# design 1

## src/rtl/mdu_pkg.sv

```systemverilog
// Shared definitions for the iterative multiply/divide unit.
package mdu_pkg;

  // Operation codes as presented on the op port.
  typedef enum logic [1:0] {
    MDU_MULT  = 2'd0,
    MDU_MULTU = 2'd1,
    MDU_DIV   = 2'd2,
    MDU_DIVU  = 2'd3
  } mdu_op_e;

  // Controller states.
  typedef enum logic [1:0] {
    ST_IDLE = 2'd0,
    ST_MUL  = 2'd1,
    ST_DIV  = 2'd2,
    ST_DONE = 2'd3
  } mdu_state_e;

  // Supported multiply latency range.
  localparam int MUL_LAT_MIN = 1;
  localparam int MUL_LAT_MAX = 8;

  // Pull an out-of-range latency back into the supported window.
  function automatic int clamp_mul_lat(input int lat);
    if (lat < MUL_LAT_MIN) return MUL_LAT_MIN;
    if (lat > MUL_LAT_MAX) return MUL_LAT_MAX;
    return lat;
  endfunction

endpackage

```

## src/rtl/mdu_div_step.sv

```systemverilog
// One restoring-division step: shift in the next dividend bit, trial-subtract
// the divisor and keep the difference only when it did not go negative.
module mdu_div_step #(
  parameter int WIDTH = 32
) (
  input  logic [WIDTH-1:0] rem_in,
  input  logic             bit_in,
  input  logic [WIDTH-1:0] dvs,
  output logic [WIDTH-1:0] rem_out,
  output logic             q_bit
);

  logic [WIDTH:0] shifted;
  logic [WIDTH:0] diff;

  // Trial subtraction; the extra top bit of diff is the borrow.
  always_comb begin
    shifted = {rem_in, bit_in};
    diff    = shifted - {1'b0, dvs};
    q_bit   = ~diff[WIDTH];
    rem_out = q_bit ? diff[WIDTH-1:0] : shifted[WIDTH-1:0];
  end

endmodule

```

## src/rtl/mdu_iter.sv

```systemverilog
// Multi-cycle multiply/divide unit. Multiply waits a fixed latency on the
// captured operands; divide runs a prep cycle, WIDTH restoring steps and a
// sign fix-up cycle before presenting the result.
module mdu_iter
  import mdu_pkg::*;
#(
  parameter int WIDTH   = 32,
  parameter int MUL_LAT = 2
) (
  input  logic             clk,
  input  logic             rst,
  input  logic             start,
  input  logic [1:0]       op,
  input  logic [WIDTH-1:0] a,
  input  logic [WIDTH-1:0] b,
  input  logic             cancel,
  output logic             busy,
  output logic             done,
  output logic [WIDTH-1:0] hi,
  output logic [WIDTH-1:0] lo
);

  localparam int LAT = clamp_mul_lat(MUL_LAT);
  // Counter must reach WIDTH+1 for divide and LAT-1 for multiply.
  localparam int CW  = ($clog2(WIDTH + 2) > 4) ? $clog2(WIDTH + 2) : 4;
  localparam logic [CW-1:0] MUL_LAST = CW'(LAT - 1);
  localparam logic [CW-1:0] DIV_FIX  = CW'(WIDTH + 1);
  localparam logic [CW-1:0] DIV_STEP = CW'(WIDTH);

  mdu_state_e       state_reg, state_next;
  mdu_op_e          op_reg, op_next;
  logic [CW-1:0]    cnt_reg, cnt_next;
  logic [WIDTH-1:0] a_reg, a_next;
  logic [WIDTH-1:0] b_reg, b_next;
  logic [WIDTH-1:0] rem_reg, rem_next;
  logic [WIDTH-1:0] quo_reg, quo_next;
  logic [WIDTH-1:0] dvs_reg, dvs_next;
  logic [WIDTH-1:0] hi_reg, hi_next;
  logic [WIDTH-1:0] lo_reg, lo_next;

  logic             accept;
  logic             a_neg, b_neg;
  logic [WIDTH-1:0] a_mag, b_mag;
  logic             mul_signed;
  logic [2*WIDTH-1:0] a_ext, b_ext, prod;
  logic [WIDTH-1:0] rem_step;
  logic             q_step;

  mdu_div_step #(.WIDTH(WIDTH)) u_step (
    .rem_in (rem_reg),
    .bit_in (quo_reg[WIDTH-1]),
    .dvs    (dvs_reg),
    .rem_out(rem_step),
    .q_bit  (q_step)
  );

  // Operand conditioning: magnitudes for signed divide, extended operands
  // for a 2*WIDTH product (sign extension makes the low 2*WIDTH bits exact).
  always_comb begin
    a_neg      = (op_reg == MDU_DIV) && a_reg[WIDTH-1];
    b_neg      = (op_reg == MDU_DIV) && b_reg[WIDTH-1];
    a_mag      = a_neg ? -a_reg : a_reg;
    b_mag      = b_neg ? -b_reg : b_reg;
    mul_signed = (op_reg == MDU_MULT);
    a_ext      = {{WIDTH{mul_signed & a_reg[WIDTH-1]}}, a_reg};
    b_ext      = {{WIDTH{mul_signed & b_reg[WIDTH-1]}}, b_reg};
    prod       = a_ext * b_ext;
  end

  // Next-state and datapath updates; hi/lo only move when entering DONE.
  always_comb begin
    state_next = state_reg;
    op_next    = op_reg;
    cnt_next   = cnt_reg;
    a_next     = a_reg;
    b_next     = b_reg;
    rem_next   = rem_reg;
    quo_next   = quo_reg;
    dvs_next   = dvs_reg;
    hi_next    = hi_reg;
    lo_next    = lo_reg;
    accept     = start && !cancel &&
                 ((state_reg == ST_IDLE) || (state_reg == ST_DONE));

    case (state_reg)
      ST_IDLE, ST_DONE: begin
        state_next = ST_IDLE;
        if (accept) begin
          op_next    = mdu_op_e'(op);
          a_next     = a;
          b_next     = b;
          cnt_next   = '0;
          state_next = op[1] ? ST_DIV : ST_MUL;
        end
      end
      ST_MUL: begin
        if (cancel) begin
          state_next = ST_IDLE;
        end else if (cnt_reg == MUL_LAST) begin
          state_next = ST_DONE;
          hi_next    = prod[2*WIDTH-1:WIDTH];
          lo_next    = prod[WIDTH-1:0];
        end else begin
          cnt_next = cnt_reg + CW'(1);
        end
      end
      ST_DIV: begin
        if (cancel) begin
          state_next = ST_IDLE;
        end else begin
          cnt_next = cnt_reg + CW'(1);
          if (cnt_reg == '0) begin
            rem_next = '0;
            quo_next = a_mag;
            dvs_next = b_mag;
          end else if (cnt_reg <= DIV_STEP) begin
            rem_next = rem_step;
            quo_next = {quo_reg[WIDTH-2:0], q_step};
          end else if (cnt_reg == DIV_FIX) begin
            state_next = ST_DONE;
            if (b_reg == '0) begin
              // Divide by zero: fixed pattern, dividend passed through raw.
              lo_next = '1;
              hi_next = a_reg;
            end else begin
              lo_next = (a_neg ^ b_neg) ? -quo_reg : quo_reg;
              hi_next = a_neg ? -rem_reg : rem_reg;
            end
          end
        end
      end
      default: state_next = ST_IDLE;
    endcase
  end

  // State and datapath registers with asynchronous clear.
  always_ff @(posedge clk or posedge rst) begin
    if (rst) begin
      state_reg <= ST_IDLE;
      op_reg    <= MDU_MULT;
      cnt_reg   <= '0;
      a_reg     <= '0;
      b_reg     <= '0;
      rem_reg   <= '0;
      quo_reg   <= '0;
      dvs_reg   <= '0;
      hi_reg    <= '0;
      lo_reg    <= '0;
    end else begin
      state_reg <= state_next;
      op_reg    <= op_next;
      cnt_reg   <= cnt_next;
      a_reg     <= a_next;
      b_reg     <= b_next;
      rem_reg   <= rem_next;
      quo_reg   <= quo_next;
      dvs_reg   <= dvs_next;
      hi_reg    <= hi_next;
      lo_reg    <= lo_next;
    end
  end

  // Status outputs decoded from the state register.
  always_comb begin
    busy = (state_reg == ST_MUL) || (state_reg == ST_DIV);
    done = (state_reg == ST_DONE);
    hi   = hi_reg;
    lo   = lo_reg;
  end

endmodule

```

## config.mk

```make
export PLATFORM = sky130hd
export DESIGN_NAME = mdu_iter
export DESIGN_NICKNAME = d
export VERILOG_FILES = /design/src/rtl/mdu_pkg.sv /design/src/rtl/mdu_div_step.sv /design/src/rtl/mdu_iter.sv
export SDC_FILE = /design/constraint.sdc
export NUM_CORES = 2
export LEC_CHECK = 0
export ABC_AREA = 1
export CORE_MARGIN = 2
export CORE_UTILIZATION = 50
export DETAILED_ROUTE_END_ITERATION = 8
export PLACE_DENSITY = 0.67
export SETUP_SLACK_MARGIN = 0.05
export SYNTH_ARGS = -nofsm -noshare
export SYNTH_HDL_FRONTEND = slang
export SYNTH_SLANG_ARGS = --single-unit
```

## constraint.sdc

```tcl
create_clock -name clk -period 8.8 [get_ports clk]
set_clock_uncertainty 0.15 [all_clocks]
set_input_delay 0.88 -clock clk [delete_from_list [all_inputs] [get_ports clk]]
set_output_delay 0.88 -clock clk [all_outputs]
set_load 0.03 [all_outputs]
```

# design 2

<file path="config.mk">
export PLATFORM = sky130hd
export DESIGN_NAME = bp_btb_bht
export DESIGN_NICKNAME = d
export VERILOG_FILES = /design/src/rtl/bp_pkg.sv /design/src/rtl/bp_table.sv /design/src/rtl/bp_btb_bht.sv
export SDC_FILE = /design/constraint.sdc
export NUM_CORES = 2
export LEC_CHECK = 0
export CORE_MARGIN = 1.5
export CORE_UTILIZATION = 28
export DETAILED_ROUTE_END_ITERATION = 7
export HOLD_SLACK_MARGIN = 0.02
export PLACE_DENSITY_LB_ADDON = 0.25
export SYNTH_ARGS = -nofsm -noshare
export SYNTH_HDL_FRONTEND = slang
export SYNTH_HIERARCHICAL = 1
export SYNTH_SLANG_ARGS = --single-unit
</file>
<file path="constraint.sdc">
create_clock -name clk -period 8.2 [get_ports clk]
set_input_delay 0.82 -clock clk [delete_from_list [all_inputs] [get_ports clk]]
set_output_delay 0.82 -clock clk [all_outputs]
set_load 0.02 [all_outputs]
</file>
<file path="src/rtl/bp_pkg.sv">
`default_nettype none
// ============================================================================
// Module      : bp_pkg
// Description : Shared types and helpers for the BTB/BHT branch predictor:
//               2-bit direction counter, saturating update functions and
//               index-mode selectors.
// Revision    : 1.0 - initial release
// ============================================================================
package bp_pkg;

  // Index mode selectors for the MODE parameter
  localparam int MODE_BIMODAL = 0;
  localparam int MODE_GSHARE  = 1;

  // Direction counter: strong/weak not-taken, weak/strong taken
  typedef enum logic [1:0] {
    SNT = 2'b00,
    WNT = 2'b01,
    WT  = 2'b10,
    ST  = 2'b11
  } ctr_e;

  // Move one step towards strong taken, sticking at ST
  function automatic ctr_e sat_inc(input ctr_e c);
    ctr_e r;
    case (c)
      SNT:     r = WNT;
      WNT:     r = WT;
      default: r = ST;
    endcase
    return r;
  endfunction

  // Move one step towards strong not-taken, sticking at SNT
  function automatic ctr_e sat_dec(input ctr_e c);
    ctr_e r;
    case (c)
      ST:      r = WT;
      WT:      r = WNT;
      default: r = SNT;
    endcase
    return r;
  endfunction

  // The table entry record {valid, tag, target, ctr} is declared inside
  // bp_table because its tag and target widths follow that module's
  // parameters.

endpackage : bp_pkg
`default_nettype wire

</file>
<file path="src/rtl/bp_table.sv">
`default_nettype none
// ============================================================================
// Module      : bp_table
// Description : Direct-mapped predictor storage. Two combinational read
//               ports (fetch lookup, resolve-side read-modify-write), one
//               write port, and a synchronous clear of all valid bits while
//               rst is low.
// Revision    : 1.0 - initial release
// ============================================================================
module bp_table
  import bp_pkg::*;
#(
  parameter int INDEX_BITS = 6,
  parameter int TAG_BITS   = 24,
  parameter int PC_W       = 32
) (
  input  logic                  clk,
  input  logic                  rst,
  // fetch-side lookup
  input  logic [INDEX_BITS-1:0] rd_idx,
  output logic                  rd_valid,
  output logic [TAG_BITS-1:0]   rd_tag,
  output logic [PC_W-1:0]       rd_target,
  output ctr_e                  rd_ctr,
  // resolve-side read of the entry about to be updated
  input  logic [INDEX_BITS-1:0] up_idx,
  output logic                  up_valid,
  output logic [TAG_BITS-1:0]   up_tag,
  output logic [PC_W-1:0]       up_target,
  output ctr_e                  up_ctr,
  // write port
  input  logic                  wr_en,
  input  logic [INDEX_BITS-1:0] wr_idx,
  input  logic                  wr_valid,
  input  logic [TAG_BITS-1:0]   wr_tag,
  input  logic [PC_W-1:0]       wr_target,
  input  ctr_e                  wr_ctr
);

  localparam int ENTRIES = 1 << INDEX_BITS;

  typedef struct packed {
    logic                valid;
    logic [TAG_BITS-1:0] tag;
    logic [PC_W-1:0]     target;
    ctr_e                ctr;
  } entry_t;

  entry_t mem_q [ENTRIES];
  entry_t mem_d [ENTRIES];

  // Next table state: clear wins over write; only valid bits need clearing
  always_comb begin
    mem_d = mem_q;
    if (!rst) begin
      for (int i = 0; i < ENTRIES; i++) begin
        mem_d[i].valid = 1'b0;
      end
    end else if (wr_en) begin
      mem_d[wr_idx] = '{valid: wr_valid, tag: wr_tag, target: wr_target, ctr: wr_ctr};
    end
  end

  // Table storage register
  always_ff @(posedge clk) begin
    mem_q <= mem_d;
  end

  assign rd_valid  = mem_q[rd_idx].valid;
  assign rd_tag    = mem_q[rd_idx].tag;
  assign rd_target = mem_q[rd_idx].target;
  assign rd_ctr    = mem_q[rd_idx].ctr;

  assign up_valid  = mem_q[up_idx].valid;
  assign up_tag    = mem_q[up_idx].tag;
  assign up_target = mem_q[up_idx].target;
  assign up_ctr    = mem_q[up_idx].ctr;

endmodule : bp_table
`default_nettype wire

</file>
<file path="src/rtl/bp_btb_bht.sv">
`default_nettype none
// ============================================================================
// Module      : bp_btb_bht
// Description : Combined BTB/BHT branch predictor. Zero-latency lookup in IF,
//               resolution in ID with refetch/redirect, wrong-path squash,
//               optional gshare indexing with a speculative global history,
//               and saturating prediction statistics.
// Revision    : 1.0 - initial release
// ============================================================================
module bp_btb_bht
  import bp_pkg::*;
#(
  parameter int PC_W       = 32,
  parameter int INDEX_BITS = 6,
  parameter int INST_BYTES = 4,
  parameter int MODE       = 0,
  parameter int GHR_BITS   = 6,
  parameter int CNT_W      = 16
) (
  input  logic             clk,
  input  logic             rst,
  // fetch
  input  logic [PC_W-1:0]  pc_if,
  output logic             hit_if,
  output logic             taken_if,
  output logic [PC_W-1:0]  pred_pc_if,
  // pipeline control / resolve
  input  logic             fd_stall,
  input  logic             inst_valid_id,
  input  logic             is_branch_id,
  input  logic             branch_taken_id,
  input  logic [PC_W-1:0]  pc_id,
  input  logic [PC_W-1:0]  target_id,
  output logic             refetch,
  output logic [PC_W-1:0]  redirect_pc,
  // statistics
  output logic [CNT_W-1:0] branch_cnt,
  output logic [CNT_W-1:0] mispred_cnt
);

  localparam int ALIGN    = $clog2(INST_BYTES);
  localparam int TAG_BITS = PC_W - INDEX_BITS - ALIGN;

  // IF/ID pipeline state, global history and statistics
  logic                  taken_id_q,   taken_id_d;
  logic [PC_W-1:0]       pred_pc_id_q, pred_pc_id_d;
  logic                  hit_id_q,     hit_id_d;
  logic [INDEX_BITS-1:0] idx_id_q,     idx_id_d;
  logic [GHR_BITS-1:0]   ghr_snap_q,   ghr_snap_d;
  logic                  squash_q,     squash_d;
  logic [GHR_BITS-1:0]   ghr_q,        ghr_d;
  logic [CNT_W-1:0]      branch_cnt_q, branch_cnt_d;
  logic [CNT_W-1:0]      mispred_cnt_q, mispred_cnt_d;

  // table ports
  logic [INDEX_BITS-1:0] idx_if;
  logic                  rd_valid;
  logic [TAG_BITS-1:0]   rd_tag;
  logic [PC_W-1:0]       rd_target;
  ctr_e                  rd_ctr;
  logic                  up_valid;
  logic [TAG_BITS-1:0]   up_tag;
  logic [PC_W-1:0]       up_target;
  ctr_e                  up_ctr;
  logic                  wr_en;
  logic                  wr_valid;
  logic [TAG_BITS-1:0]   wr_tag;
  logic [PC_W-1:0]       wr_target;
  ctr_e                  wr_ctr;

  logic                  lookup_hit;
  logic                  act;
  logic                  mispredict;

  // --------------------------------------------------------------------------
  // IF lookup
  // --------------------------------------------------------------------------
  assign idx_if = pc_if[ALIGN +: INDEX_BITS]
                ^ ((MODE == MODE_GSHARE) ? INDEX_BITS'(ghr_q) : '0);

  bp_table #(
    .INDEX_BITS (INDEX_BITS),
    .TAG_BITS   (TAG_BITS),
    .PC_W       (PC_W)
  ) u_table (
    .clk       (clk),
    .rst       (rst),
    .rd_idx    (idx_if),
    .rd_valid  (rd_valid),
    .rd_tag    (rd_tag),
    .rd_target (rd_target),
    .rd_ctr    (rd_ctr),
    .up_idx    (idx_id_q),
    .up_valid  (up_valid),
    .up_tag    (up_tag),
    .up_target (up_target),
    .up_ctr    (up_ctr),
    .wr_en     (wr_en),
    .wr_idx    (idx_id_q),
    .wr_valid  (wr_valid),
    .wr_tag    (wr_tag),
    .wr_target (wr_target),
    .wr_ctr    (wr_ctr)
  );

  assign lookup_hit = rd_valid && (rd_tag == pc_if[PC_W-1 -: TAG_BITS]);
  assign hit_if     = rst & lookup_hit;
  assign taken_if   = hit_if & ((rd_ctr == WT) || (rd_ctr == ST));
  assign pred_pc_if = hit_if ? rd_target : '0;

  // Instruction-alignment bits of the fetch PC never reach the table
  generate
    if (ALIGN > 0) begin : g_align
      logic unused_align_bits;
      assign unused_align_bits = ^pc_if[ALIGN-1:0];
    end
  endgenerate

  // --------------------------------------------------------------------------
  // ID resolve
  // --------------------------------------------------------------------------
  assign act = rst & inst_valid_id & ~squash_q & ~fd_stall;

  assign mispredict = is_branch_id
                    ? ((branch_taken_id != taken_id_q) ||
                       (branch_taken_id && taken_id_q && (pred_pc_id_q != target_id)))
                    : taken_id_q;

  assign refetch     = act & mispredict;
  assign redirect_pc = !rst ? '0
                     : (is_branch_id && branch_taken_id) ? target_id
                     : pc_id + PC_W'(INST_BYTES);

  // Table update for the resolving slot, at the index it was looked up with
  always_comb begin
    wr_en     = 1'b0;
    wr_valid  = up_valid;
    wr_tag    = up_tag;
    wr_target = up_target;
    wr_ctr    = up_ctr;
    if (act) begin
      if (is_branch_id) begin
        if (branch_taken_id) begin
          wr_en     = 1'b1;
          wr_valid  = 1'b1;
          wr_tag    = pc_id[PC_W-1 -: TAG_BITS];
          wr_target = target_id;
          wr_ctr    = hit_id_q ? sat_inc(up_ctr) : WT;
        end else if (hit_id_q) begin
          wr_en  = 1'b1;
          wr_ctr = sat_dec(up_ctr);
        end
      end else if (hit_id_q) begin
        // a non-branch matched an entry: it aliases, so kill it
        wr_en    = 1'b1;
        wr_valid = 1'b0;
      end
    end
  end

  // IF/ID load/hold; the slot fetched alongside a refetch is wrong-path
  always_comb begin
    taken_id_d   = taken_id_q;
    pred_pc_id_d = pred_pc_id_q;
    hit_id_d     = hit_id_q;
    idx_id_d     = idx_id_q;
    ghr_snap_d   = ghr_snap_q;
    squash_d     = squash_q;
    if (!fd_stall) begin
      taken_id_d   = taken_if;
      pred_pc_id_d = pred_pc_if;
      hit_id_d     = hit_if;
      idx_id_d     = idx_if;
      ghr_snap_d   = ghr_q;
      squash_d     = refetch;
    end
  end

  // Global history: restore on refetch beats the speculative shift
  always_comb begin
    ghr_d = ghr_q;
    if (MODE == MODE_GSHARE) begin
      if (refetch) begin
        ghr_d = is_branch_id ? GHR_BITS'({ghr_snap_q, branch_taken_id}) : ghr_snap_q;
      end else if (hit_if && !fd_stall) begin
        ghr_d = GHR_BITS'({ghr_q, taken_if});
      end
    end
  end

  // Saturating statistics counters
  always_comb begin
    branch_cnt_d  = branch_cnt_q;
    mispred_cnt_d = mispred_cnt_q;
    if (act && is_branch_id && !(&branch_cnt_q)) begin
      branch_cnt_d = branch_cnt_q + 1'b1;
    end
    if (refetch && !(&mispred_cnt_q)) begin
      mispred_cnt_d = mispred_cnt_q + 1'b1;
    end
  end

  // State registers with synchronous active-low reset
  always_ff @(posedge clk) begin
    if (!rst) begin
      taken_id_q    <= 1'b0;
      pred_pc_id_q  <= '0;
      hit_id_q      <= 1'b0;
      idx_id_q      <= '0;
      ghr_snap_q    <= '0;
      squash_q      <= 1'b0;
      ghr_q         <= '0;
      branch_cnt_q  <= '0;
      mispred_cnt_q <= '0;
    end else begin
      taken_id_q    <= taken_id_d;
      pred_pc_id_q  <= pred_pc_id_d;
      hit_id_q      <= hit_id_d;
      idx_id_q      <= idx_id_d;
      ghr_snap_q    <= ghr_snap_d;
      squash_q      <= squash_d;
      ghr_q         <= ghr_d;
      branch_cnt_q  <= branch_cnt_d;
      mispred_cnt_q <= mispred_cnt_d;
    end
  end

  assign branch_cnt  = branch_cnt_q;
  assign mispred_cnt = mispred_cnt_q;

endmodule : bp_btb_bht
`default_nettype wire

</file>

==> screenshots <==
Metal 2.
(1 px per um) Cells faint in the background.
Plate I
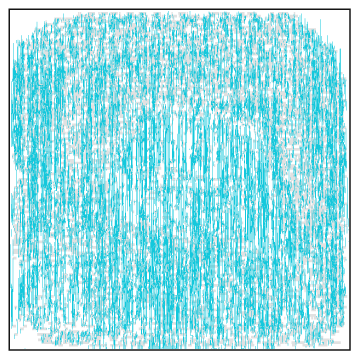
Plate II
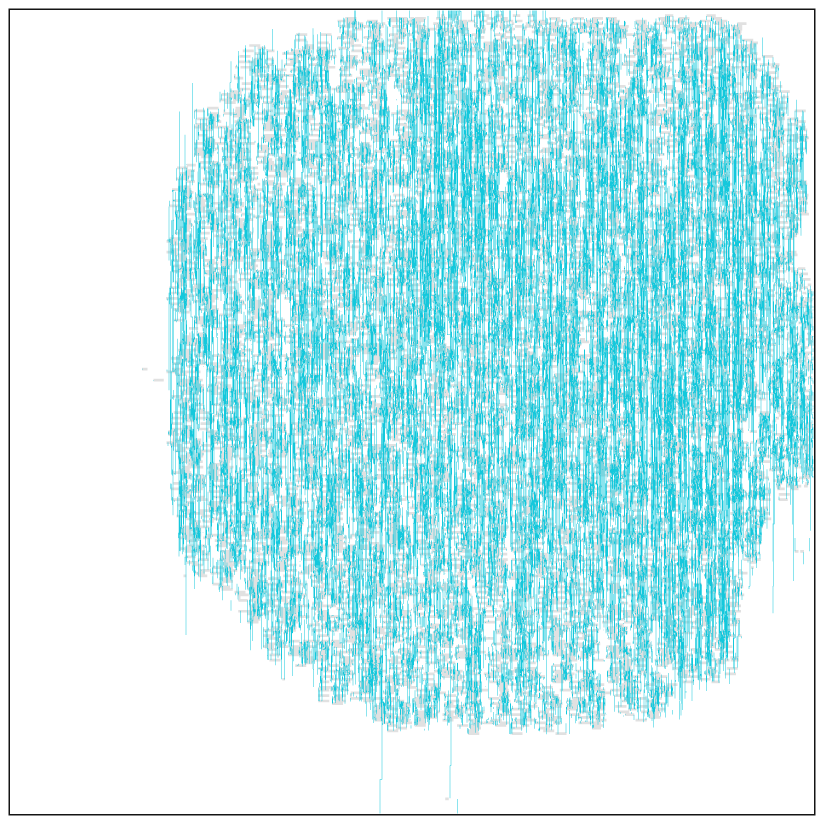
- design 2 = Plate II
- design 1 = Plate I
The one with the largest die is Plate II.

Key to Plate II:
nets with wire on the layer = 8453
main direction = vertical

Fig. 1: design 1, placed standard cells
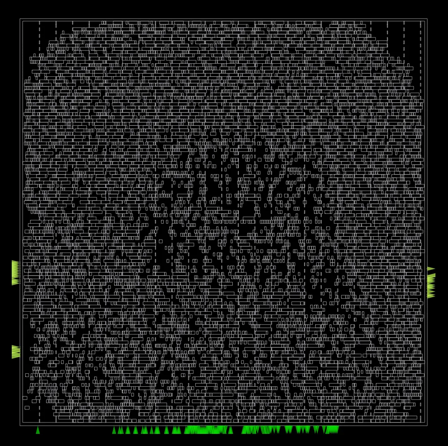
seq_cells: 234
row cnt: 123
Seq/total area: 9.65%
Well Taps: 1500

Fig. 2: design 1, met3 routing
(1 px per um)
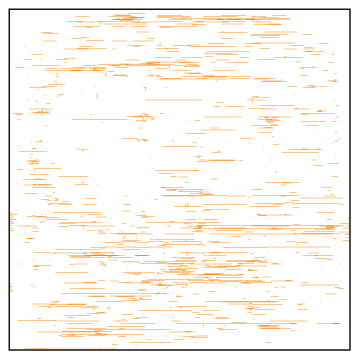
share of all routed wire = 6.2%
nets with wire on the layer = 503
longest straight run = 146 um
wire length on this layer = 12200 um
DRT Wirelength: 199000 um
met3 usage in global routing: 3.99%
via count: 48500

==> run summary, design 1 <==
fresh numbers from the pnr run: final hold viol count 0, Syn Area/Cell 7.43 um2, Crit path max-delay family adder cells, buffers plus inverters on the worst setup path 4, yosys warning tally 0, critical path class reg2reg, wire per inst 21.9 um, most common logic cells in the final layout nand2_1, inv_1, fa_1, nor2_1, nand3_1, post-CTS resize count 0, run status finished clean, router iterations before antenna repair 6, Post-Layout Inst Area 60700 um2, Final Util 54.2%, Final Slew Violations 0, CTS Sinks 234, DRC viols 0, crit end category flip-flop, core utilization at floorplan 50.2%, Mapped Nets 9014, fin crit period 8.29 ns, final hold slack 0.332 ns, RSZ-0062 raised after global routing no, remaining antenna violation count 0, number of enable flip-flop cells 0, num ports 136
design 1: cell type report:
cell class                      instances  area, um2  area share [%]
Clock inverter                         18        253           0.416
Inverter                             1890       7110            11.7
Tap cell                             1500       1880            3.09
Clock buffer                           38        842            1.39
Sequential cell                       234       5860            9.65
Timing Repair Buffer                  317       2960            4.87
Antenna cell                            1       2.50         0.00412
Multi-Input combinational cell       5083      41800            68.9
design 1: final timing paths:
kind	from	to	slack (ns)	depth (start not counted)
setup / recovery	a_reg[19]	hi[7]	0.51	23
hold / removal	dvs_reg[14]	dvs_reg[14]	0.33	2
setup reg to reg	a_reg[19]	hi[7]	0.51	23
hold reg to reg	dvs_reg[14]	dvs_reg[14]	0.33	2
max in group asynchronous	rst	b_reg[18]	6.33	3
min in group asynchronous	rst	lo[12]	0.66	2
design 1: metal layers:
metal	GRT usage (%)	share of wire [%]
met1	47.9	42
met2	57.5	47
met3	3.99	6.2
met4	14.2	5.0
met5	0	0
design 1: kinds of logic after synthesis:
family	synth area share [%]
DFF	10.4
buffers and inverters	15.3
adders and majority gates	45.7
xor gates and xnor gates	1.22
and+or+nand+nor	21.4
AOI/OAI and AO/OA	5.96
Fig. 3: design 2, met3 routing
(1 px per um)
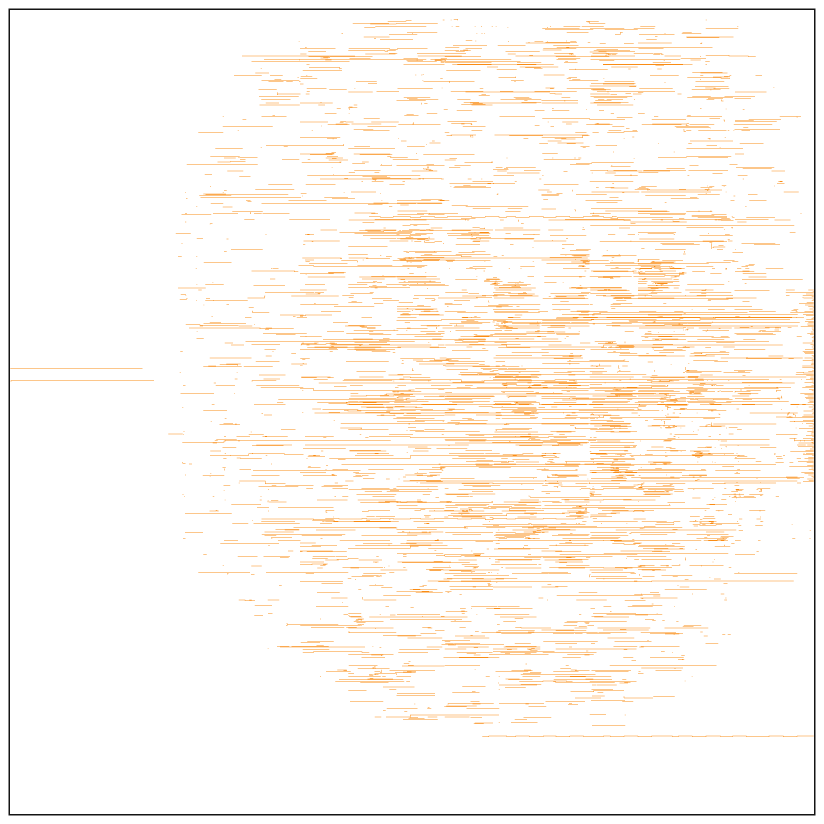
wire length on this layer = 68.2 mm
longest straight run = 434 um
main direction = horizontal
nets with wire on the layer = 1085
share of all routed wire = 9.6%
via count: 104000
met3 usage in global routing: 4.83%
DRT Wirelength: 709000 um

==> run summary, design 2 <==
fresh numbers from the pnr run: CTS Sinks 3849, GRT met2 Usage 34.0%, reg2reg path depth 15, run status finished clean, post-CTS setup buffer count 0, final setup violation count 0, antenna violations before repair 68, Plain + repair buffers 616, crit path to pred_pc_if[28], Post-Syn Area 180000 um2, Critical Path Source Type primary input, Core Footprint 638000 um2, Layout area overhead 15.7%, CTS tree built, seq_cells 3849, PortBufs 198, Non-clock buffer share 3.20%, RR Startpoint u_table/mem_q[1225], most frequent cell on the critical path buf_12, Worst Hold End pred_pc_id_q[25], GPL Wtd Cong 0.820, root buffer cell clkbuf_16, fin crit period 8.00 ns, num ports 201, worst min-delay path class in2reg, yosys warning tally 6, CP startpoint pc_if[4], hold path depth 3, Critical Path Fanout Max 40, reg2reg setup slack 2.14 ns, worst-path cell chain buf_8 > buf_12 > buf_12 > mux4_2 > a22oi_1 > o221ai_1 > xnor2_1 > nand4_1 > buf_4 > or4_1 > buf_4 > nor4_4 > buf_12 > and2_1 > clkdlybuf4s50_1, Top class by area sequential cells, Die Ht 804 um, Die W 804 um, max FFs per register 3776, Final Util 32.6%, GRT met1 Usage 28.1%, wire per inst 39.8 um, Syn Area/Cell 20.7 um2, First DRT Iteration DRCs 15500, clk_skew 0.0806 ns, CTS Hold Buffers Added 0, Ant. Diodes 36, Fillers 60200, CTS max path bufs 4, total global-route track usage 21.3%, CP required 7.38 ns, Seq/total area 55.0%, DRC viols 0, Arrival @ worst endpoint 7.18 ns, first-pass GRT wire length 947000 um, largest net degree at the start of global routing 104, critical path depth 15
[design 2: cell usage in the layout (no fill, tap or decap), types with 93 or more instances in the layout]
cell type        count
clkbuf_16          428
edfxtp_1          3712
a21oi_1            149
buf_4              324
clkinv_1           103
mux2i_1            345
buf_12             128
dfxtp_1            132
mux2_2             135
clkdlybuf4s50_1    156
nand3_1            103
nor2_1              93
nand2_1            205
o21ai_0            111
mux4_2            2129
[design 2: stage by stage]
stage / hold slack, ns / setup slack (ns) / cell area (um2) / instances
2_1_floorplan: 0.441 / 2.84 / 180000 / 8687
3_5_place_dp: 0.457 / 0.360 / 194000 / 17000
3_3_place_gp: 0.457 / 0.344 / 194000 / 17000
5_1_grt: 0.170 / 0.383 / 208000 / 17800
4_1_cts: 0.107 / 0.369 / 208000 / 17800
6_report: 0.181 / 0.196 / 208000 / 17800
[design 2: layer usage]
layer / share of wire, % / vias up
met2: 47 / 6186
met5: 0.034 / -
met4: 4.9 / 34
met1: 39 / 57800
met3: 9.6 / 1292
li1: - / 38700

# design 3

$ cat src/rtl/block_noise_estimator.sv
// Per-8x8-block pixel variance and per-frame minimum-variance noise estimate.
// Optional macro NOISE_SKIP_FLAT_EN excludes zero-variance blocks from the minimum.
module block_noise_estimator #(
   parameter int DATA_WIDTH = 32,
   parameter int BLOCK_SIZE = 8
) (
   input  logic                  clk,
   input  logic                  rst_n,
   input  logic [15:0]           frame_height,
   input  logic [15:0]           frame_width,
   input  logic [DATA_WIDTH-1:0] data_in,
   input  logic                  data_valid,
   input  logic                  noise_estimation_en,
   input  logic                  start_data,
   input  logic                  start_of_frame,
   output logic [15:0]           block_var,
   output logic                  block_var_valid,
   output logic [15:0]           estimated_noise,
   output logic                  estimated_noise_ready,
   output logic                  sync_err
);

   localparam int         PIX_PER_BLK = BLOCK_SIZE * BLOCK_SIZE;
   localparam logic [5:0] LAST_IDX    = 6'(PIX_PER_BLK - 1);

   typedef enum logic [1:0] {IDLE, ACCUM, FLUSH, DONE} state_t;

   state_t      r_state;
   logic [13:0] r_s;
   logic [21:0] r_q;
   logic [5:0]  r_cnt;
   logic [13:0] r_sf;
   logic [21:0] r_qf;
   logic        r_v0;
   logic [27:0] r_q64;
   logic [27:0] r_ss;
   logic        r_v1;
   logic [15:0] r_bpf;
   logic [15:0] r_blk_cnt;
   logic [15:0] r_min;

   logic [7:0]  w_p;
   logic [15:0] w_pp;
   logic        w_acc;
   logic        w_sof;
   logic        w_pix;
   logic        w_start;
   logic        w_err;
   logic        w_last;
   logic        w_frame_end;
   logic [15:0] w_bpf;
   logic [27:0] w_diff;
   logic        w_take;
   logic [15:0] w_min_next;
   logic [15:0] w_est;
   logic        w_unused_bits;

   assign w_p     = data_in[7:0];
   assign w_pp    = {8'd0, w_p} * {8'd0, w_p};
   assign w_acc   = data_valid & noise_estimation_en;
   assign w_sof   = w_acc & start_of_frame;
   // Outside a frame only the frame-start pixel itself is taken.
   assign w_pix   = w_acc & (start_of_frame | (r_state == ACCUM));
   assign w_start = start_data | start_of_frame;
   assign w_err   = w_pix & start_data & (r_cnt != 6'd0);
   assign w_last  = w_pix & ~w_start & (r_cnt == LAST_IDX);
   assign w_frame_end = w_last & ((r_blk_cnt + 16'd1) == r_bpf);
   assign w_bpf   = {3'd0, frame_height[15:3]} * {3'd0, frame_width[15:3]};
   assign w_diff  = r_q64 - r_ss;
   assign w_unused_bits = ^{data_in[DATA_WIDTH-1:8], frame_height[2:0], frame_width[2:0]};

`ifdef NOISE_SKIP_FLAT_EN
   assign w_take = block_var_valid & (block_var != 16'd0);
   assign w_est  = (w_min_next == 16'hFFFF) ? 16'd0 : w_min_next;
`else
   assign w_take = block_var_valid;
   assign w_est  = w_min_next;
`endif
   assign w_min_next = (w_take && (block_var < r_min)) ? block_var : r_min;

   // Block accumulators; final sums are handed off so the next block can start at once.
   always_ff @(posedge clk or negedge rst_n) begin
      if (!rst_n) begin
         r_s   <= '0;
         r_q   <= '0;
         r_cnt <= '0;
         r_sf  <= '0;
         r_qf  <= '0;
         r_v0  <= 1'b0;
      end else begin
         r_v0 <= 1'b0;
         if (w_pix && w_start) begin
            r_s   <= {6'd0, w_p};
            r_q   <= {6'd0, w_pp};
            r_cnt <= 6'd1;
         end else if (w_last) begin
            r_sf  <= r_s + {6'd0, w_p};
            r_qf  <= r_q + {6'd0, w_pp};
            r_v0  <= 1'b1;
            r_cnt <= 6'd0;
         end else if (w_pix && (r_cnt != 6'd0)) begin
            r_s   <= r_s + {6'd0, w_p};
            r_q   <= r_q + {6'd0, w_pp};
            r_cnt <= r_cnt + 6'd1;
         end
      end
   end

   // A new frame start kills in-flight results so they never reach the new minimum.
   always_ff @(posedge clk or negedge rst_n) begin
      if (!rst_n) begin
         r_q64           <= '0;
         r_ss            <= '0;
         r_v1            <= 1'b0;
         block_var       <= '0;
         block_var_valid <= 1'b0;
      end else begin
         r_v1            <= r_v0 & ~w_sof;
         block_var_valid <= r_v1 & ~w_sof;
         if (r_v0) begin
            r_q64 <= {r_qf, 6'd0};
            r_ss  <= {14'd0, r_sf} * {14'd0, r_sf};
         end
         if (r_v1) begin
            block_var <= w_diff[27:12];
         end
      end
   end

   always_ff @(posedge clk or negedge rst_n) begin
      if (!rst_n) begin
         sync_err <= 1'b0;
      end else if (w_sof) begin
         sync_err <= w_err;
      end else if (w_err) begin
         sync_err <= 1'b1;
      end
   end

   always_ff @(posedge clk or negedge rst_n) begin
      if (!rst_n) begin
         r_state               <= IDLE;
         r_bpf                 <= '0;
         r_blk_cnt             <= '0;
         r_min                 <= 16'hFFFF;
         estimated_noise       <= '0;
         estimated_noise_ready <= 1'b0;
      end else begin
         estimated_noise_ready <= 1'b0;
         if (w_sof) begin
            r_bpf     <= w_bpf;
            r_blk_cnt <= '0;
            r_min     <= 16'hFFFF;
            r_state   <= ACCUM;
         end else begin
            if ((r_state == ACCUM) || (r_state == FLUSH)) begin
               r_min <= w_min_next;
            end
            case (r_state)
               IDLE: r_state <= IDLE;
               ACCUM: begin
                  if (w_last) begin
                     r_blk_cnt <= r_blk_cnt + 16'd1;
                     if (w_frame_end) begin
                        r_state <= FLUSH;
                     end
                  end
               end
               FLUSH: begin
                  if (block_var_valid) begin
                     r_state               <= DONE;
                     estimated_noise       <= w_est;
                     estimated_noise_ready <= 1'b1;
                  end
               end
               DONE:    r_state <= IDLE;
               default: r_state <= IDLE;
            endcase
         end
      end
   end

endmodule

$ cat config.mk
export PLATFORM = sky130hd
export DESIGN_NAME = block_noise_estimator
export DESIGN_NICKNAME = d
export VERILOG_FILES = /design/src/rtl/block_noise_estimator.sv
export SDC_FILE = /design/constraint.sdc
export NUM_CORES = 1
export LEC_CHECK = 0
export CAP_MARGIN = 20
export CORE_ASPECT_RATIO = 1.25
export CORE_MARGIN = 3
export CORE_UTILIZATION = 55
export DETAILED_ROUTE_END_ITERATION = 6
export GPL_TIMING_DRIVEN = 0
export PLACE_DENSITY = 0.74
export SYNTH_ARGS = -nofsm -noshare
export SYNTH_HDL_FRONTEND = slang
export SYNTH_SLANG_ARGS = --single-unit
$ cat constraint.sdc
create_clock -name clk -period 14.25 [get_ports clk]
set_input_delay 1.425 -clock clk [delete_from_list [all_inputs] [get_ports clk]]
set_output_delay 1.425 -clock clk [all_outputs]
set_load 0.01 [all_outputs]
# design 4

--- config.mk ---
export PLATFORM = sky130hd
export DESIGN_NAME = fpu_arbiter
export DESIGN_NICKNAME = d
export VERILOG_FILES = /design/src/rtl/fpu_pkg.sv /design/src/rtl/fpu_rr_arb2.sv /design/src/rtl/fpu_arbiter.sv
export SDC_FILE = /design/constraint.sdc
export NUM_CORES = 1
export LEC_CHECK = 0
export ABC_AREA = 1
export CAP_MARGIN = 20
export CORE_MARGIN = 2
export CORE_UTILIZATION = 37
export DETAILED_ROUTE_END_ITERATION = 6
export GPL_TIMING_DRIVEN = 0
export PLACE_DENSITY = 0.88
export SKIP_CTS_REPAIR_TIMING = 1
export SLEW_MARGIN = 25
export SYNTH_ARGS = -nofsm -noshare
export SYNTH_HDL_FRONTEND = slang
export SYNTH_SLANG_ARGS = --single-unit
export TNS_END_PERCENT = 20
--- constraint.sdc ---
create_clock -name clk -period 2.11 [get_ports clk]
set_clock_uncertainty 0.2 [all_clocks]
set_input_delay 0.211 -clock clk [delete_from_list [all_inputs] [get_ports clk]]
set_output_delay 0.211 -clock clk [all_outputs]
set_load 0.02 [all_outputs]
--- src/rtl/fpu_pkg.sv ---
// Shared definitions for the FPU front-end arbiter: op codes, controller states, flag layout.
package fpu_pkg;

   localparam logic [1:0] ADD = 2'b00;
   localparam logic [1:0] SUB = 2'b01;
   localparam logic [1:0] MUL = 2'b10;
   localparam logic [1:0] DIV = 2'b11;

   typedef enum logic [1:0] {
      ST_IDLE = 2'b00,
      ST_LOAD = 2'b01,
      ST_RUN  = 2'b10,
      ST_RESP = 2'b11
   } state_t;

   localparam int FLG_ZERO = 0;
   localparam int FLG_OVF  = 1;
   localparam int FLG_UNF  = 2;
   localparam int FLG_NAN  = 3;
   localparam int FLG_ERR  = 4;

   // Canned flag words for responses the FPU never produces itself
   localparam logic [4:0] FLAGS_DIV = 5'((1 << FLG_ERR) | (1 << FLG_NAN));
   localparam logic [4:0] FLAGS_TMO = 5'(1 << FLG_ERR);

endpackage

--- src/rtl/fpu_rr_arb2.sv ---
// Two-way round-robin grant; the pointer moves only when a grant is actually taken.
module fpu_rr_arb2 (
   input  logic       clk,
   input  logic       rst,
   input  logic       valid0,
   input  logic       valid1,
   input  logic       advance,
   output logic [1:0] grant
);

   logic r_prio1;

   always_comb begin
      grant = 2'b00;
      if (valid0 && (!valid1 || !r_prio1)) grant = 2'b01;
      else if (valid1)                     grant = 2'b10;
   end

   always_ff @(posedge clk) begin
      if (rst)          r_prio1 <= 1'b0;
      else if (advance) r_prio1 <= grant[0];
   end

endmodule

--- src/rtl/fpu_arbiter.sv ---
// Two-requester front end for a single FPU: round-robin grant, load/run/done sequencing, tagged response.
// Optional run-length abort guarded by FPU_ARB_TIMEOUT_EN.
module fpu_arbiter
   import fpu_pkg::*;
#(
   parameter int Mantissa_Size  = 23,
   parameter int Exponent_Size  = 8,
   parameter int N              = Mantissa_Size + Exponent_Size,
   parameter int TIMEOUT_CYCLES = 64
) (
   input  logic         clk,
   input  logic         rst,
   input  logic         req0_valid,
   output logic         req0_ready,
   input  logic [1:0]   req0_op,
   input  logic [N:0]   req0_a,
   input  logic [N:0]   req0_b,
   input  logic         req1_valid,
   output logic         req1_ready,
   input  logic [1:0]   req1_op,
   input  logic [N:0]   req1_a,
   input  logic [N:0]   req1_b,
   output logic         rsp_valid,
   input  logic         rsp_ready,
   output logic         rsp_id,
   output logic [N:0]   rsp_result,
   output logic [4:0]   rsp_flags,
   output logic         fpu_load,
   output logic         fpu_enable,
   output logic [1:0]   fpu_op,
   output logic [N:0]   fpu_a,
   output logic [N:0]   fpu_b,
   input  logic         fpu_done,
   input  logic [N:0]   fpu_result,
   input  logic         fpu_zero,
   input  logic         fpu_overflow,
   input  logic         fpu_underflow,
   input  logic         fpu_NAN
);

   state_t       r_state, w_next;
   logic [1:0]   w_grant;
   logic         w_idle, w_accept, w_sel, w_done_ok, w_tmo_hit;
   logic [1:0]   w_op;
   logic [4:0]   w_fpu_flags;
   logic         r_first, r_id;
   logic [1:0]   r_op;
   logic [N:0]   r_a, r_b, r_result;
   logic [4:0]   r_flags;

   // Grants are only offered in IDLE and never while reset is held
   assign w_idle   = (r_state == ST_IDLE) && !rst;
   assign w_accept = w_idle && (w_grant != 2'b00);
   assign w_sel    = w_grant[1];
   assign w_op     = w_sel ? req1_op : req0_op;

   fpu_rr_arb2 u_arb (
      .clk     (clk),
      .rst     (rst),
      .valid0  (req0_valid),
      .valid1  (req1_valid),
      .advance (w_accept),
      .grant   (w_grant)
   );

   assign req0_ready = w_idle && w_grant[0];
   assign req1_ready = w_idle && w_grant[1];

   // The first RUN cycle may still see a done left over from a previous operation
   assign w_done_ok = (r_state == ST_RUN) && !r_first && fpu_done;

`ifdef FPU_ARB_TIMEOUT_EN
   localparam int             TW       = $clog2(TIMEOUT_CYCLES + 1);
   localparam logic [TW-1:0]  TMO_LAST = TW'(TIMEOUT_CYCLES - 1);
   logic [TW-1:0] r_tmo;

   always_ff @(posedge clk) begin
      if (rst)                     r_tmo <= '0;
      else if (r_state == ST_LOAD) r_tmo <= '0;
      else if (r_state == ST_RUN)  r_tmo <= r_tmo + TW'(1);
   end

   assign w_tmo_hit = (r_state == ST_RUN) && !w_done_ok && (r_tmo == TMO_LAST);
`else
   assign w_tmo_hit = 1'b0;
`endif

   always_comb begin
      w_fpu_flags           = '0;
      w_fpu_flags[FLG_ZERO] = fpu_zero;
      w_fpu_flags[FLG_OVF]  = fpu_overflow;
      w_fpu_flags[FLG_UNF]  = fpu_underflow;
      w_fpu_flags[FLG_NAN]  = fpu_NAN;
   end

   always_ff @(posedge clk) begin
      if (rst) r_state <= ST_IDLE;
      else     r_state <= w_next;
   end

   always_comb begin
      w_next = r_state;
      case (r_state)
         ST_IDLE: if (w_accept) w_next = (w_op == DIV) ? ST_RESP : ST_LOAD;
         ST_LOAD: w_next = ST_RUN;
         ST_RUN:  if (w_done_ok || w_tmo_hit) w_next = ST_RESP;
         ST_RESP: if (rsp_ready) w_next = ST_IDLE;
         default: w_next = ST_IDLE;
      endcase
   end

   always_comb begin
      fpu_load   = (r_state == ST_LOAD);
      fpu_enable = (r_state == ST_RUN);
      rsp_valid  = (r_state == ST_RESP);
   end

   always_ff @(posedge clk) begin
      if (rst) begin
         r_op     <= '0;
         r_a      <= '0;
         r_b      <= '0;
         r_id     <= 1'b0;
         r_first  <= 1'b0;
         r_result <= '0;
         r_flags  <= '0;
      end else begin
         if (w_accept) begin
            r_op <= w_op;
            r_a  <= w_sel ? req1_a : req0_a;
            r_b  <= w_sel ? req1_b : req0_b;
            r_id <= w_sel;
            if (w_op == DIV) begin
               r_result <= '0;
               r_flags  <= FLAGS_DIV;
            end
         end
         if (r_state == ST_LOAD)     r_first <= 1'b1;
         else if (r_state == ST_RUN) r_first <= 1'b0;
         if (w_done_ok) begin
            r_result <= fpu_result;
            r_flags  <= w_fpu_flags;
         end else if (w_tmo_hit) begin
            r_result <= '0;
            r_flags  <= FLAGS_TMO;
         end
      end
   end

   assign fpu_op     = r_op;
   assign fpu_a      = r_a;
   assign fpu_b      = r_b;
   assign rsp_id     = r_id;
   assign rsp_result = r_result;
   assign rsp_flags  = r_flags;

endmodule

Fig. 4: design 4, metal 2
(2 px per um) Cells faint in the background.
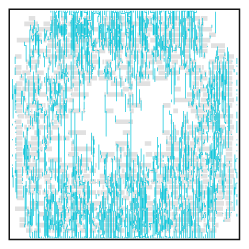
share of all routed wire = 48%
main direction = vertical
DRT Wirelength: 17500 um
GRT met2 Usage: 42.3%
via count: 5427

Fig. 5: design 4, M1 wires
(3 px per um) Supply wires on this layer in grey.
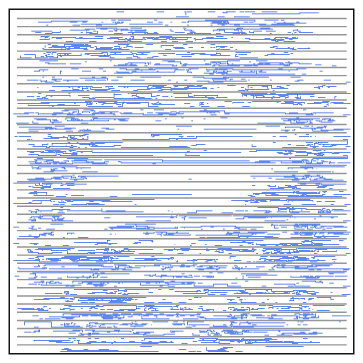
nets with wire on the layer = 963
main direction = horizontal
wire length on this layer = 7090 um
share of all routed wire = 41%
longest straight run = 51.5 um
GRT met1 Usage: 33.2%

==> run summary, design 4 <==
fresh numbers from the pnr run: run status finished clean, wire per inst 16.8 um, row cnt 40, top cells, area dfxtp_1, nand3_1, o21ai_0, nand2_1, a21oi_1, Logic power comb 3.56 mW, CP startpoint r_state[1], Top-area cell share 48.0%, vias per std cell 5.20, vias in the first global route 5143, Cell Pwr Density 1050 nW/um2, Yosys chip area 4510 um2, layout cells sized above 1 8.59%, Rel. slew slack 64.2%, final worst-path cycle share 98.0%, Basic Gates by Area 22.4%, NetSw 2.94 mW, clock network power 1.92 mW, R2R Path End rsp_result[29], leading area contributor after synthesis dfxtp_1, Leakage 3.04 nW, reg2reg path depth 9, met2 WL post-DR 8350 um, RR Startpoint r_state[1], GPL Wtd Cong 0.907, router iterations before antenna repair 5, Layout area overhead 75.8%, DRC viols 0, FF/Latch Area 2160 um2, wire length on met1 7090 um, busiest grt layer met2, Logic pwr share 43.0%, yosys warning tally 0, logic area 2030 um2, Complex Gates by Area 20.8%, highest metal used met4, largest net degree at the start of global routing 18, Max Cap Violations 0, Final Slew Violations 0, Worst-Margin Slew 0.537 ns, Syn Area/Cell 7.57 um2, root buffer cell clkbuf_16, stage-log warning count 31, CTS Sinks 108, chip area 13100 um2, largest family of logic cells by area simple AND/OR/NAND/NOR gates, Pwr top combinational cells, first-pass GRT wire length 26900 um, Seq power 2.81 mW, Fmax achieved 483 MHz, First DRT Iteration DRCs 408
design 4: flip-flops by register name, indices dropped and copies added, names as in the netlist:
name and flops:
u_arb.r_prio1 1, rsp_id 1, r_first 1, rsp_result 32, rsp_flags 5, fpu_a 32
fpu_op 2, fpu_b 32, r_state 2
design 4: area by class of cell:
cell class / count / share of cell area [%]
Buffer: 49 / 3.41
Clock buffer: 9 / 2.84
Clock inverter: 7 / 1.45
Inverter: 25 / 1.22
Multi-Input combinational cell: 413 / 25.6
Sequential cell: 108 / 27.3
Tap cell: 147 / 2.32
Timing Repair Buffer: 285 / 35.9
design 4: cell usage after synthesis:
cell type  instances
a31oi_1            1
nand3_2            1
buf_6              1
inv_1             21
nand3_1           92
nand2_1           73
o21ai_0           80
nor2_1            62
inv_2              3
clkbuf_1          15
ha_1               5
nand3_4            1
dfxtp_1          108
a31o_1             2
nor3_4             1
a21oi_2            1
buf_4              4
a31o_2             8
o21ai_1           32
buf_2             24
o21ai_2            1
buf_1              5
a21oi_1           53
inv_4              1
design 4: critical path, cell delays in order (launching register included):
cell     delay, ns
dfxtp_1       0.33
inv_1         0.13
ha_2          0.22
nand3_4       0.13
buf_6         0.19
nor2_4        0.14
buf_4         0.17
Fig. 6: design 3, met3 routing
(1.5 px per um)
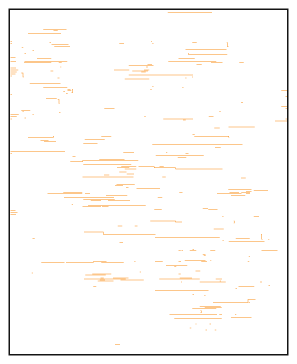
longest straight run = 59.8 um
nets with wire on the layer = 153
share of all routed wire = 3.8%
main direction = horizontal
wire length on this layer = 1970 um
met3 usage in global routing: 1.86%
via count: 16900
DRT Wirelength: 52100 um

==> run summary, design 3 <==
fresh numbers from the pnr run: Seq/Total Area, Yosys 24.5%, router iterations before antenna repair 5, Synth Instances 2415, Comb/total area 61.4%, ClkCell Share 3.49%, CTS Hold Buffers Added 0, count leader, synth inv_1, worst min-delay path class reg2reg, Top-area cell share 22.6%, Synth top cells by count inv_1, nand2_1, ha_1, Plain + repair buffers 162, First DRT Iteration DRCs 870, Pwr top combinational cells, Comb gates 1737, CP startpoint data_in[0], peak supply drop 0.169 mV, hold path depth 2, row cnt 81, run status finished clean, Seq/total area 22.3%, NetSw 1.27 mW, CTS max path bufs 3, crit path to r_q[20], remaining antenna violation count 0, final worst-path cycle share 54.9%, critical path depth 24, post-CTS setup buffer count 0, clock buf count 33, clock share of power 21.9%, Seq pwr share 24.3%, worst-path cell chain clkdlybuf4s50_1 > clkbuf_1 > and2_1 > ha_1 > a31o_2 > fa_1 > inv_1 > fa_1 > fa_1 > inv_1 > ha_1 > or3_1 > o211a_1 > a211oi_1 > o21bai_1 > a21oi_1 > xor2_1 > ha_1 > clkbuf_1 > nand2_1 > o21ai_1 > nand4_1 > or3_1 > nand3_1, PortBufs 70, dominant register cell dfrtp_1, Well Taps 498, Top class by area multi-input combinational cells, CP max stage cell clkdlybuf4s50_1, Crit path max-delay family adder cells, Critical Path Source Type primary input, Final Slew Violations 0, wire per inst 17.2 um
==> design 3: routing by layer <==
| layer | vias to the layer above | GRT usage (%) | wire length [um] |
|---|---|---|---|
| met4 | 0 | 7.91 | 1550 |
| met5 | - | 0 | 0 |
| met3 | 106 | 1.86 | 1970 |
| met2 | 373 | 46.8 | 27500 |
| li1 | 7991 | - | - |
| met1 | 8461 | 31.1 | 21100 |
==> design 3: per-stage QoR <==
| stage | total power [mW] | setup WS (ns) | instance area [um2] | util (%) | std cells |
|---|---|---|---|---|---|
| after detailed placement | 2.34 | 5.90 | 23300 | 59.4 | 2984 |
| after global routing | 3.27 | 5.99 | 24100 | 61.6 | 3027 |
| after CTS | 3.02 | 6.42 | 24100 | 61.6 | 3027 |
| final | 3.02 | 6.42 | 24100 | 61.6 | 3027 |
| after floorplan | 1.93 | 7.33 | 21900 | - | 2415 |
| after global placement | 2.29 | 2.84 | 23300 | 59.3 | 2983 |
==> design 3: cell families (layout without fill, tap and decap cells) <==
group	after synthesis	in the layout
simple gates	697	697
buf+inv	464	578
fa+ha+maj	443	443
compound gates	385	385
flops	214	214
xor+xnor	148	148
mux	64	64

# design 5

Fig. 7: design 5, pin placement
(3 px per um) Pins as bars across the die edge, other pins in grey.
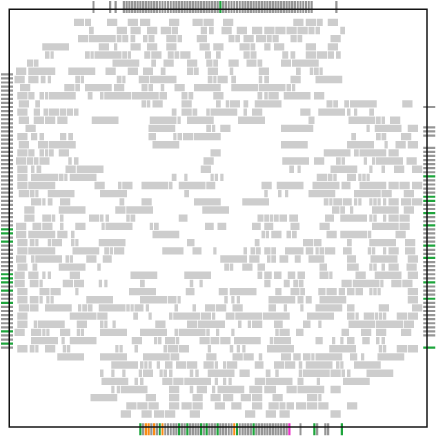

### config.mk
export PLATFORM = sky130hd
export DESIGN_NAME = alu_decode_stage_flat
export DESIGN_NICKNAME = d
export VERILOG_FILES = /design/src/rtl/alu_decode_stage_if.sv /design/src/rtl/alu_decode_stage.sv /design/src/flat_wrapper.sv
export SDC_FILE = /design/constraint.sdc
export NUM_CORES = 1
export LEC_CHECK = 0
export ABC_AREA = 0
export CORE_UTILIZATION = 28
export DETAILED_ROUTE_END_ITERATION = 8
export SYNTH_ARGS = -nofsm -noshare
export SYNTH_HDL_FRONTEND = slang
export SYNTH_SLANG_ARGS = --single-unit
export TNS_END_PERCENT = 20
### constraint.sdc
create_clock -name clk -period 4.6 [get_ports clk]
set_input_delay 0.69 -clock clk [delete_from_list [all_inputs] [get_ports clk]]
set_output_delay 0.69 -clock clk [all_outputs]
set_load 0.02 [all_outputs]
### src/rtl/alu_decode_stage_if.sv
// Fetch/regfile/hazard inputs and ID/EX bundle of the ALU decode stage.
// The stage binds to the slave modport; its surroundings drive the master.
interface alu_decode_stage_if;
    logic        if_valid;
    logic [31:0] if_inst;
    logic [31:0] if_pc;
    logic        stall;
    logic        flush;
    logic [4:0]  rs1_addr;
    logic [4:0]  rs2_addr;
    logic [31:0] rs1_data;
    logic [31:0] rs2_data;
    logic        id_valid;
    logic [3:0]  alu_ctrl;
    logic [31:0] alu_data_1;
    logic [31:0] alu_data_2;
    logic [4:0]  rd_addr;
    logic        reg_write;
    logic        mem_read;
    logic        mem_write;
    logic [31:0] store_data;
    logic        illegal_inst;
    logic        illegal_seen;

    modport master (
        output if_valid, if_inst, if_pc, stall, flush,
        output rs1_data, rs2_data,
        input  rs1_addr, rs2_addr,
        input  id_valid, alu_ctrl, alu_data_1, alu_data_2,
        input  rd_addr, reg_write, mem_read, mem_write,
        input  store_data, illegal_inst, illegal_seen
    );

    modport slave (
        input  if_valid, if_inst, if_pc, stall, flush,
        input  rs1_data, rs2_data,
        output rs1_addr, rs2_addr,
        output id_valid, alu_ctrl, alu_data_1, alu_data_2,
        output rd_addr, reg_write, mem_read, mem_write,
        output store_data, illegal_inst, illegal_seen
    );
endinterface

### src/rtl/alu_decode_stage.sv
// RV32I decode stage: builds the ALU operand/control bundle
// and registers it into ID/EX with stall/flush handling.
module alu_decode_stage #(
    parameter int XLEN = 32
) (
    input logic clk,
    input logic rst,
    alu_decode_stage_if.slave bus
);
    typedef enum logic [3:0] {
        ALU_ADD  = 4'd0,
        ALU_SUB  = 4'd1,
        ALU_XOR  = 4'd2,
        ALU_OR   = 4'd3,
        ALU_AND  = 4'd4,
        ALU_SLL  = 4'd5,
        ALU_SRL  = 4'd6,
        ALU_SRA  = 4'd7,
        ALU_SLT  = 4'd8,
        ALU_SLTU = 4'd9
    } alu_op_e;

    typedef struct packed {
        alu_op_e         ctrl;
        logic [XLEN-1:0] d1;
        logic [XLEN-1:0] d2;
        logic [4:0]      rd;
        logic            rw;
        logic            mr;
        logic            mw;
        logic [XLEN-1:0] sd;
    } id_ex_t;

    localparam logic [6:0] OPC_OP    = 7'b0110011;
    localparam logic [6:0] OPC_IMM   = 7'b0010011;
    localparam logic [6:0] OPC_LUI   = 7'b0110111;
    localparam logic [6:0] OPC_AUIPC = 7'b0010111;
    localparam logic [6:0] OPC_LOAD  = 7'b0000011;
    localparam logic [6:0] OPC_STORE = 7'b0100011;
    localparam logic [6:0] F7_BASE   = 7'b0000000;
    localparam logic [6:0] F7_ALT    = 7'b0100000;

    logic [31:0]     inst;
    logic [6:0]      opc;
    logic [2:0]      f3;
    logic [6:0]      f7;
    logic [XLEN-1:0] imm_i;
    logic [XLEN-1:0] imm_s;
    logic [XLEN-1:0] imm_u;
    logic [XLEN-1:0] shamt;
    logic            is_shift;

    assign inst     = bus.if_inst;
    assign opc      = inst[6:0];
    assign f3       = inst[14:12];
    assign f7       = inst[31:25];
    assign imm_i    = {{(XLEN-12){inst[31]}}, inst[31:20]};
    assign imm_s    = {{(XLEN-12){inst[31]}}, inst[31:25], inst[11:7]};
    assign imm_u    = {inst[31:12], {(XLEN-20){1'b0}}};
    assign shamt    = {{(XLEN-5){1'b0}}, inst[24:20]};
    assign is_shift = (f3 == 3'b001) || (f3 == 3'b101);

    assign bus.rs1_addr = inst[19:15];
    assign bus.rs2_addr = inst[24:20];

    function automatic alu_op_e f3_op(input logic [2:0] f);
        alu_op_e r;
        unique case (f)
            3'b000:  r = ALU_ADD;
            3'b001:  r = ALU_SLL;
            3'b010:  r = ALU_SLT;
            3'b011:  r = ALU_SLTU;
            3'b100:  r = ALU_XOR;
            3'b101:  r = ALU_SRL;
            3'b110:  r = ALU_OR;
            default: r = ALU_AND;
        endcase
        return r;
    endfunction

    id_ex_t dec;
    logic   legal;

    always_comb begin
        dec      = '0;
        legal    = 1'b0;
        dec.ctrl = ALU_ADD;
        dec.rd   = inst[11:7];
        dec.d1   = bus.rs1_data;
        dec.sd   = bus.rs2_data;
        unique case (1'b1)
            (opc == OPC_OP): begin
                dec.d2 = bus.rs2_data;
                dec.rw = 1'b1;
                if (f7 == F7_BASE) begin
                    legal    = 1'b1;
                    dec.ctrl = f3_op(f3);
                end else if (f7 == F7_ALT && f3 == 3'b000) begin
                    legal    = 1'b1;
                    dec.ctrl = ALU_SUB;
                end else if (f7 == F7_ALT && f3 == 3'b101) begin
                    legal    = 1'b1;
                    dec.ctrl = ALU_SRA;
                end
            end
            (opc == OPC_IMM): begin
                dec.rw   = 1'b1;
                dec.ctrl = f3_op(f3);
                dec.d2   = imm_i;
                legal    = 1'b1;
                // shifts reuse imm[11:5] as funct7 and take shamt only
                if (is_shift) begin
                    dec.d2 = shamt;
                    legal  = (f7 == F7_BASE) ||
                             (f7 == F7_ALT && f3 == 3'b101);
                    if (f7 == F7_ALT) dec.ctrl = ALU_SRA;
                end
            end
            (opc == OPC_LUI): begin
                legal  = 1'b1;
                dec.rw = 1'b1;
                dec.d1 = '0;
                dec.d2 = imm_u;
            end
            (opc == OPC_AUIPC): begin
                legal  = 1'b1;
                dec.rw = 1'b1;
                dec.d1 = bus.if_pc;
                dec.d2 = imm_u;
            end
            (opc == OPC_LOAD): begin
                legal  = 1'b1;
                dec.rw = 1'b1;
                dec.mr = 1'b1;
                dec.d2 = imm_i;
            end
            (opc == OPC_STORE): begin
                legal  = 1'b1;
                dec.mw = 1'b1;
                dec.d2 = imm_s;
            end
            default: legal = 1'b0;
        endcase
        if (dec.rd == 5'd0) dec.rw = 1'b0;
    end

    id_ex_t q;
    logic   valid_q;
    logic   ill_q;
    logic   seen_q;

    always_ff @(posedge clk or posedge rst) begin
        if (rst) begin
            q       <= '0;
            valid_q <= 1'b0;
            ill_q   <= 1'b0;
            seen_q  <= 1'b0;
        end else if (bus.flush) begin
            valid_q <= 1'b0;
            ill_q   <= 1'b0;
            q.rw    <= 1'b0;
            q.mr    <= 1'b0;
            q.mw    <= 1'b0;
        end else if (!bus.stall) begin
            if (bus.if_valid && legal) begin
                q       <= dec;
                valid_q <= 1'b1;
                ill_q   <= 1'b0;
            end else begin
                // bubble; a dropped illegal word leaves only the flags
                valid_q <= 1'b0;
                ill_q   <= bus.if_valid;
                q.rw    <= 1'b0;
                q.mr    <= 1'b0;
                q.mw    <= 1'b0;
                if (bus.if_valid) seen_q <= 1'b1;
            end
        end
    end

    assign bus.id_valid     = valid_q;
    assign bus.alu_ctrl     = q.ctrl;
    assign bus.alu_data_1   = q.d1;
    assign bus.alu_data_2   = q.d2;
    assign bus.rd_addr      = q.rd;
    assign bus.reg_write    = q.rw;
    assign bus.mem_read     = q.mr;
    assign bus.mem_write    = q.mw;
    assign bus.store_data   = q.sd;
    assign bus.illegal_inst = ill_q;
    assign bus.illegal_seen = seen_q;
endmodule

### src/flat_wrapper.sv
// flat-port wrapper written by rule: the top's interface ports become plain ports
module alu_decode_stage_flat 
#(
    parameter int XLEN = 32
)
  (clk, rst, bus_if_valid, bus_if_inst, bus_if_pc, bus_stall, bus_flush, bus_rs1_data, bus_rs2_data, bus_rs1_addr, bus_rs2_addr, bus_id_valid, bus_alu_ctrl, bus_alu_data_1, bus_alu_data_2, bus_rd_addr, bus_reg_write, bus_mem_read, bus_mem_write, bus_store_data, bus_illegal_inst, bus_illegal_seen);
  alu_decode_stage_if bus_i ();
  input logic clk;
  input logic rst;
  input wire logic [$bits(bus_i.if_valid)-1:0] bus_if_valid;
  input wire logic [$bits(bus_i.if_inst)-1:0] bus_if_inst;
  input wire logic [$bits(bus_i.if_pc)-1:0] bus_if_pc;
  input wire logic [$bits(bus_i.stall)-1:0] bus_stall;
  input wire logic [$bits(bus_i.flush)-1:0] bus_flush;
  input wire logic [$bits(bus_i.rs1_data)-1:0] bus_rs1_data;
  input wire logic [$bits(bus_i.rs2_data)-1:0] bus_rs2_data;
  output wire logic [$bits(bus_i.rs1_addr)-1:0] bus_rs1_addr;
  output wire logic [$bits(bus_i.rs2_addr)-1:0] bus_rs2_addr;
  output wire logic [$bits(bus_i.id_valid)-1:0] bus_id_valid;
  output wire logic [$bits(bus_i.alu_ctrl)-1:0] bus_alu_ctrl;
  output wire logic [$bits(bus_i.alu_data_1)-1:0] bus_alu_data_1;
  output wire logic [$bits(bus_i.alu_data_2)-1:0] bus_alu_data_2;
  output wire logic [$bits(bus_i.rd_addr)-1:0] bus_rd_addr;
  output wire logic [$bits(bus_i.reg_write)-1:0] bus_reg_write;
  output wire logic [$bits(bus_i.mem_read)-1:0] bus_mem_read;
  output wire logic [$bits(bus_i.mem_write)-1:0] bus_mem_write;
  output wire logic [$bits(bus_i.store_data)-1:0] bus_store_data;
  output wire logic [$bits(bus_i.illegal_inst)-1:0] bus_illegal_inst;
  output wire logic [$bits(bus_i.illegal_seen)-1:0] bus_illegal_seen;
  assign bus_i.if_valid = bus_if_valid;
  assign bus_i.if_inst = bus_if_inst;
  assign bus_i.if_pc = bus_if_pc;
  assign bus_i.stall = bus_stall;
  assign bus_i.flush = bus_flush;
  assign bus_i.rs1_data = bus_rs1_data;
  assign bus_i.rs2_data = bus_rs2_data;
  assign bus_rs1_addr = bus_i.rs1_addr;
  assign bus_rs2_addr = bus_i.rs2_addr;
  assign bus_id_valid = bus_i.id_valid;
  assign bus_alu_ctrl = bus_i.alu_ctrl;
  assign bus_alu_data_1 = bus_i.alu_data_1;
  assign bus_alu_data_2 = bus_i.alu_data_2;
  assign bus_rd_addr = bus_i.rd_addr;
  assign bus_reg_write = bus_i.reg_write;
  assign bus_mem_read = bus_i.mem_read;
  assign bus_mem_write = bus_i.mem_write;
  assign bus_store_data = bus_i.store_data;
  assign bus_illegal_inst = bus_i.illegal_inst;
  assign bus_illegal_seen = bus_i.illegal_seen;
  alu_decode_stage #(.XLEN(XLEN)) u_core (.clk(clk), .rst(rst), .bus(bus_i));
endmodule
# design 6

[config.mk]
export PLATFORM = sky130hd
export DESIGN_NAME = hr_16t4_tx_sched
export DESIGN_NICKNAME = d
export VERILOG_FILES = /design/src/rtl/hr_16t4_tx_sched.sv
export SDC_FILE = /design/constraint.sdc
export NUM_CORES = 1
export LEC_CHECK = 0
export ABC_AREA = 0
export ABC_CLOCK_PERIOD_IN_PS = 3000
export CAP_MARGIN = 30
export CORE_MARGIN = 2
export CORE_UTILIZATION = 35
export CTS_BUF_LIST = sky130_fd_sc_hd__clkbuf_16
export CTS_CLUSTER_DIAMETER = 40
export CTS_CLUSTER_SIZE = 10
export DETAILED_ROUTE_END_ITERATION = 16
export SYNTH_ARGS = -nofsm -noshare
export SYNTH_HDL_FRONTEND = slang
export SYNTH_SLANG_ARGS = --single-unit
[constraint.sdc]
create_clock -name clk_prbs -period 3 [get_ports clk_prbs]
set_input_delay 0.6 -clock clk_prbs [delete_from_list [all_inputs] [get_ports clk_prbs]]
set_output_delay 0.6 -clock clk_prbs [all_outputs]
set_load 0.02 [all_outputs]
[src/rtl/hr_16t4_tx_sched.sv]
// Transmit word scheduler for the half-rate 16:4 serializer: IDLE -> TRAIN -> RUN bring-up,
// payload from user FIFO, PRBS7 or a static pattern. Optional PRBS7 generator: TX_SCHED_PRBS_EN.
module hr_16t4_tx_sched #(
  parameter int          TRAIN_WORDS = 64,
  parameter int          FIFO_DEPTH  = 4,
  parameter logic [15:0] IDLE_WORD   = 16'h0000,
  parameter logic [15:0] TRAIN_PAT   = 16'h5555
) (
  input  logic        clk_prbs,
  input  logic        rst,
  input  logic        en,
  input  logic [1:0]  mode,
  input  logic [15:0] cfg_pat,
  input  logic [15:0] s_data,
  input  logic        s_valid,
  output logic        s_ready,
  output logic [15:0] tx_word,
  output logic [1:0]  state,
  output logic        train_done,
  output logic [7:0]  underflow_cnt
);

  localparam int CW = $clog2(TRAIN_WORDS + 1);
  localparam int AW = $clog2(FIFO_DEPTH);
  localparam int NW = AW + 1;

  typedef enum logic [1:0] {
    ST_IDLE  = 2'b00,
    ST_TRAIN = 2'b01,
    ST_RUN   = 2'b10
  } state_e;

  state_e          state_q, state_d;
  logic [CW-1:0]   tcnt_q, tcnt_d;
  logic [15:0]     tx_q, tx_d;
  logic [7:0]      uf_q;
  logic [15:0]     mem_q [FIFO_DEPTH];
  logic [AW-1:0]   wptr_q, rptr_q;
  logic [NW-1:0]   cnt_q;
  logic            full, empty, wr, pop, uf_inc, last_train, payload;

  // Handshake: a word transfers on any edge where s_valid && s_ready; s_ready depends only on
  // registered state (not IDLE, FIFO not full), so a pop in the same cycle never frees a slot early.
  assign full       = (cnt_q == NW'(FIFO_DEPTH));
  assign empty      = (cnt_q == '0);
  assign s_ready    = (state_q != ST_IDLE) && !full;
  assign wr         = s_valid && s_ready;
  assign last_train = (tcnt_q == CW'(TRAIN_WORDS));
  // The cycle after the last training word already carries payload, so RUN starts with it.
  assign payload    = en && ((state_q == ST_RUN) || ((state_q == ST_TRAIN) && last_train));
  assign pop        = payload && (mode == 2'b00) && !empty;
  assign uf_inc     = payload && (mode == 2'b00) && empty;

`ifdef TX_SCHED_PRBS_EN
  logic [6:0] lfsr_q, lfsr_d;

  // Sixteen Fibonacci steps of x^7+x^6+1; result is {next_lfsr, word}, word bit 0 first in time.
  function automatic logic [22:0] prbs_step(input logic [6:0] seed);
    logic [6:0]  s;
    logic [15:0] w;
    logic        b;
    s = seed;
    w = '0;
    for (int k = 0; k < 16; k++) begin
      b    = s[6] ^ s[5];
      w[k] = b;
      s    = {s[5:0], b};
    end
    return {s, w};
  endfunction
`endif

  always_comb begin
    state_d = state_q;
    tcnt_d  = tcnt_q;
    tx_d    = IDLE_WORD;
`ifdef TX_SCHED_PRBS_EN
    lfsr_d  = (state_q == ST_IDLE) ? 7'h7F : lfsr_q;
`endif
    case (state_q)
      ST_IDLE: begin
        tcnt_d = '0;
        if (en) state_d = ST_TRAIN;
      end
      ST_TRAIN: begin
        if (!en) begin
          state_d = ST_IDLE;
        end else if (!last_train) begin
          tx_d   = tcnt_q[0] ? ~TRAIN_PAT : TRAIN_PAT;
          tcnt_d = tcnt_q + CW'(1);
        end else begin
          state_d = ST_RUN;
        end
      end
      ST_RUN: begin
        if (!en) state_d = ST_IDLE;
      end
      default: state_d = ST_IDLE;
    endcase
    if (payload) begin
      case (mode)
        2'b00: if (!empty) tx_d = mem_q[rptr_q];
        2'b10: tx_d = cfg_pat;
`ifdef TX_SCHED_PRBS_EN
        2'b01: {lfsr_d, tx_d} = prbs_step(lfsr_q);
`endif
        default: tx_d = IDLE_WORD;
      endcase
    end
  end

  always_ff @(posedge clk_prbs) begin
    if (rst) begin
      state_q <= ST_IDLE;
      tcnt_q  <= '0;
      tx_q    <= IDLE_WORD;
      uf_q    <= '0;
`ifdef TX_SCHED_PRBS_EN
      lfsr_q  <= 7'h7F;
`endif
    end else begin
      state_q <= state_d;
      tcnt_q  <= tcnt_d;
      tx_q    <= tx_d;
      if (uf_inc && (uf_q != 8'hFF)) uf_q <= uf_q + 8'd1;
`ifdef TX_SCHED_PRBS_EN
      lfsr_q  <= lfsr_d;
`endif
    end
  end

  // FIFO pointers; IDLE holds the buffer empty so stale words never survive a re-enable.
  always_ff @(posedge clk_prbs) begin
    if (rst || (state_q == ST_IDLE)) begin
      wptr_q <= '0;
      rptr_q <= '0;
      cnt_q  <= '0;
    end else begin
      if (wr)  wptr_q <= wptr_q + AW'(1);
      if (pop) rptr_q <= rptr_q + AW'(1);
      case ({wr, pop})
        2'b10:   cnt_q <= cnt_q + NW'(1);
        2'b01:   cnt_q <= cnt_q - NW'(1);
        default: cnt_q <= cnt_q;
      endcase
    end
  end

  always_ff @(posedge clk_prbs) begin
    if (wr) mem_q[wptr_q] <= s_data;
  end

  assign tx_word       = tx_q;
  assign state         = state_q;
  assign train_done    = (state_q == ST_RUN);
  assign underflow_cnt = uf_q;

endmodule


## Gallery

Metal 2.
(2 px per um) Cells faint in the background.
panel A
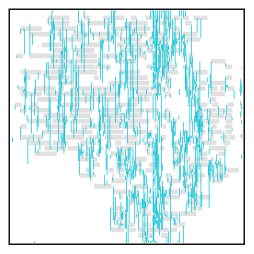
panel B
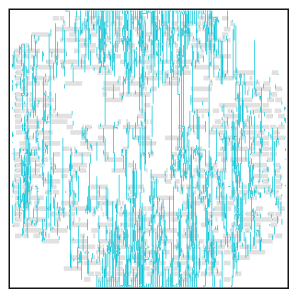
design 5 -> panel B
design 6 -> panel A
Of these, largest die: panel B

Fig. 8: design 6, M1 wires
(3 px per um) Supply wires on this layer in grey.
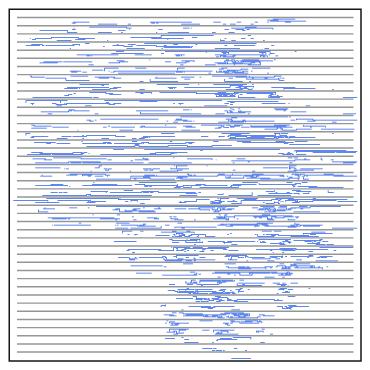
longest straight run = 47.4 um
main direction = horizontal
share of all routed wire = 48%
nets with wire on the layer = 416
via count: 3043
GRT met1 Usage: 19.6%
DRT Wirelength: 9500 um

==> run summary, design 6 <==
fresh numbers from the pnr run: RSZ-0062 raised after global routing no, GRT met2 Usage 22.7%, final hold slack 0.500 ns, CTS Sinks 106, Layout Cells excl Fill 584, crit end category flip-flop, later-pin clock latency in the skew report 0.36 ns, post-CTS resize count 0, dominant register cell edfxtp_1, R2R Path End cnt_q[2], aggregate global routing overflow 0, run status finished clean, Seq power 1.56 mW, final hold viol count 0, vias per std cell 5.21, buffers plus inverters on the worst setup path 2, NetSw 663 uW, setup TNS 0 ns, CTS Hold Buffers Added 0, nets 454, Mapped Nets 381, seq_cells 106, critical path class reg2reg, clock-pin slew on the worst setup and hold paths 0.08 ns, router iterations before antenna repair 4, root buffer cell clkbuf_16, Comb/total area 27.5%, Die W 117 um, Placed Cells 568, CTS HTree Levels 3, post-synth cell types 44, met2 WL post-DR 4440 um, Seq/total area 48.8%, Critical Path Source Type flip-flop, logic area 1560 um2, Comb gates 194, Critical Path Fanout Max 5, Core Footprint 12500 um2, ClkCell Share 5.15%, clock network power 1.16 mW, critical path depth 11, Layout area overhead 27.3%, Fillers 1170, Pwr top sequential cells, peak supply drop 0.299 mV, CP peak stage delay 0.38 ns, layout cells sized above 1 14.6%, num ports 66
design 6: cells in the mapped netlist, types with 9 or more instances:
cell type	count
nand2_1	9
mux4_2	16
nand3_1	18
inv_1	13
clkbuf_1	16
a21oi_1	17
edfxtp_1	64
nor2_1	14
dfxtp_1	42
o2111ai_1	13
nand4_1	18
design 6: kinds of logic after synthesis:
logic type                 share of synthesized area (%)
AOI/OAI and AO/OA                                   10.2
xor gates and xnor gates                           0.591
adders and majority gates                           2.70
buffers and inverters                               2.95
DFF                                                 62.1
muxes                                               8.58
and+or+nand+nor                                     12.9
design 6: worst min path at each step:
stage | to | slack (ns) | cells after the start | startpoint
after detailed placement | flip-flop | 0.49 | 2 | rptr_q[1]
after global routing | tcnt_q[6] | 0.53 | 1 | tcnt_q[6]
final | rptr_q[1] | 0.50 | 2 | rptr_q[1]
after floorplan | tcnt_q[6] | 0.45 | 1 | tcnt_q[6]
after CTS | rptr_q[1] | 0.51 | 2 | rptr_q[1]
after global placement | tcnt_q[6] | 0.47 | 1 | tcnt_q[6]
design 6: state kept, by name, summed over array words and instances (netlist names), named ones only:
name           count
cnt_q              3
state              2
underflow_cnt      8
rptr_q             2
tx_word           16
tcnt_q             7
mem_q             64
wptr_q             2
Fig. 9: design 5, placed standard cells
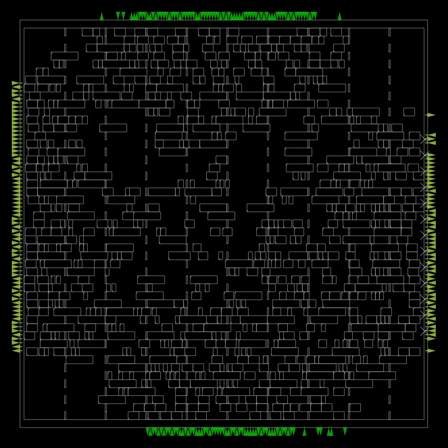
row cnt: 49
Final Util: 44.8%
Seq/total area: 34.1%
Well Taps: 229
seq_cells: 111

About Fig. 7:
bus_mem_write -> magenta  # pins 1, direction output, edge bottom
bus_store_data -> green  # pins 32, direction output, edge 11 bottom, 10 left, 10 right, 1 top
bus_rd_addr -> orange  # pins 5, direction output, edge bottom
Die W: 139 um
PortBufs: 253

==> run summary, design 5 <==
fresh numbers from the pnr run: Seq pwr share 43.6%, later-pin clock latency in the skew report 0.34 ns, run status finished with violations, clock share of power 28.8%, top cells, area dfrtp_1, nand2_1, a21oi_1, nor2_1, and3_1, Syn Area/Cell 8.88 um2, Critical Path Source Type primary input, nets 939, final worst-path cycle share 68.7%, failing checks DRC, Hold Path Origin u_core.bus.alu_data_2[4], Cell Pwr Density 326 nW/um2, number of enable flip-flop cells 0, DRT Wirelength 17700 um, peak supply drop 0.166 mV, post-CTS resize count 0, crit path setup slack, layout 1.44 ns, num ports 254, DRC viols 13, NetSw 776 uW, CTS Hold Buffers Added 0, Worst-Margin Slew 1.09 ns, CTS max path bufs 2, reg2reg path depth 2, clock-pin slew on the worst setup and hold paths 0.07 ns, RR Startpoint u_core.bus.alu_data_2[18], CTS tree built
design 5: registers in the layout (all words and copies together) (netlist names), 4 cells and up:
register,count
u_core.bus.store_data,32
u_core.bus.rd_addr,5
u_core.bus.alu_ctrl,4
u_core.bus.alu_data_1,32
u_core.bus.alu_data_2,32
design 5: logic make-up after synthesis:
group,after synthesis,synth area share [%]
AND/OR/NAND/NOR,262,22.1
AND-OR/OR-AND,147,17.5
flip-flops,111,53.0
buffers and inverters,62,5.88
multiplexers,6,1.15
XOR/XNOR,2,0.335
design 5: layout make-up:
class,count,area (um2),share of cell area [%]
clock buffer,9,225,2.77
clock inverter,4,50.0,0.615
inverter,4,17.5,0.215
multi-input combinational,417,2160,26.5
sequential,111,2780,34.1
tap,229,287,3.52
timing repair buffer,263,2620,32.2
design 5: metal layers:
layer	vias to the layer above	GRT usage, %
met3	7	5.90
li1	2448	-
met4	0	3.33
met5	-	0
met1	2417	23.7
met2	169	32.1
design 5: power by group through the flow:
stage               combinational, mW  sequential [mW]  clock (mW)
floorplan                       0.167             1.32           0
global placement                0.737             1.17           0
detailed placement              0.739             1.17           0
CTS                             0.740             1.16       0.795
global route                    0.788             1.17       0.829
finish                          0.732             1.16       0.764

# design 7

<file path="config.mk">
export PLATFORM = sky130hd
export DESIGN_NAME = fifo_rd_burst_drain
export DESIGN_NICKNAME = d
export VERILOG_FILES = /design/src/rtl/fifo_rd_burst_drain.sv
export SDC_FILE = /design/constraint.sdc
export NUM_CORES = 1
export LEC_CHECK = 0
export CORE_MARGIN = 1.5
export CORE_UTILIZATION = 40
export CTS_CLUSTER_DIAMETER = 40
export DETAILED_ROUTE_END_ITERATION = 10
export PLACE_DENSITY_LB_ADDON = 0.3
export SLEW_MARGIN = 15
export SYNTH_ARGS = -nofsm -noshare
export SYNTH_HDL_FRONTEND = slang
export SYNTH_SLANG_ARGS = --single-unit
</file>
<file path="constraint.sdc">
create_clock -name clk -period 2.2 [get_ports clk]
set_input_delay 0.55 -clock clk [delete_from_list [all_inputs] [get_ports clk]]
set_output_delay 0.55 -clock clk [all_outputs]
set_load 0.005 [all_outputs]
</file>
<file path="src/rtl/fifo_rd_burst_drain.sv">
// Read-side burst drain: pops whole 2^BURST_LOG-word bursts from a FWFT FIFO onto a registered valid/stall stream.
// Optional header word per burst when FIFO_RD_BURST_HDR_EN is defined.
module fifo_rd_burst_drain #(
  parameter int BURST_LOG = 3,
  parameter int WORDS_W   = 10
) (
  input  logic               clk,
  input  logic               rst,
  input  logic               i_enable,
  input  logic [31:0]        i_fifo_data,
  input  logic               i_fifo_empty,
  input  logic [WORDS_W-1:0] i_fifo_words,
  output logic               o_fifo_rd_en,
  output logic [31:0]        o_data,
  output logic               o_valid,
  output logic               o_first,
  output logic               o_last,
  input  logic               i_stall,
  output logic               o_busy
);

  localparam logic [31:0] BURST_LEN = 32'd1 << BURST_LOG;
  localparam int          CMP_W     = (WORDS_W > 10) ? WORDS_W : 10;
  localparam logic [BURST_LOG:0] LAST_CNT = (BURST_LOG + 1)'(BURST_LEN - 32'd1);

  typedef enum logic [1:0] {
    IDLE  = 2'd0,
`ifdef FIFO_RD_BURST_HDR_EN
    HDR   = 2'd1,
`endif
    BURST = 2'd2
  } state_t;

  state_t             state_r;
  logic [BURST_LOG:0] cnt_r;
  logic               load_s;
  logic               start_s;
  logic               last_pop_s;
`ifdef FIFO_RD_BURST_HDR_EN
  logic [15:0]        seq_r;
`endif

  // Occupancy widened so the threshold compare never truncates the burst length.
  assign start_s    = i_enable & (CMP_W'(i_fifo_words) >= CMP_W'(BURST_LEN));
  assign load_s     = ~o_valid | ~i_stall;
  assign o_fifo_rd_en = (state_r == BURST) & ~i_fifo_empty & load_s;
  assign last_pop_s = (cnt_r == LAST_CNT);

  // Burst FSM with the registered output stage.
  always_ff @(posedge clk or posedge rst) begin
    if (rst) begin
      state_r <= IDLE;
      cnt_r   <= {(BURST_LOG+1){1'b0}};
      o_data  <= 32'h0000_0000;
      o_valid <= 1'b0;
      o_first <= 1'b0;
      o_last  <= 1'b0;
      o_busy  <= 1'b0;
`ifdef FIFO_RD_BURST_HDR_EN
      seq_r   <= 16'h0000;
`endif
    end else begin
      // Accepted word with nothing new to load drains the output register.
      if (~i_stall) begin
        o_valid <= 1'b0;
      end
      case (state_r)
        IDLE: begin
          if (start_s) begin
            cnt_r  <= {(BURST_LOG+1){1'b0}};
            o_busy <= 1'b1;
`ifdef FIFO_RD_BURST_HDR_EN
            state_r <= HDR;
`else
            state_r <= BURST;
`endif
          end
        end
`ifdef FIFO_RD_BURST_HDR_EN
        HDR: begin
          if (load_s) begin
            o_data  <= {8'hA5, 8'h00, seq_r};
            o_valid <= 1'b1;
            o_first <= 1'b1;
            o_last  <= 1'b0;
            seq_r   <= seq_r + 16'd1;
            state_r <= BURST;
          end
        end
`endif
        BURST: begin
          if (o_fifo_rd_en) begin
            o_data  <= i_fifo_data;
            o_valid <= 1'b1;
`ifdef FIFO_RD_BURST_HDR_EN
            o_first <= 1'b0;
`else
            o_first <= (cnt_r == {(BURST_LOG+1){1'b0}});
`endif
            o_last  <= last_pop_s;
            cnt_r   <= cnt_r + {{BURST_LOG{1'b0}}, 1'b1};
            if (last_pop_s) begin
              state_r <= IDLE;
              o_busy  <= 1'b0;
            end
          end
        end
        default: begin
          state_r <= IDLE;
          o_busy  <= 1'b0;
        end
      endcase
    end
  end

endmodule

</file>
# design 8

## src/rtl/sdram_read_sched.sv

```systemverilog
// sdram_read_sched
//   Round-robin owner of the shared SDRAM Avalon-MM read port. One requester
//   at a time is granted the port for a whole burst. The port is held until
//   every accepted command has returned its beat, and only then is the owner
//   released with a one-cycle done pulse.
//
// Parameters
//   NUM_REQ  number of requesters (1..32); requester i drives mux port i
//   LEN_W    width of the per-request beat count
//   TIMEOUT  idle-cycle watchdog limit (SDRAM_RD_TIMEOUT_EN builds only, >= 2)
//
// Ports
//   i_clk, i_rst     clock, synchronous active-high reset
//   i_req            per-requester level request, held until its done pulse
//   i_req_len        beat count per requester, slice i at [i*LEN_W +: LEN_W]
//   o_grant          one-hot current owner, zero when idle
//   o_sel            mux select (owner index), zero when idle
//   o_cmd_allow      owner may still issue read commands
//   o_done           one-cycle pulse to the owner at release
//   o_busy           port owned
//   i_rd_cmd_acc     read command accepted on the muxed bus
//   i_rd_valid       read beat returned on the muxed bus
//   o_err            sticky watchdog error
//
// Build option
//   SDRAM_RD_TIMEOUT_EN  adds the stalled-burst watchdog. Without it o_err is
//                        tied low and a stalled burst keeps the port.
//
// state   | meaning
// IDLE    | port free, arbitrating among pending requests
// GRANT   | owner issuing commands, beats may already be returning
// DRAIN   | all commands issued, waiting for the remaining beats
// RELEASE | one cycle: done to owner, round-robin pointer advances

module sdram_read_sched #(
  parameter int NUM_REQ = 4,
  parameter int LEN_W   = 16,
  parameter int TIMEOUT = 1024
) (
  input  logic                     i_clk,
  input  logic                     i_rst,
  input  logic [NUM_REQ-1:0]       i_req,
  input  logic [NUM_REQ*LEN_W-1:0] i_req_len,
  output logic [NUM_REQ-1:0]       o_grant,
  output logic [4:0]               o_sel,
  output logic                     o_cmd_allow,
  output logic [NUM_REQ-1:0]       o_done,
  output logic                     o_busy,
  input  logic                     i_rd_cmd_acc,
  input  logic                     i_rd_valid,
  output logic                     o_err
);

  typedef enum logic [1:0] {
    S_IDLE    = 2'd0,
    S_GRANT   = 2'd1,
    S_DRAIN   = 2'd2,
    S_RELEASE = 2'd3
  } state_t;

  localparam logic [4:0]       LAST_IDX = 5'(NUM_REQ - 1);
  localparam logic [LEN_W-1:0] CNT_ONE  = 1;

  state_t           r_state;
  state_t           w_state_nxt;
  logic [4:0]       r_owner;
  logic [4:0]       r_rr_ptr;
  logic [LEN_W-1:0] r_len;
  logic [LEN_W-1:0] r_issued;
  logic [LEN_W-1:0] r_rcv;

  logic             w_found_hi;
  logic [4:0]       w_pick_hi;
  logic [LEN_W-1:0] w_len_hi;
  logic [4:0]       w_pick_any;
  logic [LEN_W-1:0] w_len_any;
  logic [4:0]       w_pick;
  logic [LEN_W-1:0] w_pick_len;

  logic [LEN_W-1:0] w_issued_nxt;
  logic [LEN_W-1:0] w_rcv_nxt;
  logic             w_timeout;

  // Round-robin pick: the lowest requester at or above the pointer wins,
  // otherwise the lowest requester overall (the wrap-around case). Scanning
  // downward lets the last hit be the lowest index.
  always_comb begin
    w_found_hi = 1'b0;
    w_pick_hi  = '0;
    w_len_hi   = '0;
    w_pick_any = '0;
    w_len_any  = '0;
    for (int i = NUM_REQ - 1; i >= 0; i--) begin
      if (i_req[i]) begin
        w_pick_any = 5'(i);
        w_len_any  = i_req_len[i*LEN_W +: LEN_W];
        if (5'(i) >= r_rr_ptr) begin
          w_found_hi = 1'b1;
          w_pick_hi  = 5'(i);
          w_len_hi   = i_req_len[i*LEN_W +: LEN_W];
        end
      end
    end
    w_pick     = w_found_hi ? w_pick_hi : w_pick_any;
    w_pick_len = w_found_hi ? w_len_hi  : w_len_any;
  end

  // Both counters saturate at len: stray accepts after the last command and
  // extra beats are ignored rather than wrapping.
  always_comb begin
    w_issued_nxt = r_issued;
    w_rcv_nxt    = r_rcv;
    if (i_rd_cmd_acc && (r_issued != r_len)) w_issued_nxt = r_issued + CNT_ONE;
    if (i_rd_valid && (r_rcv != r_len))      w_rcv_nxt    = r_rcv + CNT_ONE;
  end

  always_ff @(posedge i_clk) begin
    if (i_rst) begin
      r_state  <= S_IDLE;
      r_owner  <= '0;
      r_rr_ptr <= '0;
      r_len    <= '0;
      r_issued <= '0;
      r_rcv    <= '0;
    end else begin
      r_state <= w_state_nxt;
      case (r_state)
        S_IDLE: begin
          if (|i_req) begin
            r_owner  <= w_pick;
            r_len    <= w_pick_len;
            r_issued <= '0;
            r_rcv    <= '0;
          end
        end
        S_GRANT, S_DRAIN: begin
          r_issued <= w_issued_nxt;
          r_rcv    <= w_rcv_nxt;
        end
        S_RELEASE: begin
          r_rr_ptr <= (r_owner == LAST_IDX) ? 5'd0 : r_owner + 5'd1;
        end
        default: ;
      endcase
    end
  end

  always_comb begin
    w_state_nxt = r_state;
    o_grant     = '0;
    o_done      = '0;
    o_sel       = '0;
    o_busy      = 1'b0;
    o_cmd_allow = 1'b0;

    case (r_state)
      S_IDLE: begin
        if (|i_req) w_state_nxt = S_GRANT;
      end
      S_GRANT: begin
        // A zero-length grant, or a burst whose final beat lands together
        // with its final accept, skips DRAIN.
        if (w_timeout)
          w_state_nxt = S_RELEASE;
        else if (w_issued_nxt == r_len)
          w_state_nxt = (w_rcv_nxt == r_len) ? S_RELEASE : S_DRAIN;
      end
      S_DRAIN: begin
        if (w_timeout || (w_rcv_nxt == r_len)) w_state_nxt = S_RELEASE;
      end
      S_RELEASE: begin
        w_state_nxt = S_IDLE;
      end
      default: w_state_nxt = S_IDLE;
    endcase

    if (r_state != S_IDLE) begin
      o_busy = 1'b1;
      o_sel  = r_owner;
      for (int i = 0; i < NUM_REQ; i++) o_grant[i] = (r_owner == 5'(i));
    end
    if (r_state == S_GRANT)   o_cmd_allow = (r_issued < r_len);
    if (r_state == S_RELEASE) o_done      = o_grant;
  end

`ifdef SDRAM_RD_TIMEOUT_EN
  // Down-counter reloaded on any bus activity and outside a burst. Terminal
  // count on an idle cycle forces RELEASE, so err and done appear TIMEOUT
  // cycles after the last activity.
  localparam int            WD_W    = $clog2(TIMEOUT) + 1;
  localparam logic [WD_W-1:0] WD_LOAD = WD_W'(TIMEOUT - 2);

  logic [WD_W-1:0] r_wd_cnt;
  logic            r_err;
  logic            w_bus_idle;
  logic            w_in_burst;

  assign w_bus_idle = !i_rd_cmd_acc && !i_rd_valid;
  assign w_in_burst = (r_state == S_GRANT) || (r_state == S_DRAIN);
  assign w_timeout  = w_in_burst && w_bus_idle && (r_wd_cnt == '0);
  assign o_err      = r_err;

  always_ff @(posedge i_clk) begin
    if (i_rst) begin
      r_wd_cnt <= WD_LOAD;
      r_err    <= 1'b0;
    end else begin
      if (!w_in_burst || !w_bus_idle)
        r_wd_cnt <= WD_LOAD;
      else if (r_wd_cnt != '0)
        r_wd_cnt <= r_wd_cnt - 1'b1;
      if (w_timeout) r_err <= 1'b1;
    end
  end
`else
  // Without the watchdog TIMEOUT has no effect; this compare is always false.
  assign w_timeout = 1'b0;
  assign o_err     = (TIMEOUT < 0);
`endif

endmodule

```

## config.mk

```make
export PLATFORM = sky130hd
export DESIGN_NAME = sdram_read_sched
export DESIGN_NICKNAME = d
export VERILOG_FILES = /design/src/rtl/sdram_read_sched.sv
export SDC_FILE = /design/constraint.sdc
export NUM_CORES = 1
export LEC_CHECK = 0
export CORE_MARGIN = 5
export CORE_UTILIZATION = 59
export DETAILED_ROUTE_END_ITERATION = 7
export PLACE_DENSITY = 0.87
export RECOVER_POWER = 50
export SYNTH_ARGS = -nofsm -noshare
export SYNTH_HDL_FRONTEND = slang
export SYNTH_SLANG_ARGS = --single-unit
```

## constraint.sdc

```tcl
create_clock -name i_clk -period 5.83 [get_ports i_clk]
set_input_delay 0.8745 -clock i_clk [delete_from_list [all_inputs] [get_ports i_clk]]
set_output_delay 0.8745 -clock i_clk [all_outputs]
set_load 0.02 [all_outputs]
```

# design 9

$ cat config.mk
export PLATFORM = sky130hd
export DESIGN_NAME = i2c_rx_sequencer
export DESIGN_NICKNAME = d
export VERILOG_FILES = /design/src/rtl/i2c_rx_pkg.sv /design/src/rtl/rx_byte_buffer.sv /design/src/rtl/i2c_rx_sequencer.sv
export SDC_FILE = /design/constraint.sdc
export NUM_CORES = 1
export LEC_CHECK = 0
export ABC_AREA = 1
export CORE_MARGIN = 1
export CORE_UTILIZATION = 30
export DETAILED_ROUTE_END_ITERATION = 7
export GPL_TIMING_DRIVEN = 0
export SETUP_SLACK_MARGIN = 0.05
export SLEW_MARGIN = 20
export SYNTH_ARGS = -nofsm -noshare
export SYNTH_HDL_FRONTEND = slang
export SYNTH_HIERARCHICAL = 1
export SYNTH_SLANG_ARGS = --single-unit
$ cat constraint.sdc
create_clock -name clk -period 2.2 [get_ports clk]
set_clock_uncertainty 0.05 [all_clocks]
set_input_delay 0.44 -clock clk [delete_from_list [all_inputs] [get_ports clk]]
set_output_delay 0.44 -clock clk [all_outputs]
set_load 0.05 [all_outputs]
$ cat src/rtl/i2c_rx_pkg.sv
// Shared encodings for the I2C receive sequencer: FSM states, SDA drive levels
// and the bank-index width helper.
package i2c_rx_pkg;

   typedef logic [1:0] state_t;

   localparam state_t ST_IDLE  = 2'd0;
   localparam state_t ST_SHIFT = 2'd1;
   localparam state_t ST_ACK   = 2'd2;
   localparam state_t ST_DONE  = 2'd3;

   // sda_oe levels: pulling SDA low is an ACK, releasing it is a NACK
   localparam logic SDA_ACK  = 1'b1;
   localparam logic SDA_NACK = 1'b0;

   function automatic int bank_w(input int n);
      return (n > 1) ? $clog2(n) : 1;
   endfunction

endpackage

$ cat src/rtl/rx_byte_buffer.sv
// NUM_BANKS-deep ring of received bytes. A push into a full ring is accepted
// when a pop happens in the same cycle.
module rx_byte_buffer
   import i2c_rx_pkg::*;
#(
   parameter int  DATA_W    = 8,
   parameter int  NUM_BANKS = 2,
   localparam int BANK_W    = bank_w(NUM_BANKS),
   localparam int OCC_W     = $clog2(NUM_BANKS + 1)
) (
   input  logic              clk,
   input  logic              rst,
   input  logic              push,
   input  logic [DATA_W-1:0] push_data,
   input  logic              pop,
   output logic              accept,
   output logic [DATA_W-1:0] rd_data,
   output logic [BANK_W-1:0] rd_ptr,
   output logic [OCC_W-1:0]  count
);

   logic [NUM_BANKS-1:0][DATA_W-1:0] mem;
   logic [BANK_W-1:0]                wr_ptr;
   logic                             full, pop_ok;

   assign full    = (count == OCC_W'(NUM_BANKS));
   assign pop_ok  = pop && (count != '0);
   assign accept  = push && (!full || pop_ok);
   assign rd_data = mem[rd_ptr];

   // Storage is cleared on reset so rd_data reads zero out of reset.
   always_ff @(posedge clk) begin
      if (rst) begin
         mem    <= '0;
         wr_ptr <= '0;
         rd_ptr <= '0;
         count  <= '0;
      end else begin
         if (accept) begin
            mem[wr_ptr] <= push_data;
            wr_ptr      <= wr_ptr + 1'b1;
         end
         if (pop_ok) rd_ptr <= rd_ptr + 1'b1;
         count <= count + OCC_W'(accept) - OCC_W'(pop_ok);
      end
   end

endmodule

$ cat src/rtl/i2c_rx_sequencer.sv
// Receive sequencer: shifts serial bits into bytes, pushes them into the bank
// ring and drives ACK/NACK on SDA for every byte.
module i2c_rx_sequencer
   import i2c_rx_pkg::*;
#(
   parameter int  DATA_W    = 8,
   parameter int  CNT_W     = 7,
   parameter int  NUM_BANKS = 2,
   localparam int BANK_W    = bank_w(NUM_BANKS)
) (
   input  logic              clk,
   input  logic              rst,
   input  logic              start_rx,
   input  logic [CNT_W-1:0]  rx_len,
   input  logic              bit_valid,
   input  logic              bit_in,
   input  logic              ack_slot,
   input  logic              rx_ready,
   output logic [DATA_W-1:0] rx_data,
   output logic [BANK_W-1:0] rx_bank,
   output logic              rx_valid,
   output logic              sda_oe,
   output logic              busy,
   output logic              done,
   output logic              aborted,
   output logic              overflow,
   output logic [CNT_W-1:0]  bytes_left
);

   localparam int BC_W  = $clog2(DATA_W);
   localparam int OCC_W = $clog2(NUM_BANKS + 1);

   state_t            state, state_nx;
   logic              armed, nack;
   logic [DATA_W-1:0] shreg, byte_nx;
   logic [BC_W-1:0]   bit_cnt;
   logic [OCC_W-1:0]  occ;
   logic              start_go, abort_go, shift_en, last_bit, ack_en;
   logic              push_ok, pop, ack_byte;
   logic              busy_nx, done_nx, aborted_nx;

   // armed gives edge-qualified restart: start_rx must drop before a new start
   assign start_go = (state == ST_IDLE) && start_rx && armed;
   assign abort_go = ((state == ST_SHIFT) || (state == ST_ACK)) && !start_rx;
   assign shift_en = (state == ST_SHIFT) && start_rx && bit_valid;
   assign last_bit = shift_en && (bit_cnt == BC_W'(DATA_W - 1));
   assign ack_en   = (state == ST_ACK) && start_rx && ack_slot;
   assign byte_nx  = {shreg[DATA_W-2:0], bit_in};
   assign pop      = rx_valid && rx_ready;
   assign ack_byte = push_ok && (bytes_left > CNT_W'(1));
   assign rx_valid = (occ != '0);

   rx_byte_buffer #(.DATA_W(DATA_W), .NUM_BANKS(NUM_BANKS)) u_buf (
      .clk       (clk),
      .rst       (rst),
      .push      (last_bit),
      .push_data (byte_nx),
      .pop       (pop),
      .accept    (push_ok),
      .rd_data   (rx_data),
      .rd_ptr    (rx_bank),
      .count     (occ)
   );

   always_ff @(posedge clk) begin
      if (rst) state <= ST_IDLE;
      else     state <= state_nx;
   end

   always_comb begin
      state_nx = state;
      case (state)
         ST_IDLE:  if (start_go) state_nx = (rx_len == '0) ? ST_DONE : ST_SHIFT;
         ST_SHIFT: if (!start_rx) state_nx = ST_IDLE;
                   else if (last_bit) state_nx = ST_ACK;
         ST_ACK:   if (!start_rx) state_nx = ST_IDLE;
                   else if (ack_slot) state_nx = nack ? ST_DONE : ST_SHIFT;
         ST_DONE:  state_nx = ST_IDLE;
         default:  state_nx = ST_IDLE;
      endcase
   end

   always_comb begin
      busy_nx    = (state_nx != ST_IDLE);
      done_nx    = (state_nx == ST_DONE);
      aborted_nx = abort_go;
   end

   always_ff @(posedge clk) begin
      if (rst) begin
         armed      <= 1'b1;
         nack       <= 1'b0;
         shreg      <= '0;
         bit_cnt    <= '0;
         sda_oe     <= SDA_NACK;
         busy       <= 1'b0;
         done       <= 1'b0;
         aborted    <= 1'b0;
         overflow   <= 1'b0;
         bytes_left <= '0;
      end else begin
         busy    <= busy_nx;
         done    <= done_nx;
         aborted <= aborted_nx;
         if (!start_rx)     armed <= 1'b1;
         else if (start_go) armed <= 1'b0;
         if (start_go) begin
            bytes_left <= rx_len;
            overflow   <= 1'b0;
            bit_cnt    <= '0;
         end
         if (shift_en) begin
            shreg   <= byte_nx;
            bit_cnt <= bit_cnt + 1'b1;
         end
         // A dropped byte or the final byte ends the transfer with a NACK
         if (last_bit) begin
            bit_cnt <= '0;
            nack    <= !ack_byte;
            sda_oe  <= ack_byte ? SDA_ACK : SDA_NACK;
            if (!push_ok) overflow <= 1'b1;
         end
         if (ack_en) begin
            sda_oe <= SDA_NACK;
            if (bytes_left != '0) bytes_left <= bytes_left - 1'b1;
         end
         if (abort_go) sda_oe <= SDA_NACK;
      end
   end

endmodule

# design 10

<file path="src/rtl/shell_counter_bank_pkg.sv">
// Shared definitions for the shell counter bank: register offsets, control layout, mode enum.
package shell_counter_bank_pkg;

  // Word offsets within a channel block (4 words per channel).
  localparam logic [1:0] OFF_CTRL  = 2'd0;
  localparam logic [1:0] OFF_LIMIT = 2'd1;
  localparam logic [1:0] OFF_COUNT = 2'd2;
  localparam logic [1:0] OFF_SNAP  = 2'd3;

  // Word offsets within the global block that follows the last channel.
  localparam logic [1:0] OFF_STATUS    = 2'd0;
  localparam logic [1:0] OFF_SNAP_TRIG = 2'd1;

  typedef enum logic {
    MODE_WRAP = 1'b0,
    MODE_SAT  = 1'b1
  } mode_e;

  typedef struct packed {
    logic [7:0] step;
    mode_e      mode;
    logic       enable;
  } ctrl_t;

  // Reset configuration: enabled free-running +1 counter.
  localparam ctrl_t CtrlRst = '{step: 8'd1, mode: MODE_WRAP, enable: 1'b1};

  // CTRL register image: [0] enable, [1] mode, [15:8] step.
  function automatic logic [31:0] ctrl_pack(input ctrl_t c);
    return {16'h0000, c.step, 6'b000000, c.mode, c.enable};
  endfunction

  function automatic ctrl_t ctrl_unpack(input logic [31:0] w);
    ctrl_t c;
    c.step   = w[15:8];
    c.mode   = mode_e'(w[1]);
    c.enable = w[0];
    return c;
  endfunction

endpackage

</file>
<file path="src/rtl/shell_counter_ch.sv">
// One counter channel: control, limit, count and sticky overflow with host write strobes.
module shell_counter_ch
  import shell_counter_bank_pkg::*;
#(
  parameter int unsigned Width = 32
) (
  input  logic             clk_i,
  input  logic             rst_ni,
  input  logic             ctrl_we_i,
  input  logic             limit_we_i,
  input  logic             count_we_i,
  input  logic             ovf_clr_i,
  input  logic [31:0]      wdata_i,
  output ctrl_t            ctrl_o,
  output logic [Width-1:0] limit_o,
  output logic [Width-1:0] count_o,
  output logic             ovf_o
);

  ctrl_t            ctrl_q, ctrl_d;
  logic [Width-1:0] limit_q, limit_d;
  logic [Width-1:0] count_q, count_d;
  logic             ovf_q, ovf_d;

  logic             inc_en;
  logic             over;
  logic             ovf_evt;
  logic [Width:0]   sum;

  // Next-state: host writes, increment with wrap/saturate, sticky overflow.
  always_comb begin
    ctrl_d  = ctrl_q;
    limit_d = limit_q;
    count_d = count_q;
    ovf_d   = ovf_q;

    if (ctrl_we_i)  ctrl_d  = ctrl_unpack(wdata_i);
    if (limit_we_i) limit_d = wdata_i[Width-1:0];

    inc_en = ctrl_q.enable && (ctrl_q.step != 8'd0);
    // One extra bit so the carry out of count+step is visible to the limit compare.
    sum    = {1'b0, count_q} + (Width + 1)'(ctrl_q.step);
    over   = sum > {1'b0, limit_q};
    // A host COUNT write replaces this cycle's increment, including its overflow check.
    ovf_evt = inc_en && over && !count_we_i;

    if (count_we_i) begin
      count_d = wdata_i[Width-1:0];
    end else if (inc_en) begin
      if (over) begin
        count_d = (ctrl_q.mode == MODE_SAT) ? limit_q : '0;
      end else begin
        count_d = sum[Width-1:0];
      end
    end

    // Set has priority over a simultaneous write-1-to-clear.
    if (ovf_clr_i) ovf_d = 1'b0;
    if (ovf_evt)   ovf_d = 1'b1;
  end

  // Channel state registers.
  always_ff @(posedge clk_i or negedge rst_ni) begin
    if (!rst_ni) begin
      ctrl_q  <= CtrlRst;
      limit_q <= '1;
      count_q <= '0;
      ovf_q   <= 1'b0;
    end else begin
      ctrl_q  <= ctrl_d;
      limit_q <= limit_d;
      count_q <= count_d;
      ovf_q   <= ovf_d;
    end
  end

  assign ctrl_o  = ctrl_q;
  assign limit_o = limit_q;
  assign count_o = count_q;
  assign ovf_o   = ovf_q;

endmodule

</file>
<file path="src/rtl/shell_counter_bank.sv">
// Bank of NUM_CH counters behind a single-cycle register port.
// Optional feature macro: SHELL_CNT_SNAPSHOT_EN adds SNAP registers loaded by SNAP_TRIG.
module shell_counter_bank
  import shell_counter_bank_pkg::*;
#(
  parameter int unsigned NUM_CH = 4,
  parameter int unsigned WIDTH  = 32,
  parameter int unsigned ADDR_W = $clog2(NUM_CH + 1) + 2
) (
  input  logic                    clk_i,
  input  logic                    rst_ni,
  input  logic                    req_valid_i,
  output logic                    req_ready_o,
  input  logic                    req_we_i,
  input  logic [ADDR_W-1:0]       req_addr_i,
  input  logic [31:0]             req_wdata_i,
  output logic                    rsp_valid_o,
  output logic [31:0]             rsp_rdata_o,
  output logic                    rsp_err_o,
  output logic [NUM_CH*WIDTH-1:0] count_o,
  output logic [NUM_CH-1:0]       ovf_o
);

  localparam int unsigned ChW = ADDR_W - 2;
  localparam logic [ChW-1:0] GlobalSel = ChW'(NUM_CH);

  logic [ChW-1:0] chan_sel;
  logic [1:0]     reg_sel;
  logic           ch_hit;
  logic           glb_hit;
  logic           addr_err;
  logic           wr;
  logic           rd;

  logic [NUM_CH-1:0] ctrl_we, limit_we, count_we, ovf_clr;
  ctrl_t             ch_ctrl  [NUM_CH];
  logic [WIDTH-1:0]  ch_limit [NUM_CH];
  logic [WIDTH-1:0]  ch_count [NUM_CH];
  logic [WIDTH-1:0]  snap_val [NUM_CH];
  logic [NUM_CH-1:0] ch_ovf;

  logic [31:0] rdata_mux;
  logic        rsp_valid_q, rsp_valid_d;
  logic [31:0] rsp_rdata_q, rsp_rdata_d;
  logic        rsp_err_q, rsp_err_d;

  assign req_ready_o = 1'b1;

  assign chan_sel = req_addr_i[ADDR_W-1:2];
  assign reg_sel  = req_addr_i[1:0];
  assign ch_hit   = chan_sel < GlobalSel;
  assign glb_hit  = chan_sel == GlobalSel;
  // SNAP_TRIG decodes even when snapshots are compiled out; it is simply inert then.
  assign addr_err = !(ch_hit ||
                      (glb_hit && ((reg_sel == OFF_STATUS) || (reg_sel == OFF_SNAP_TRIG))));
  assign wr       = req_valid_i && req_we_i && !addr_err;
  assign rd       = req_valid_i && !req_we_i && !addr_err;

  // Per-channel write strobes and STATUS write-1-to-clear.
  always_comb begin
    ctrl_we  = '0;
    limit_we = '0;
    count_we = '0;
    ovf_clr  = '0;
    for (int c = 0; c < NUM_CH; c++) begin
      if (wr && (chan_sel == ChW'(c))) begin
        ctrl_we[c]  = reg_sel == OFF_CTRL;
        limit_we[c] = reg_sel == OFF_LIMIT;
        count_we[c] = reg_sel == OFF_COUNT;
      end
      ovf_clr[c] = wr && glb_hit && (reg_sel == OFF_STATUS) && req_wdata_i[c];
    end
  end

  for (genvar c = 0; c < NUM_CH; c++) begin : g_ch
    shell_counter_ch #(
      .Width(WIDTH)
    ) u_ch (
      .clk_i     (clk_i),
      .rst_ni    (rst_ni),
      .ctrl_we_i (ctrl_we[c]),
      .limit_we_i(limit_we[c]),
      .count_we_i(count_we[c]),
      .ovf_clr_i (ovf_clr[c]),
      .wdata_i   (req_wdata_i),
      .ctrl_o    (ch_ctrl[c]),
      .limit_o   (ch_limit[c]),
      .count_o   (ch_count[c]),
      .ovf_o     (ch_ovf[c])
    );
    assign count_o[c*WIDTH +: WIDTH] = ch_count[c];
  end

  assign ovf_o = ch_ovf;

`ifdef SHELL_CNT_SNAPSHOT_EN
  logic             snap_trig_we;
  logic [WIDTH-1:0] snap_q [NUM_CH];
  logic [WIDTH-1:0] snap_d [NUM_CH];

  assign snap_trig_we = wr && glb_hit && (reg_sel == OFF_SNAP_TRIG);

  // Capture all pre-update counts together on a SNAP_TRIG write.
  always_comb begin
    snap_d = snap_q;
    if (snap_trig_we) begin
      for (int c = 0; c < NUM_CH; c++) snap_d[c] = ch_count[c];
    end
  end

  // Snapshot registers.
  always_ff @(posedge clk_i or negedge rst_ni) begin
    if (!rst_ni) begin
      for (int c = 0; c < NUM_CH; c++) snap_q[c] <= '0;
    end else begin
      snap_q <= snap_d;
    end
  end

  assign snap_val = snap_q;
`else
  assign snap_val = '{default: '0};
`endif

  // Read data as registers stand in the accept cycle; zero for writes and errors.
  always_comb begin
    rdata_mux = '0;
    if (rd) begin
      for (int c = 0; c < NUM_CH; c++) begin
        if (chan_sel == ChW'(c)) begin
          unique case (reg_sel)
            OFF_CTRL:  rdata_mux = ctrl_pack(ch_ctrl[c]);
            OFF_LIMIT: rdata_mux = 32'(ch_limit[c]);
            OFF_COUNT: rdata_mux = 32'(ch_count[c]);
            OFF_SNAP:  rdata_mux = 32'(snap_val[c]);
            default:   rdata_mux = '0;
          endcase
        end
      end
      if (glb_hit && (reg_sel == OFF_STATUS)) rdata_mux = 32'(ch_ovf);
    end
  end

  // Response is a one-cycle strobe following every accepted request.
  always_comb begin
    rsp_valid_d = req_valid_i;
    rsp_err_d   = req_valid_i && addr_err;
    rsp_rdata_d = rdata_mux;
  end

  // Response registers.
  always_ff @(posedge clk_i or negedge rst_ni) begin
    if (!rst_ni) begin
      rsp_valid_q <= 1'b0;
      rsp_err_q   <= 1'b0;
      rsp_rdata_q <= '0;
    end else begin
      rsp_valid_q <= rsp_valid_d;
      rsp_err_q   <= rsp_err_d;
      rsp_rdata_q <= rsp_rdata_d;
    end
  end

  assign rsp_valid_o = rsp_valid_q;
  assign rsp_err_o   = rsp_err_q;
  assign rsp_rdata_o = rsp_rdata_q;

endmodule
</file>
<file path="config.mk">
export PLATFORM = sky130hd
export DESIGN_NAME = shell_counter_bank
export DESIGN_NICKNAME = d
export VERILOG_FILES = /design/src/rtl/shell_counter_bank_pkg.sv /design/src/rtl/shell_counter_ch.sv /design/src/rtl/shell_counter_bank.sv
export SDC_FILE = /design/constraint.sdc
export NUM_CORES = 1
export LEC_CHECK = 0
export ABC_CLOCK_PERIOD_IN_PS = 5900
export CAP_MARGIN = 20
export CORE_MARGIN = 2
export CORE_UTILIZATION = 35
export CTS_CLUSTER_SIZE = 10
export DETAILED_ROUTE_END_ITERATION = 6
export PLACE_DENSITY = 0.63
export RECOVER_POWER = 25
export SLEW_MARGIN = 20
export SYNTH_ARGS = -nofsm -noshare
export SYNTH_HDL_FRONTEND = slang
export SYNTH_SLANG_ARGS = --single-unit
</file>
<file path="constraint.sdc">
create_clock -name clk_i -period 5.9 [get_ports clk_i]
set_input_delay 0.885 -clock clk_i [delete_from_list [all_inputs] [get_ports clk_i]]
set_output_delay 0.885 -clock clk_i [all_outputs]
set_load 0.01 [all_outputs]
</file>

==> notes/layouts.md <==
Pictures saved along the way, in no particular order.

Metal 2.
(a)
(1 px per um) Cells faint in the background.
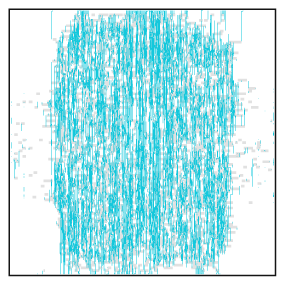
(b)
(3 px per um) Cells faint in the background.
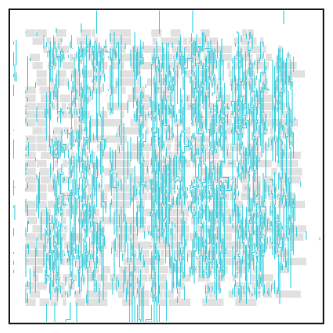
(c)
(3 px per um) Cells faint in the background.
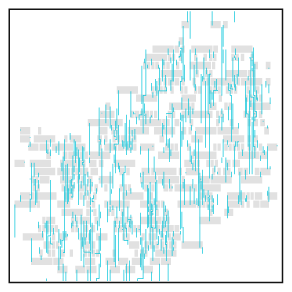
(d)
(4 px per um) Cells faint in the background.
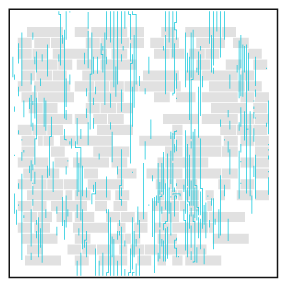
(d) -> design 7
(a) -> design 10
(b) -> design 8
(c) -> design 9
- smallest die: (d)

Key to (d):
longest straight run = 37.1 um
main direction = vertical
wire length on this layer = 1790 um
share of all routed wire = 51%
nets with wire on the layer = 224

Fig. 10: design 9, placed standard cells
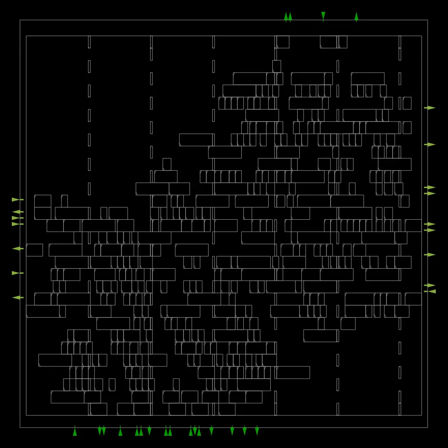
seq_cells: 46
row cnt: 31
Final Util: 39.0%
Fillers: 767
Well Taps: 99

==> run summary, design 9 <==
fresh numbers from the pnr run: run status finished clean, Syn Area/Cell 6.69 um2, GRT met2 Usage 19.4%, reg2reg setup slack 0.35 ns, critical path class reg2out, GRT met1 Usage 18.4%, Leakage 1.47 nW, Seq/total area 31.9%, XOR/XNOR Fraction of Synth Area 1.49%, Mux area share 0%, Placed Cells 486, Ant. Diodes 0, vias in the first global route 1884, yosys warning tally 6, nets 418, Complex Gates by Area 9.41%, First DRT Iteration DRCs 147, Mapped Nets 376, met3 usage in global routing 2.27%, Crit path max-delay family buffers and inverters, clock buf count 5, Layout Cells excl Fill 494, DRT Wirelength 5010 um, Worst-Margin Slew 0.501 ns, worst min-delay path class reg2reg, Final Slew Violations 0, CP startpoint bytes_left[4], top flop regs u_buf/mem x16, bytes_left x7, shreg x7, router iterations before antenna repair 4, fin crit period 2.01 ns, CTS max path bufs 2, CTS buffer count 5, Layout area overhead 22.7%, Comb/total area 40.9%
[design 9: cell families (layout without fill, tap and decap cells)]
| kind of cell | count (synthesis) | after routing |
|---|---|---|
| XOR/XNOR | 4 | 4 |
| AND/OR/NAND/NOR | 192 | 192 |
| adder cells (fa/ha/maj) | 10 | 10 |
| flip-flops | 46 | 46 |
| buffers and inverters | 58 | 101 |
| AND-OR/OR-AND | 42 | 42 |
[design 9: power by group]
group	switching, mW	leakage [nW]	internal, mW
clock network	0.317	0.0408	0.228
logic	0.399	1.06	0.218
registers	0.0439	0.373	0.890
total	0.760	1.47	1.34
[design 9: cell usage after synthesis (all sizes together)]
cell type	n	area, um2
a21oi	9	45.0
a2bb2oi	1	8.76
buf	8	63.8
clkbuf	1	3.75
clkinv	3	12.5
dfxtp	46	921
ha	10	125
inv	46	173
nand2	104	403
nand3	9	87.6
nor2	77	297
nor3	1	5.00
o211ai	2	15.0
o21a	1	7.51
o21ai	29	145
or2	1	6.26
xnor2	1	8.76
xor2	3	26.3
[design 9: what timing repair did]
action | 4_1_cts | 5_1_grt
hold endpoints to repair | 0 | 0
resized | 36 | 17
pin swaps | 0 | 0
setup endpoints to repair | 9 | 8
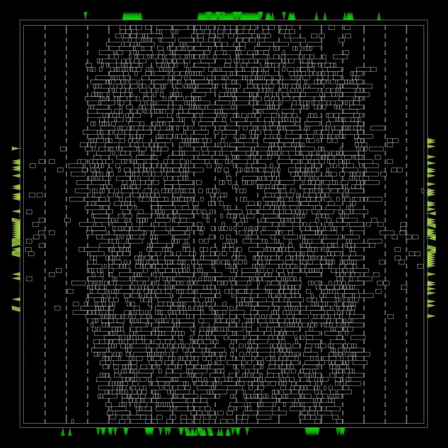
Fig. 11. Placed standard cells (design 10).
Core Footprint: 67200 um2
Fillers: 6610

==> run summary, design 10 <==
fresh numbers from the pnr run: final hold viol count 0, Comb/total area 49.9%, seq_cells 334, run status finished with violations, Rel. slew slack -155%, PortBufs 206, root buffer cell clkbuf_16, clock-pin slew on the worst setup and hold paths 0.06 ns, Max Cap Violations 1, Leakage 12.1 nW, Ant. Diodes 0, post-CTS setup buffer count 0, DP Area 26500 um2, Final Slew Violations 63, total global-route track usage 27.2%, failing checks capacitance limit, slew limit, Final Util 41.3%, Critical Path Source Type flip-flop, top cells, area dfrtp_1, dfstp_2, ha_1, a21oi_1, nand2_1
==> design 10: final timing paths <==
path | endpoint | slack, ns | depth (start not counted)
min reg2reg | g_ch[3].u_ch.count_o[18] | 0.51 | 2
max in group asynchronous | g_ch[3].u_ch.count_o[19] | 2.08 | 1
max | g_ch[2].u_ch.count_o[22] | 0.54 | 17
max reg2reg | g_ch[2].u_ch.count_o[22] | 0.54 | 17
min in group asynchronous | g_ch[0].u_ch.count_o[12] | 1.61 | 1
min | g_ch[3].u_ch.count_o[18] | 0.51 | 2
==> design 10: registers in the layout (all words and copies together) (netlist names) <==
name and flops:
g_ch.u_ch.ctrl_o 40, g_ch.u_ch.count_o 128, rsp_valid_o 1, rsp_err_o 1
rsp_rdata_o 32, g_ch.u_ch.limit_o 128, g_ch.u_ch.ovf_o 4
==> design 10: power groups by stage <==
stage                     sequential, mW  clock, mW  combinational, mW
after floorplan                     3.75          0               2.95
after global placement              3.97          0               4.82
after detailed placement            3.98          0               4.85
after CTS                           3.95       2.50               4.89
after global routing                4.05       2.59               5.43
final                               3.97       2.47               4.93
==> design 10: layer usage <==
metal,wire (um),up-vias
met5,27,-
met4,6150,4
met3,8520,206
met2,41500,1039
met1,40900,10800
li1,-,10200
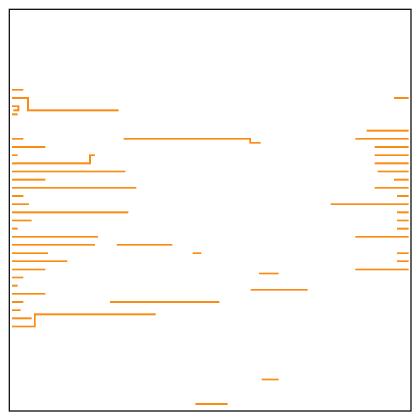
Fig. 12. Met3 routing (design 7).
(6 px per um)
nets with wire on the layer = 50
longest straight run = 20.9 um
wire length on this layer = 361 um
share of all routed wire = 10%
via count: 1217
met3 usage in global routing: 8.45%
DRT Wirelength: 3540 um

Fig. 13: design 7, M1 wires
(6 px per um) Supply wires on this layer in grey.
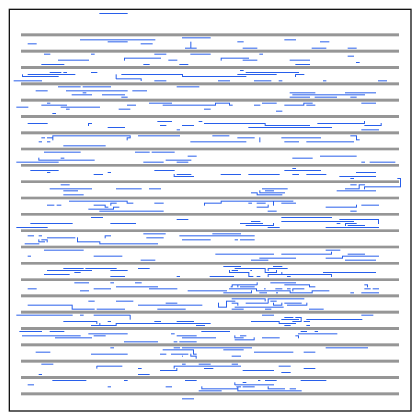
main direction = horizontal
nets with wire on the layer = 201
GRT met1 Usage: 17.5%

==> run summary, design 7 <==
fresh numbers from the pnr run: most used logic cell in the final layout clkdlybuf4s50_1, RSZ-0062 raised after global routing no, yosys warning tally 0, most common logic cells in the final layout clkdlybuf4s50_1, dfrtp_1, mux2_2, mux2_1, clkbuf_8, number of enable flip-flop cells 0, largest net degree at the start of global routing 41, root buffer cell clkbuf_8, dominant register cell dfrtp_1, busiest grt layer met2, clock buf count 6, crit end category primary output, CTS max path bufs 2, Die W 66.7 um, Rel. slew slack 66.7%, Non-clock buffer share 31.9%, nets 246, DRC viols 0, Die Ht 66.7 um, num ports 84, Well Taps 48, Arrival @ worst endpoint 1.54 ns, run status finished clean, Final Util 68.2%, Worst Hold End o_data[10], worst min-delay path class reg2reg, final setup violation count 0, Layout Cells excl Fill 246
## design 7: where the power goes
| group | leakage [nW] | switching, mW | internal [mW] | total, mW |
|---|---|---|---|---|
| clock | 0.0552 | 0.239 | 0.336 | 0.575 |
| sequential | 0.471 | 0.188 | 1.05 | 1.24 |
| combinational | 0.543 | 0.361 | 0.817 | 1.18 |
## design 7: flip-flops by register name, summed over array words and instances (netlist names)
register  flops
o_first       1
cnt_r         4
o_data       32
o_last        1
o_valid       1
o_busy        1
## design 7: synth_stat cells (2+ instances only)
library cell,n,area share (%)
inv_1,4,0.92
nand2b_1,2,0.77
mux2_1,5,3.5
mux2_2,28,19
a21oi_1,3,0.92
buf_4,3,1.4
o21ai_0,3,0.92
nor2b_1,2,0.77
o31ai_1,3,1.4
nand2_1,3,0.69
ha_1,2,1.5
dfrtp_1,40,62
nand3_1,3,0.92
or4_1,2,0.92
## design 7: per-stage QoR
stage | setup WS, ns | hold slack, ns | cell area [um2]
floorplan | 0.477 | 0.483 | 1620
global placement | -0.136 | 0.467 | 2470
detailed placement | -0.144 | 0.478 | 2470
CTS | 0.0999 | 0.495 | 2570
global route | 0.0670 | 0.511 | 2570
finish | 0.111 | 0.489 | 2570
Fig. 14: design 8, M1 wires
(4 px per um) Supply wires on this layer in grey.
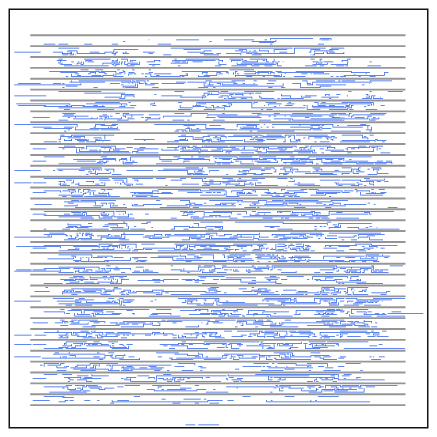
share of all routed wire = 42%
longest straight run = 30.4 um
via count: 5913
GRT met1 Usage: 37.6%
DRT Wirelength: 16100 um

==> run summary, design 8 <==
fresh numbers from the pnr run: ys cells 771, run status finished with violations, Well Taps 108, yosys adder share 6.21%, Non-clock buffer share 14.1%, worst-path cell chain inv_1 > ha_1 > nor2b_1 > o21ai_0 > nand2b_1 > a21oi_1 > o21ai_0 > a221oi_1 > nor2_1 > a2111oi_0 > clkdlybuf4s50_1, failing checks capacitance limit, slew limit, logic area 3810 um2, Final Slew Violations 96, Syn Area/Cell 6.79 um2, Placed Cells 906, final hold viol count 0, GPL Wtd Cong 0.958, CP peak stage delay 0.71 ns, clock buf count 6, Layout area overhead 16.6%, Max Cap Violations 3
design 8: synth_stat cells (2+ instances only):
library cell	count	area share [%]
a21oi_1	83	7.9
and2_1	10	1.2
nand4b_1	2	0.33
nand2b_1	6	0.72
buf_4	4	0.57
nor3_1	21	2.0
inv_1	29	2.1
buf_2	3	0.29
buf_1	2	0.14
a222oi_1	14	2.7
o211a_1	3	0.57
xor2_1	19	3.2
dfxtp_1	54	21
o22a_1	2	0.33
o21ai_1	3	0.29
a211oi_1	16	2.3
nor4_4	2	0.81
o211ai_1	5	0.72
nor3b_1	4	0.57
o2111ai_1	5	0.84
ha_1	26	6.2
o22ai_1	4	0.48
o21ai_0	39	3.7
a311oi_1	16	2.7
nand3_1	18	1.7
o31ai_1	3	0.43
a31oi_1	7	0.84
clkbuf_1	53	3.8
a21o_1	5	0.72
nand3b_1	2	0.29
nor2_1	115	8.2
nor2b_1	9	1.1
a221oi_1	2	0.33
xnor2_1	21	3.5
or3_1	9	1.1
and3_1	6	0.72
o221ai_1	3	0.50
a22oi_1	9	1.3
mux2_2	2	0.43
mux2i_1	5	0.96
and4_1	2	0.33
nor4_1	5	0.60
nand4_1	10	1.2
nand2_1	88	6.3


==> notes/layouts.md <==
Pictures saved along the way, in no particular order.

Placed standard cells.
image #1
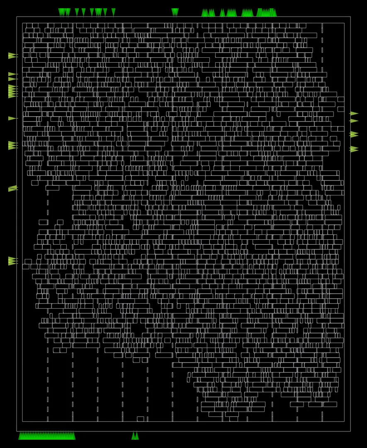
image #2
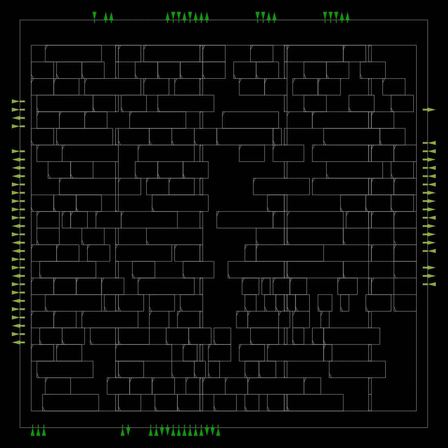
image #3
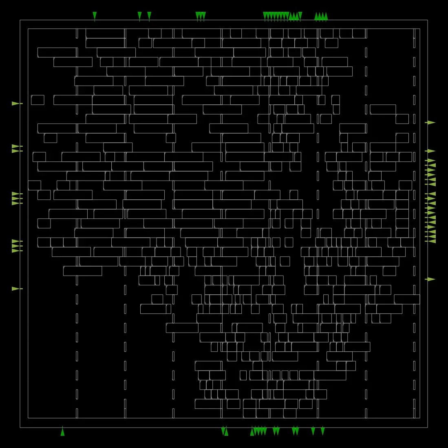
image #4
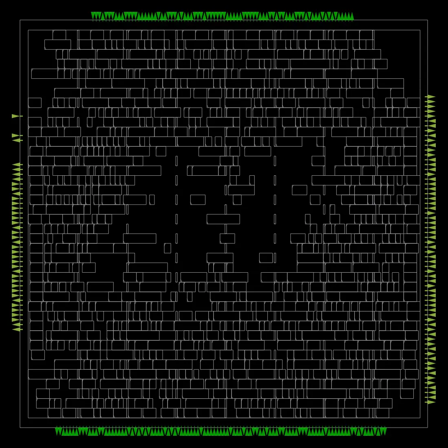
image #5
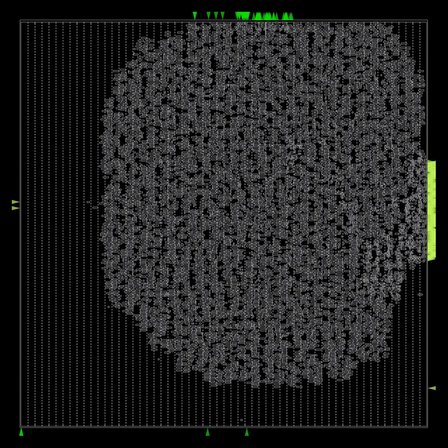
image #6
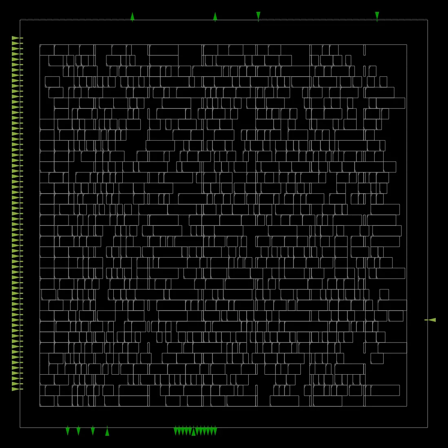
- fewest sequential cells: image #2
- fewest cells: image #2
Design 7 is image #2.
Design 4 is image #4.
Design 8 is image #6.
Design 6 is image #3.
Design 2 is image #5.
Design 3 is image #1.


## Gallery

M1 wires.
shot_01.png
(1 px per um) Supply wires on this layer in grey.
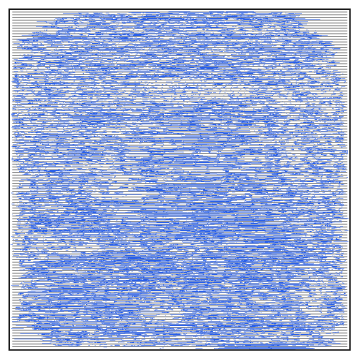
shot_02.png
(4 px per um) Supply wires on this layer in grey.
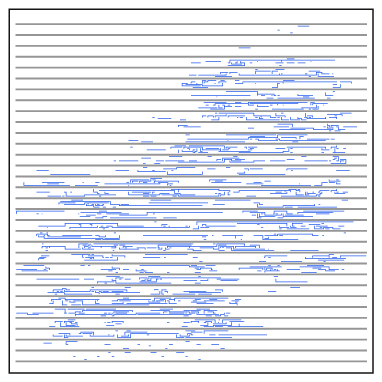
shot_03.png
(3 px per um) Supply wires on this layer in grey.
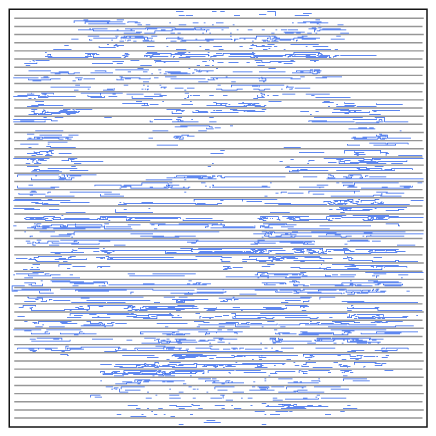
shot_04.png
(1.5 px per um) Supply wires on this layer in grey.
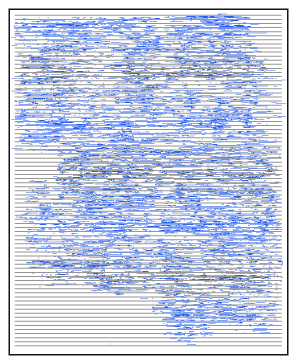
shot_05.png
(1.5 px per um) Supply wires on this layer in grey.
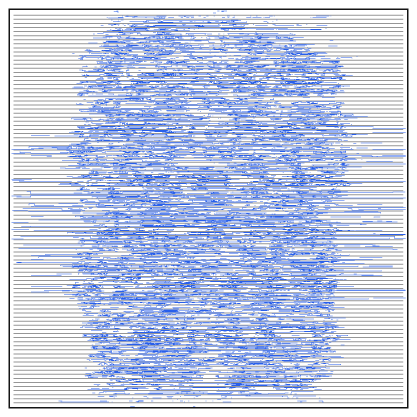
shot_06.png
(1 px per um) Supply wires on this layer in grey.
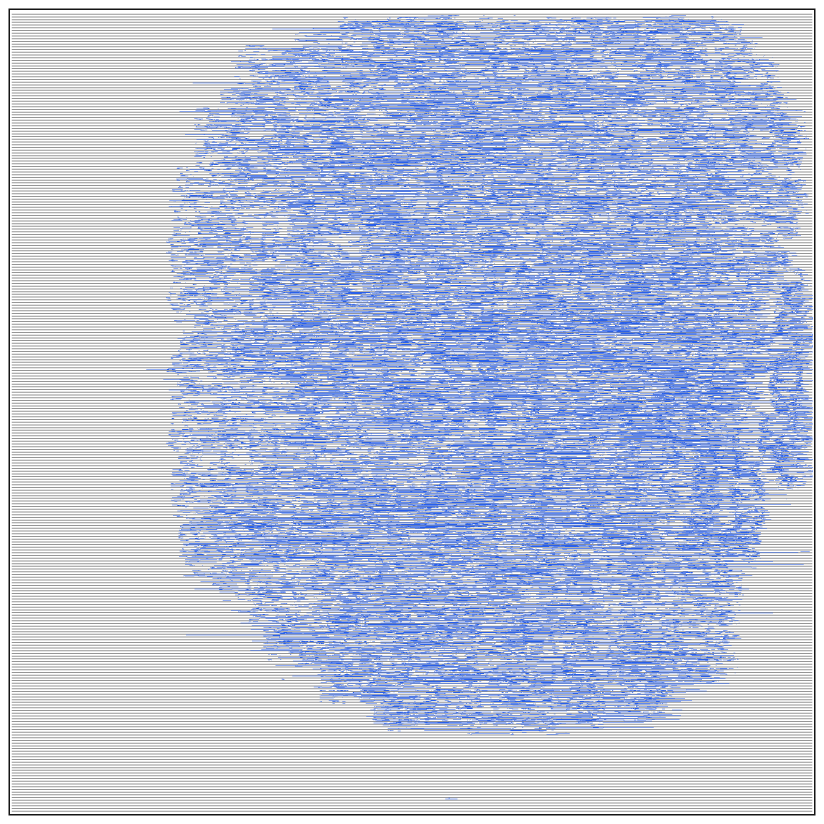
Of these, smallest die: shot_02.png
Of these, largest die: shot_06.png
design 3: shot_04.png
design 1: shot_01.png
design 5: shot_03.png
design 10: shot_05.png
design 9: shot_02.png
design 2: shot_06.png

Key to shot_01.png:
nets with wire on the layer = 8369
share of all routed wire = 42%
wire length on this layer = 83.2 mm
longest straight run = 98.9 um

Power figures rest on the tool's default switching activity, not on a simulated workload.
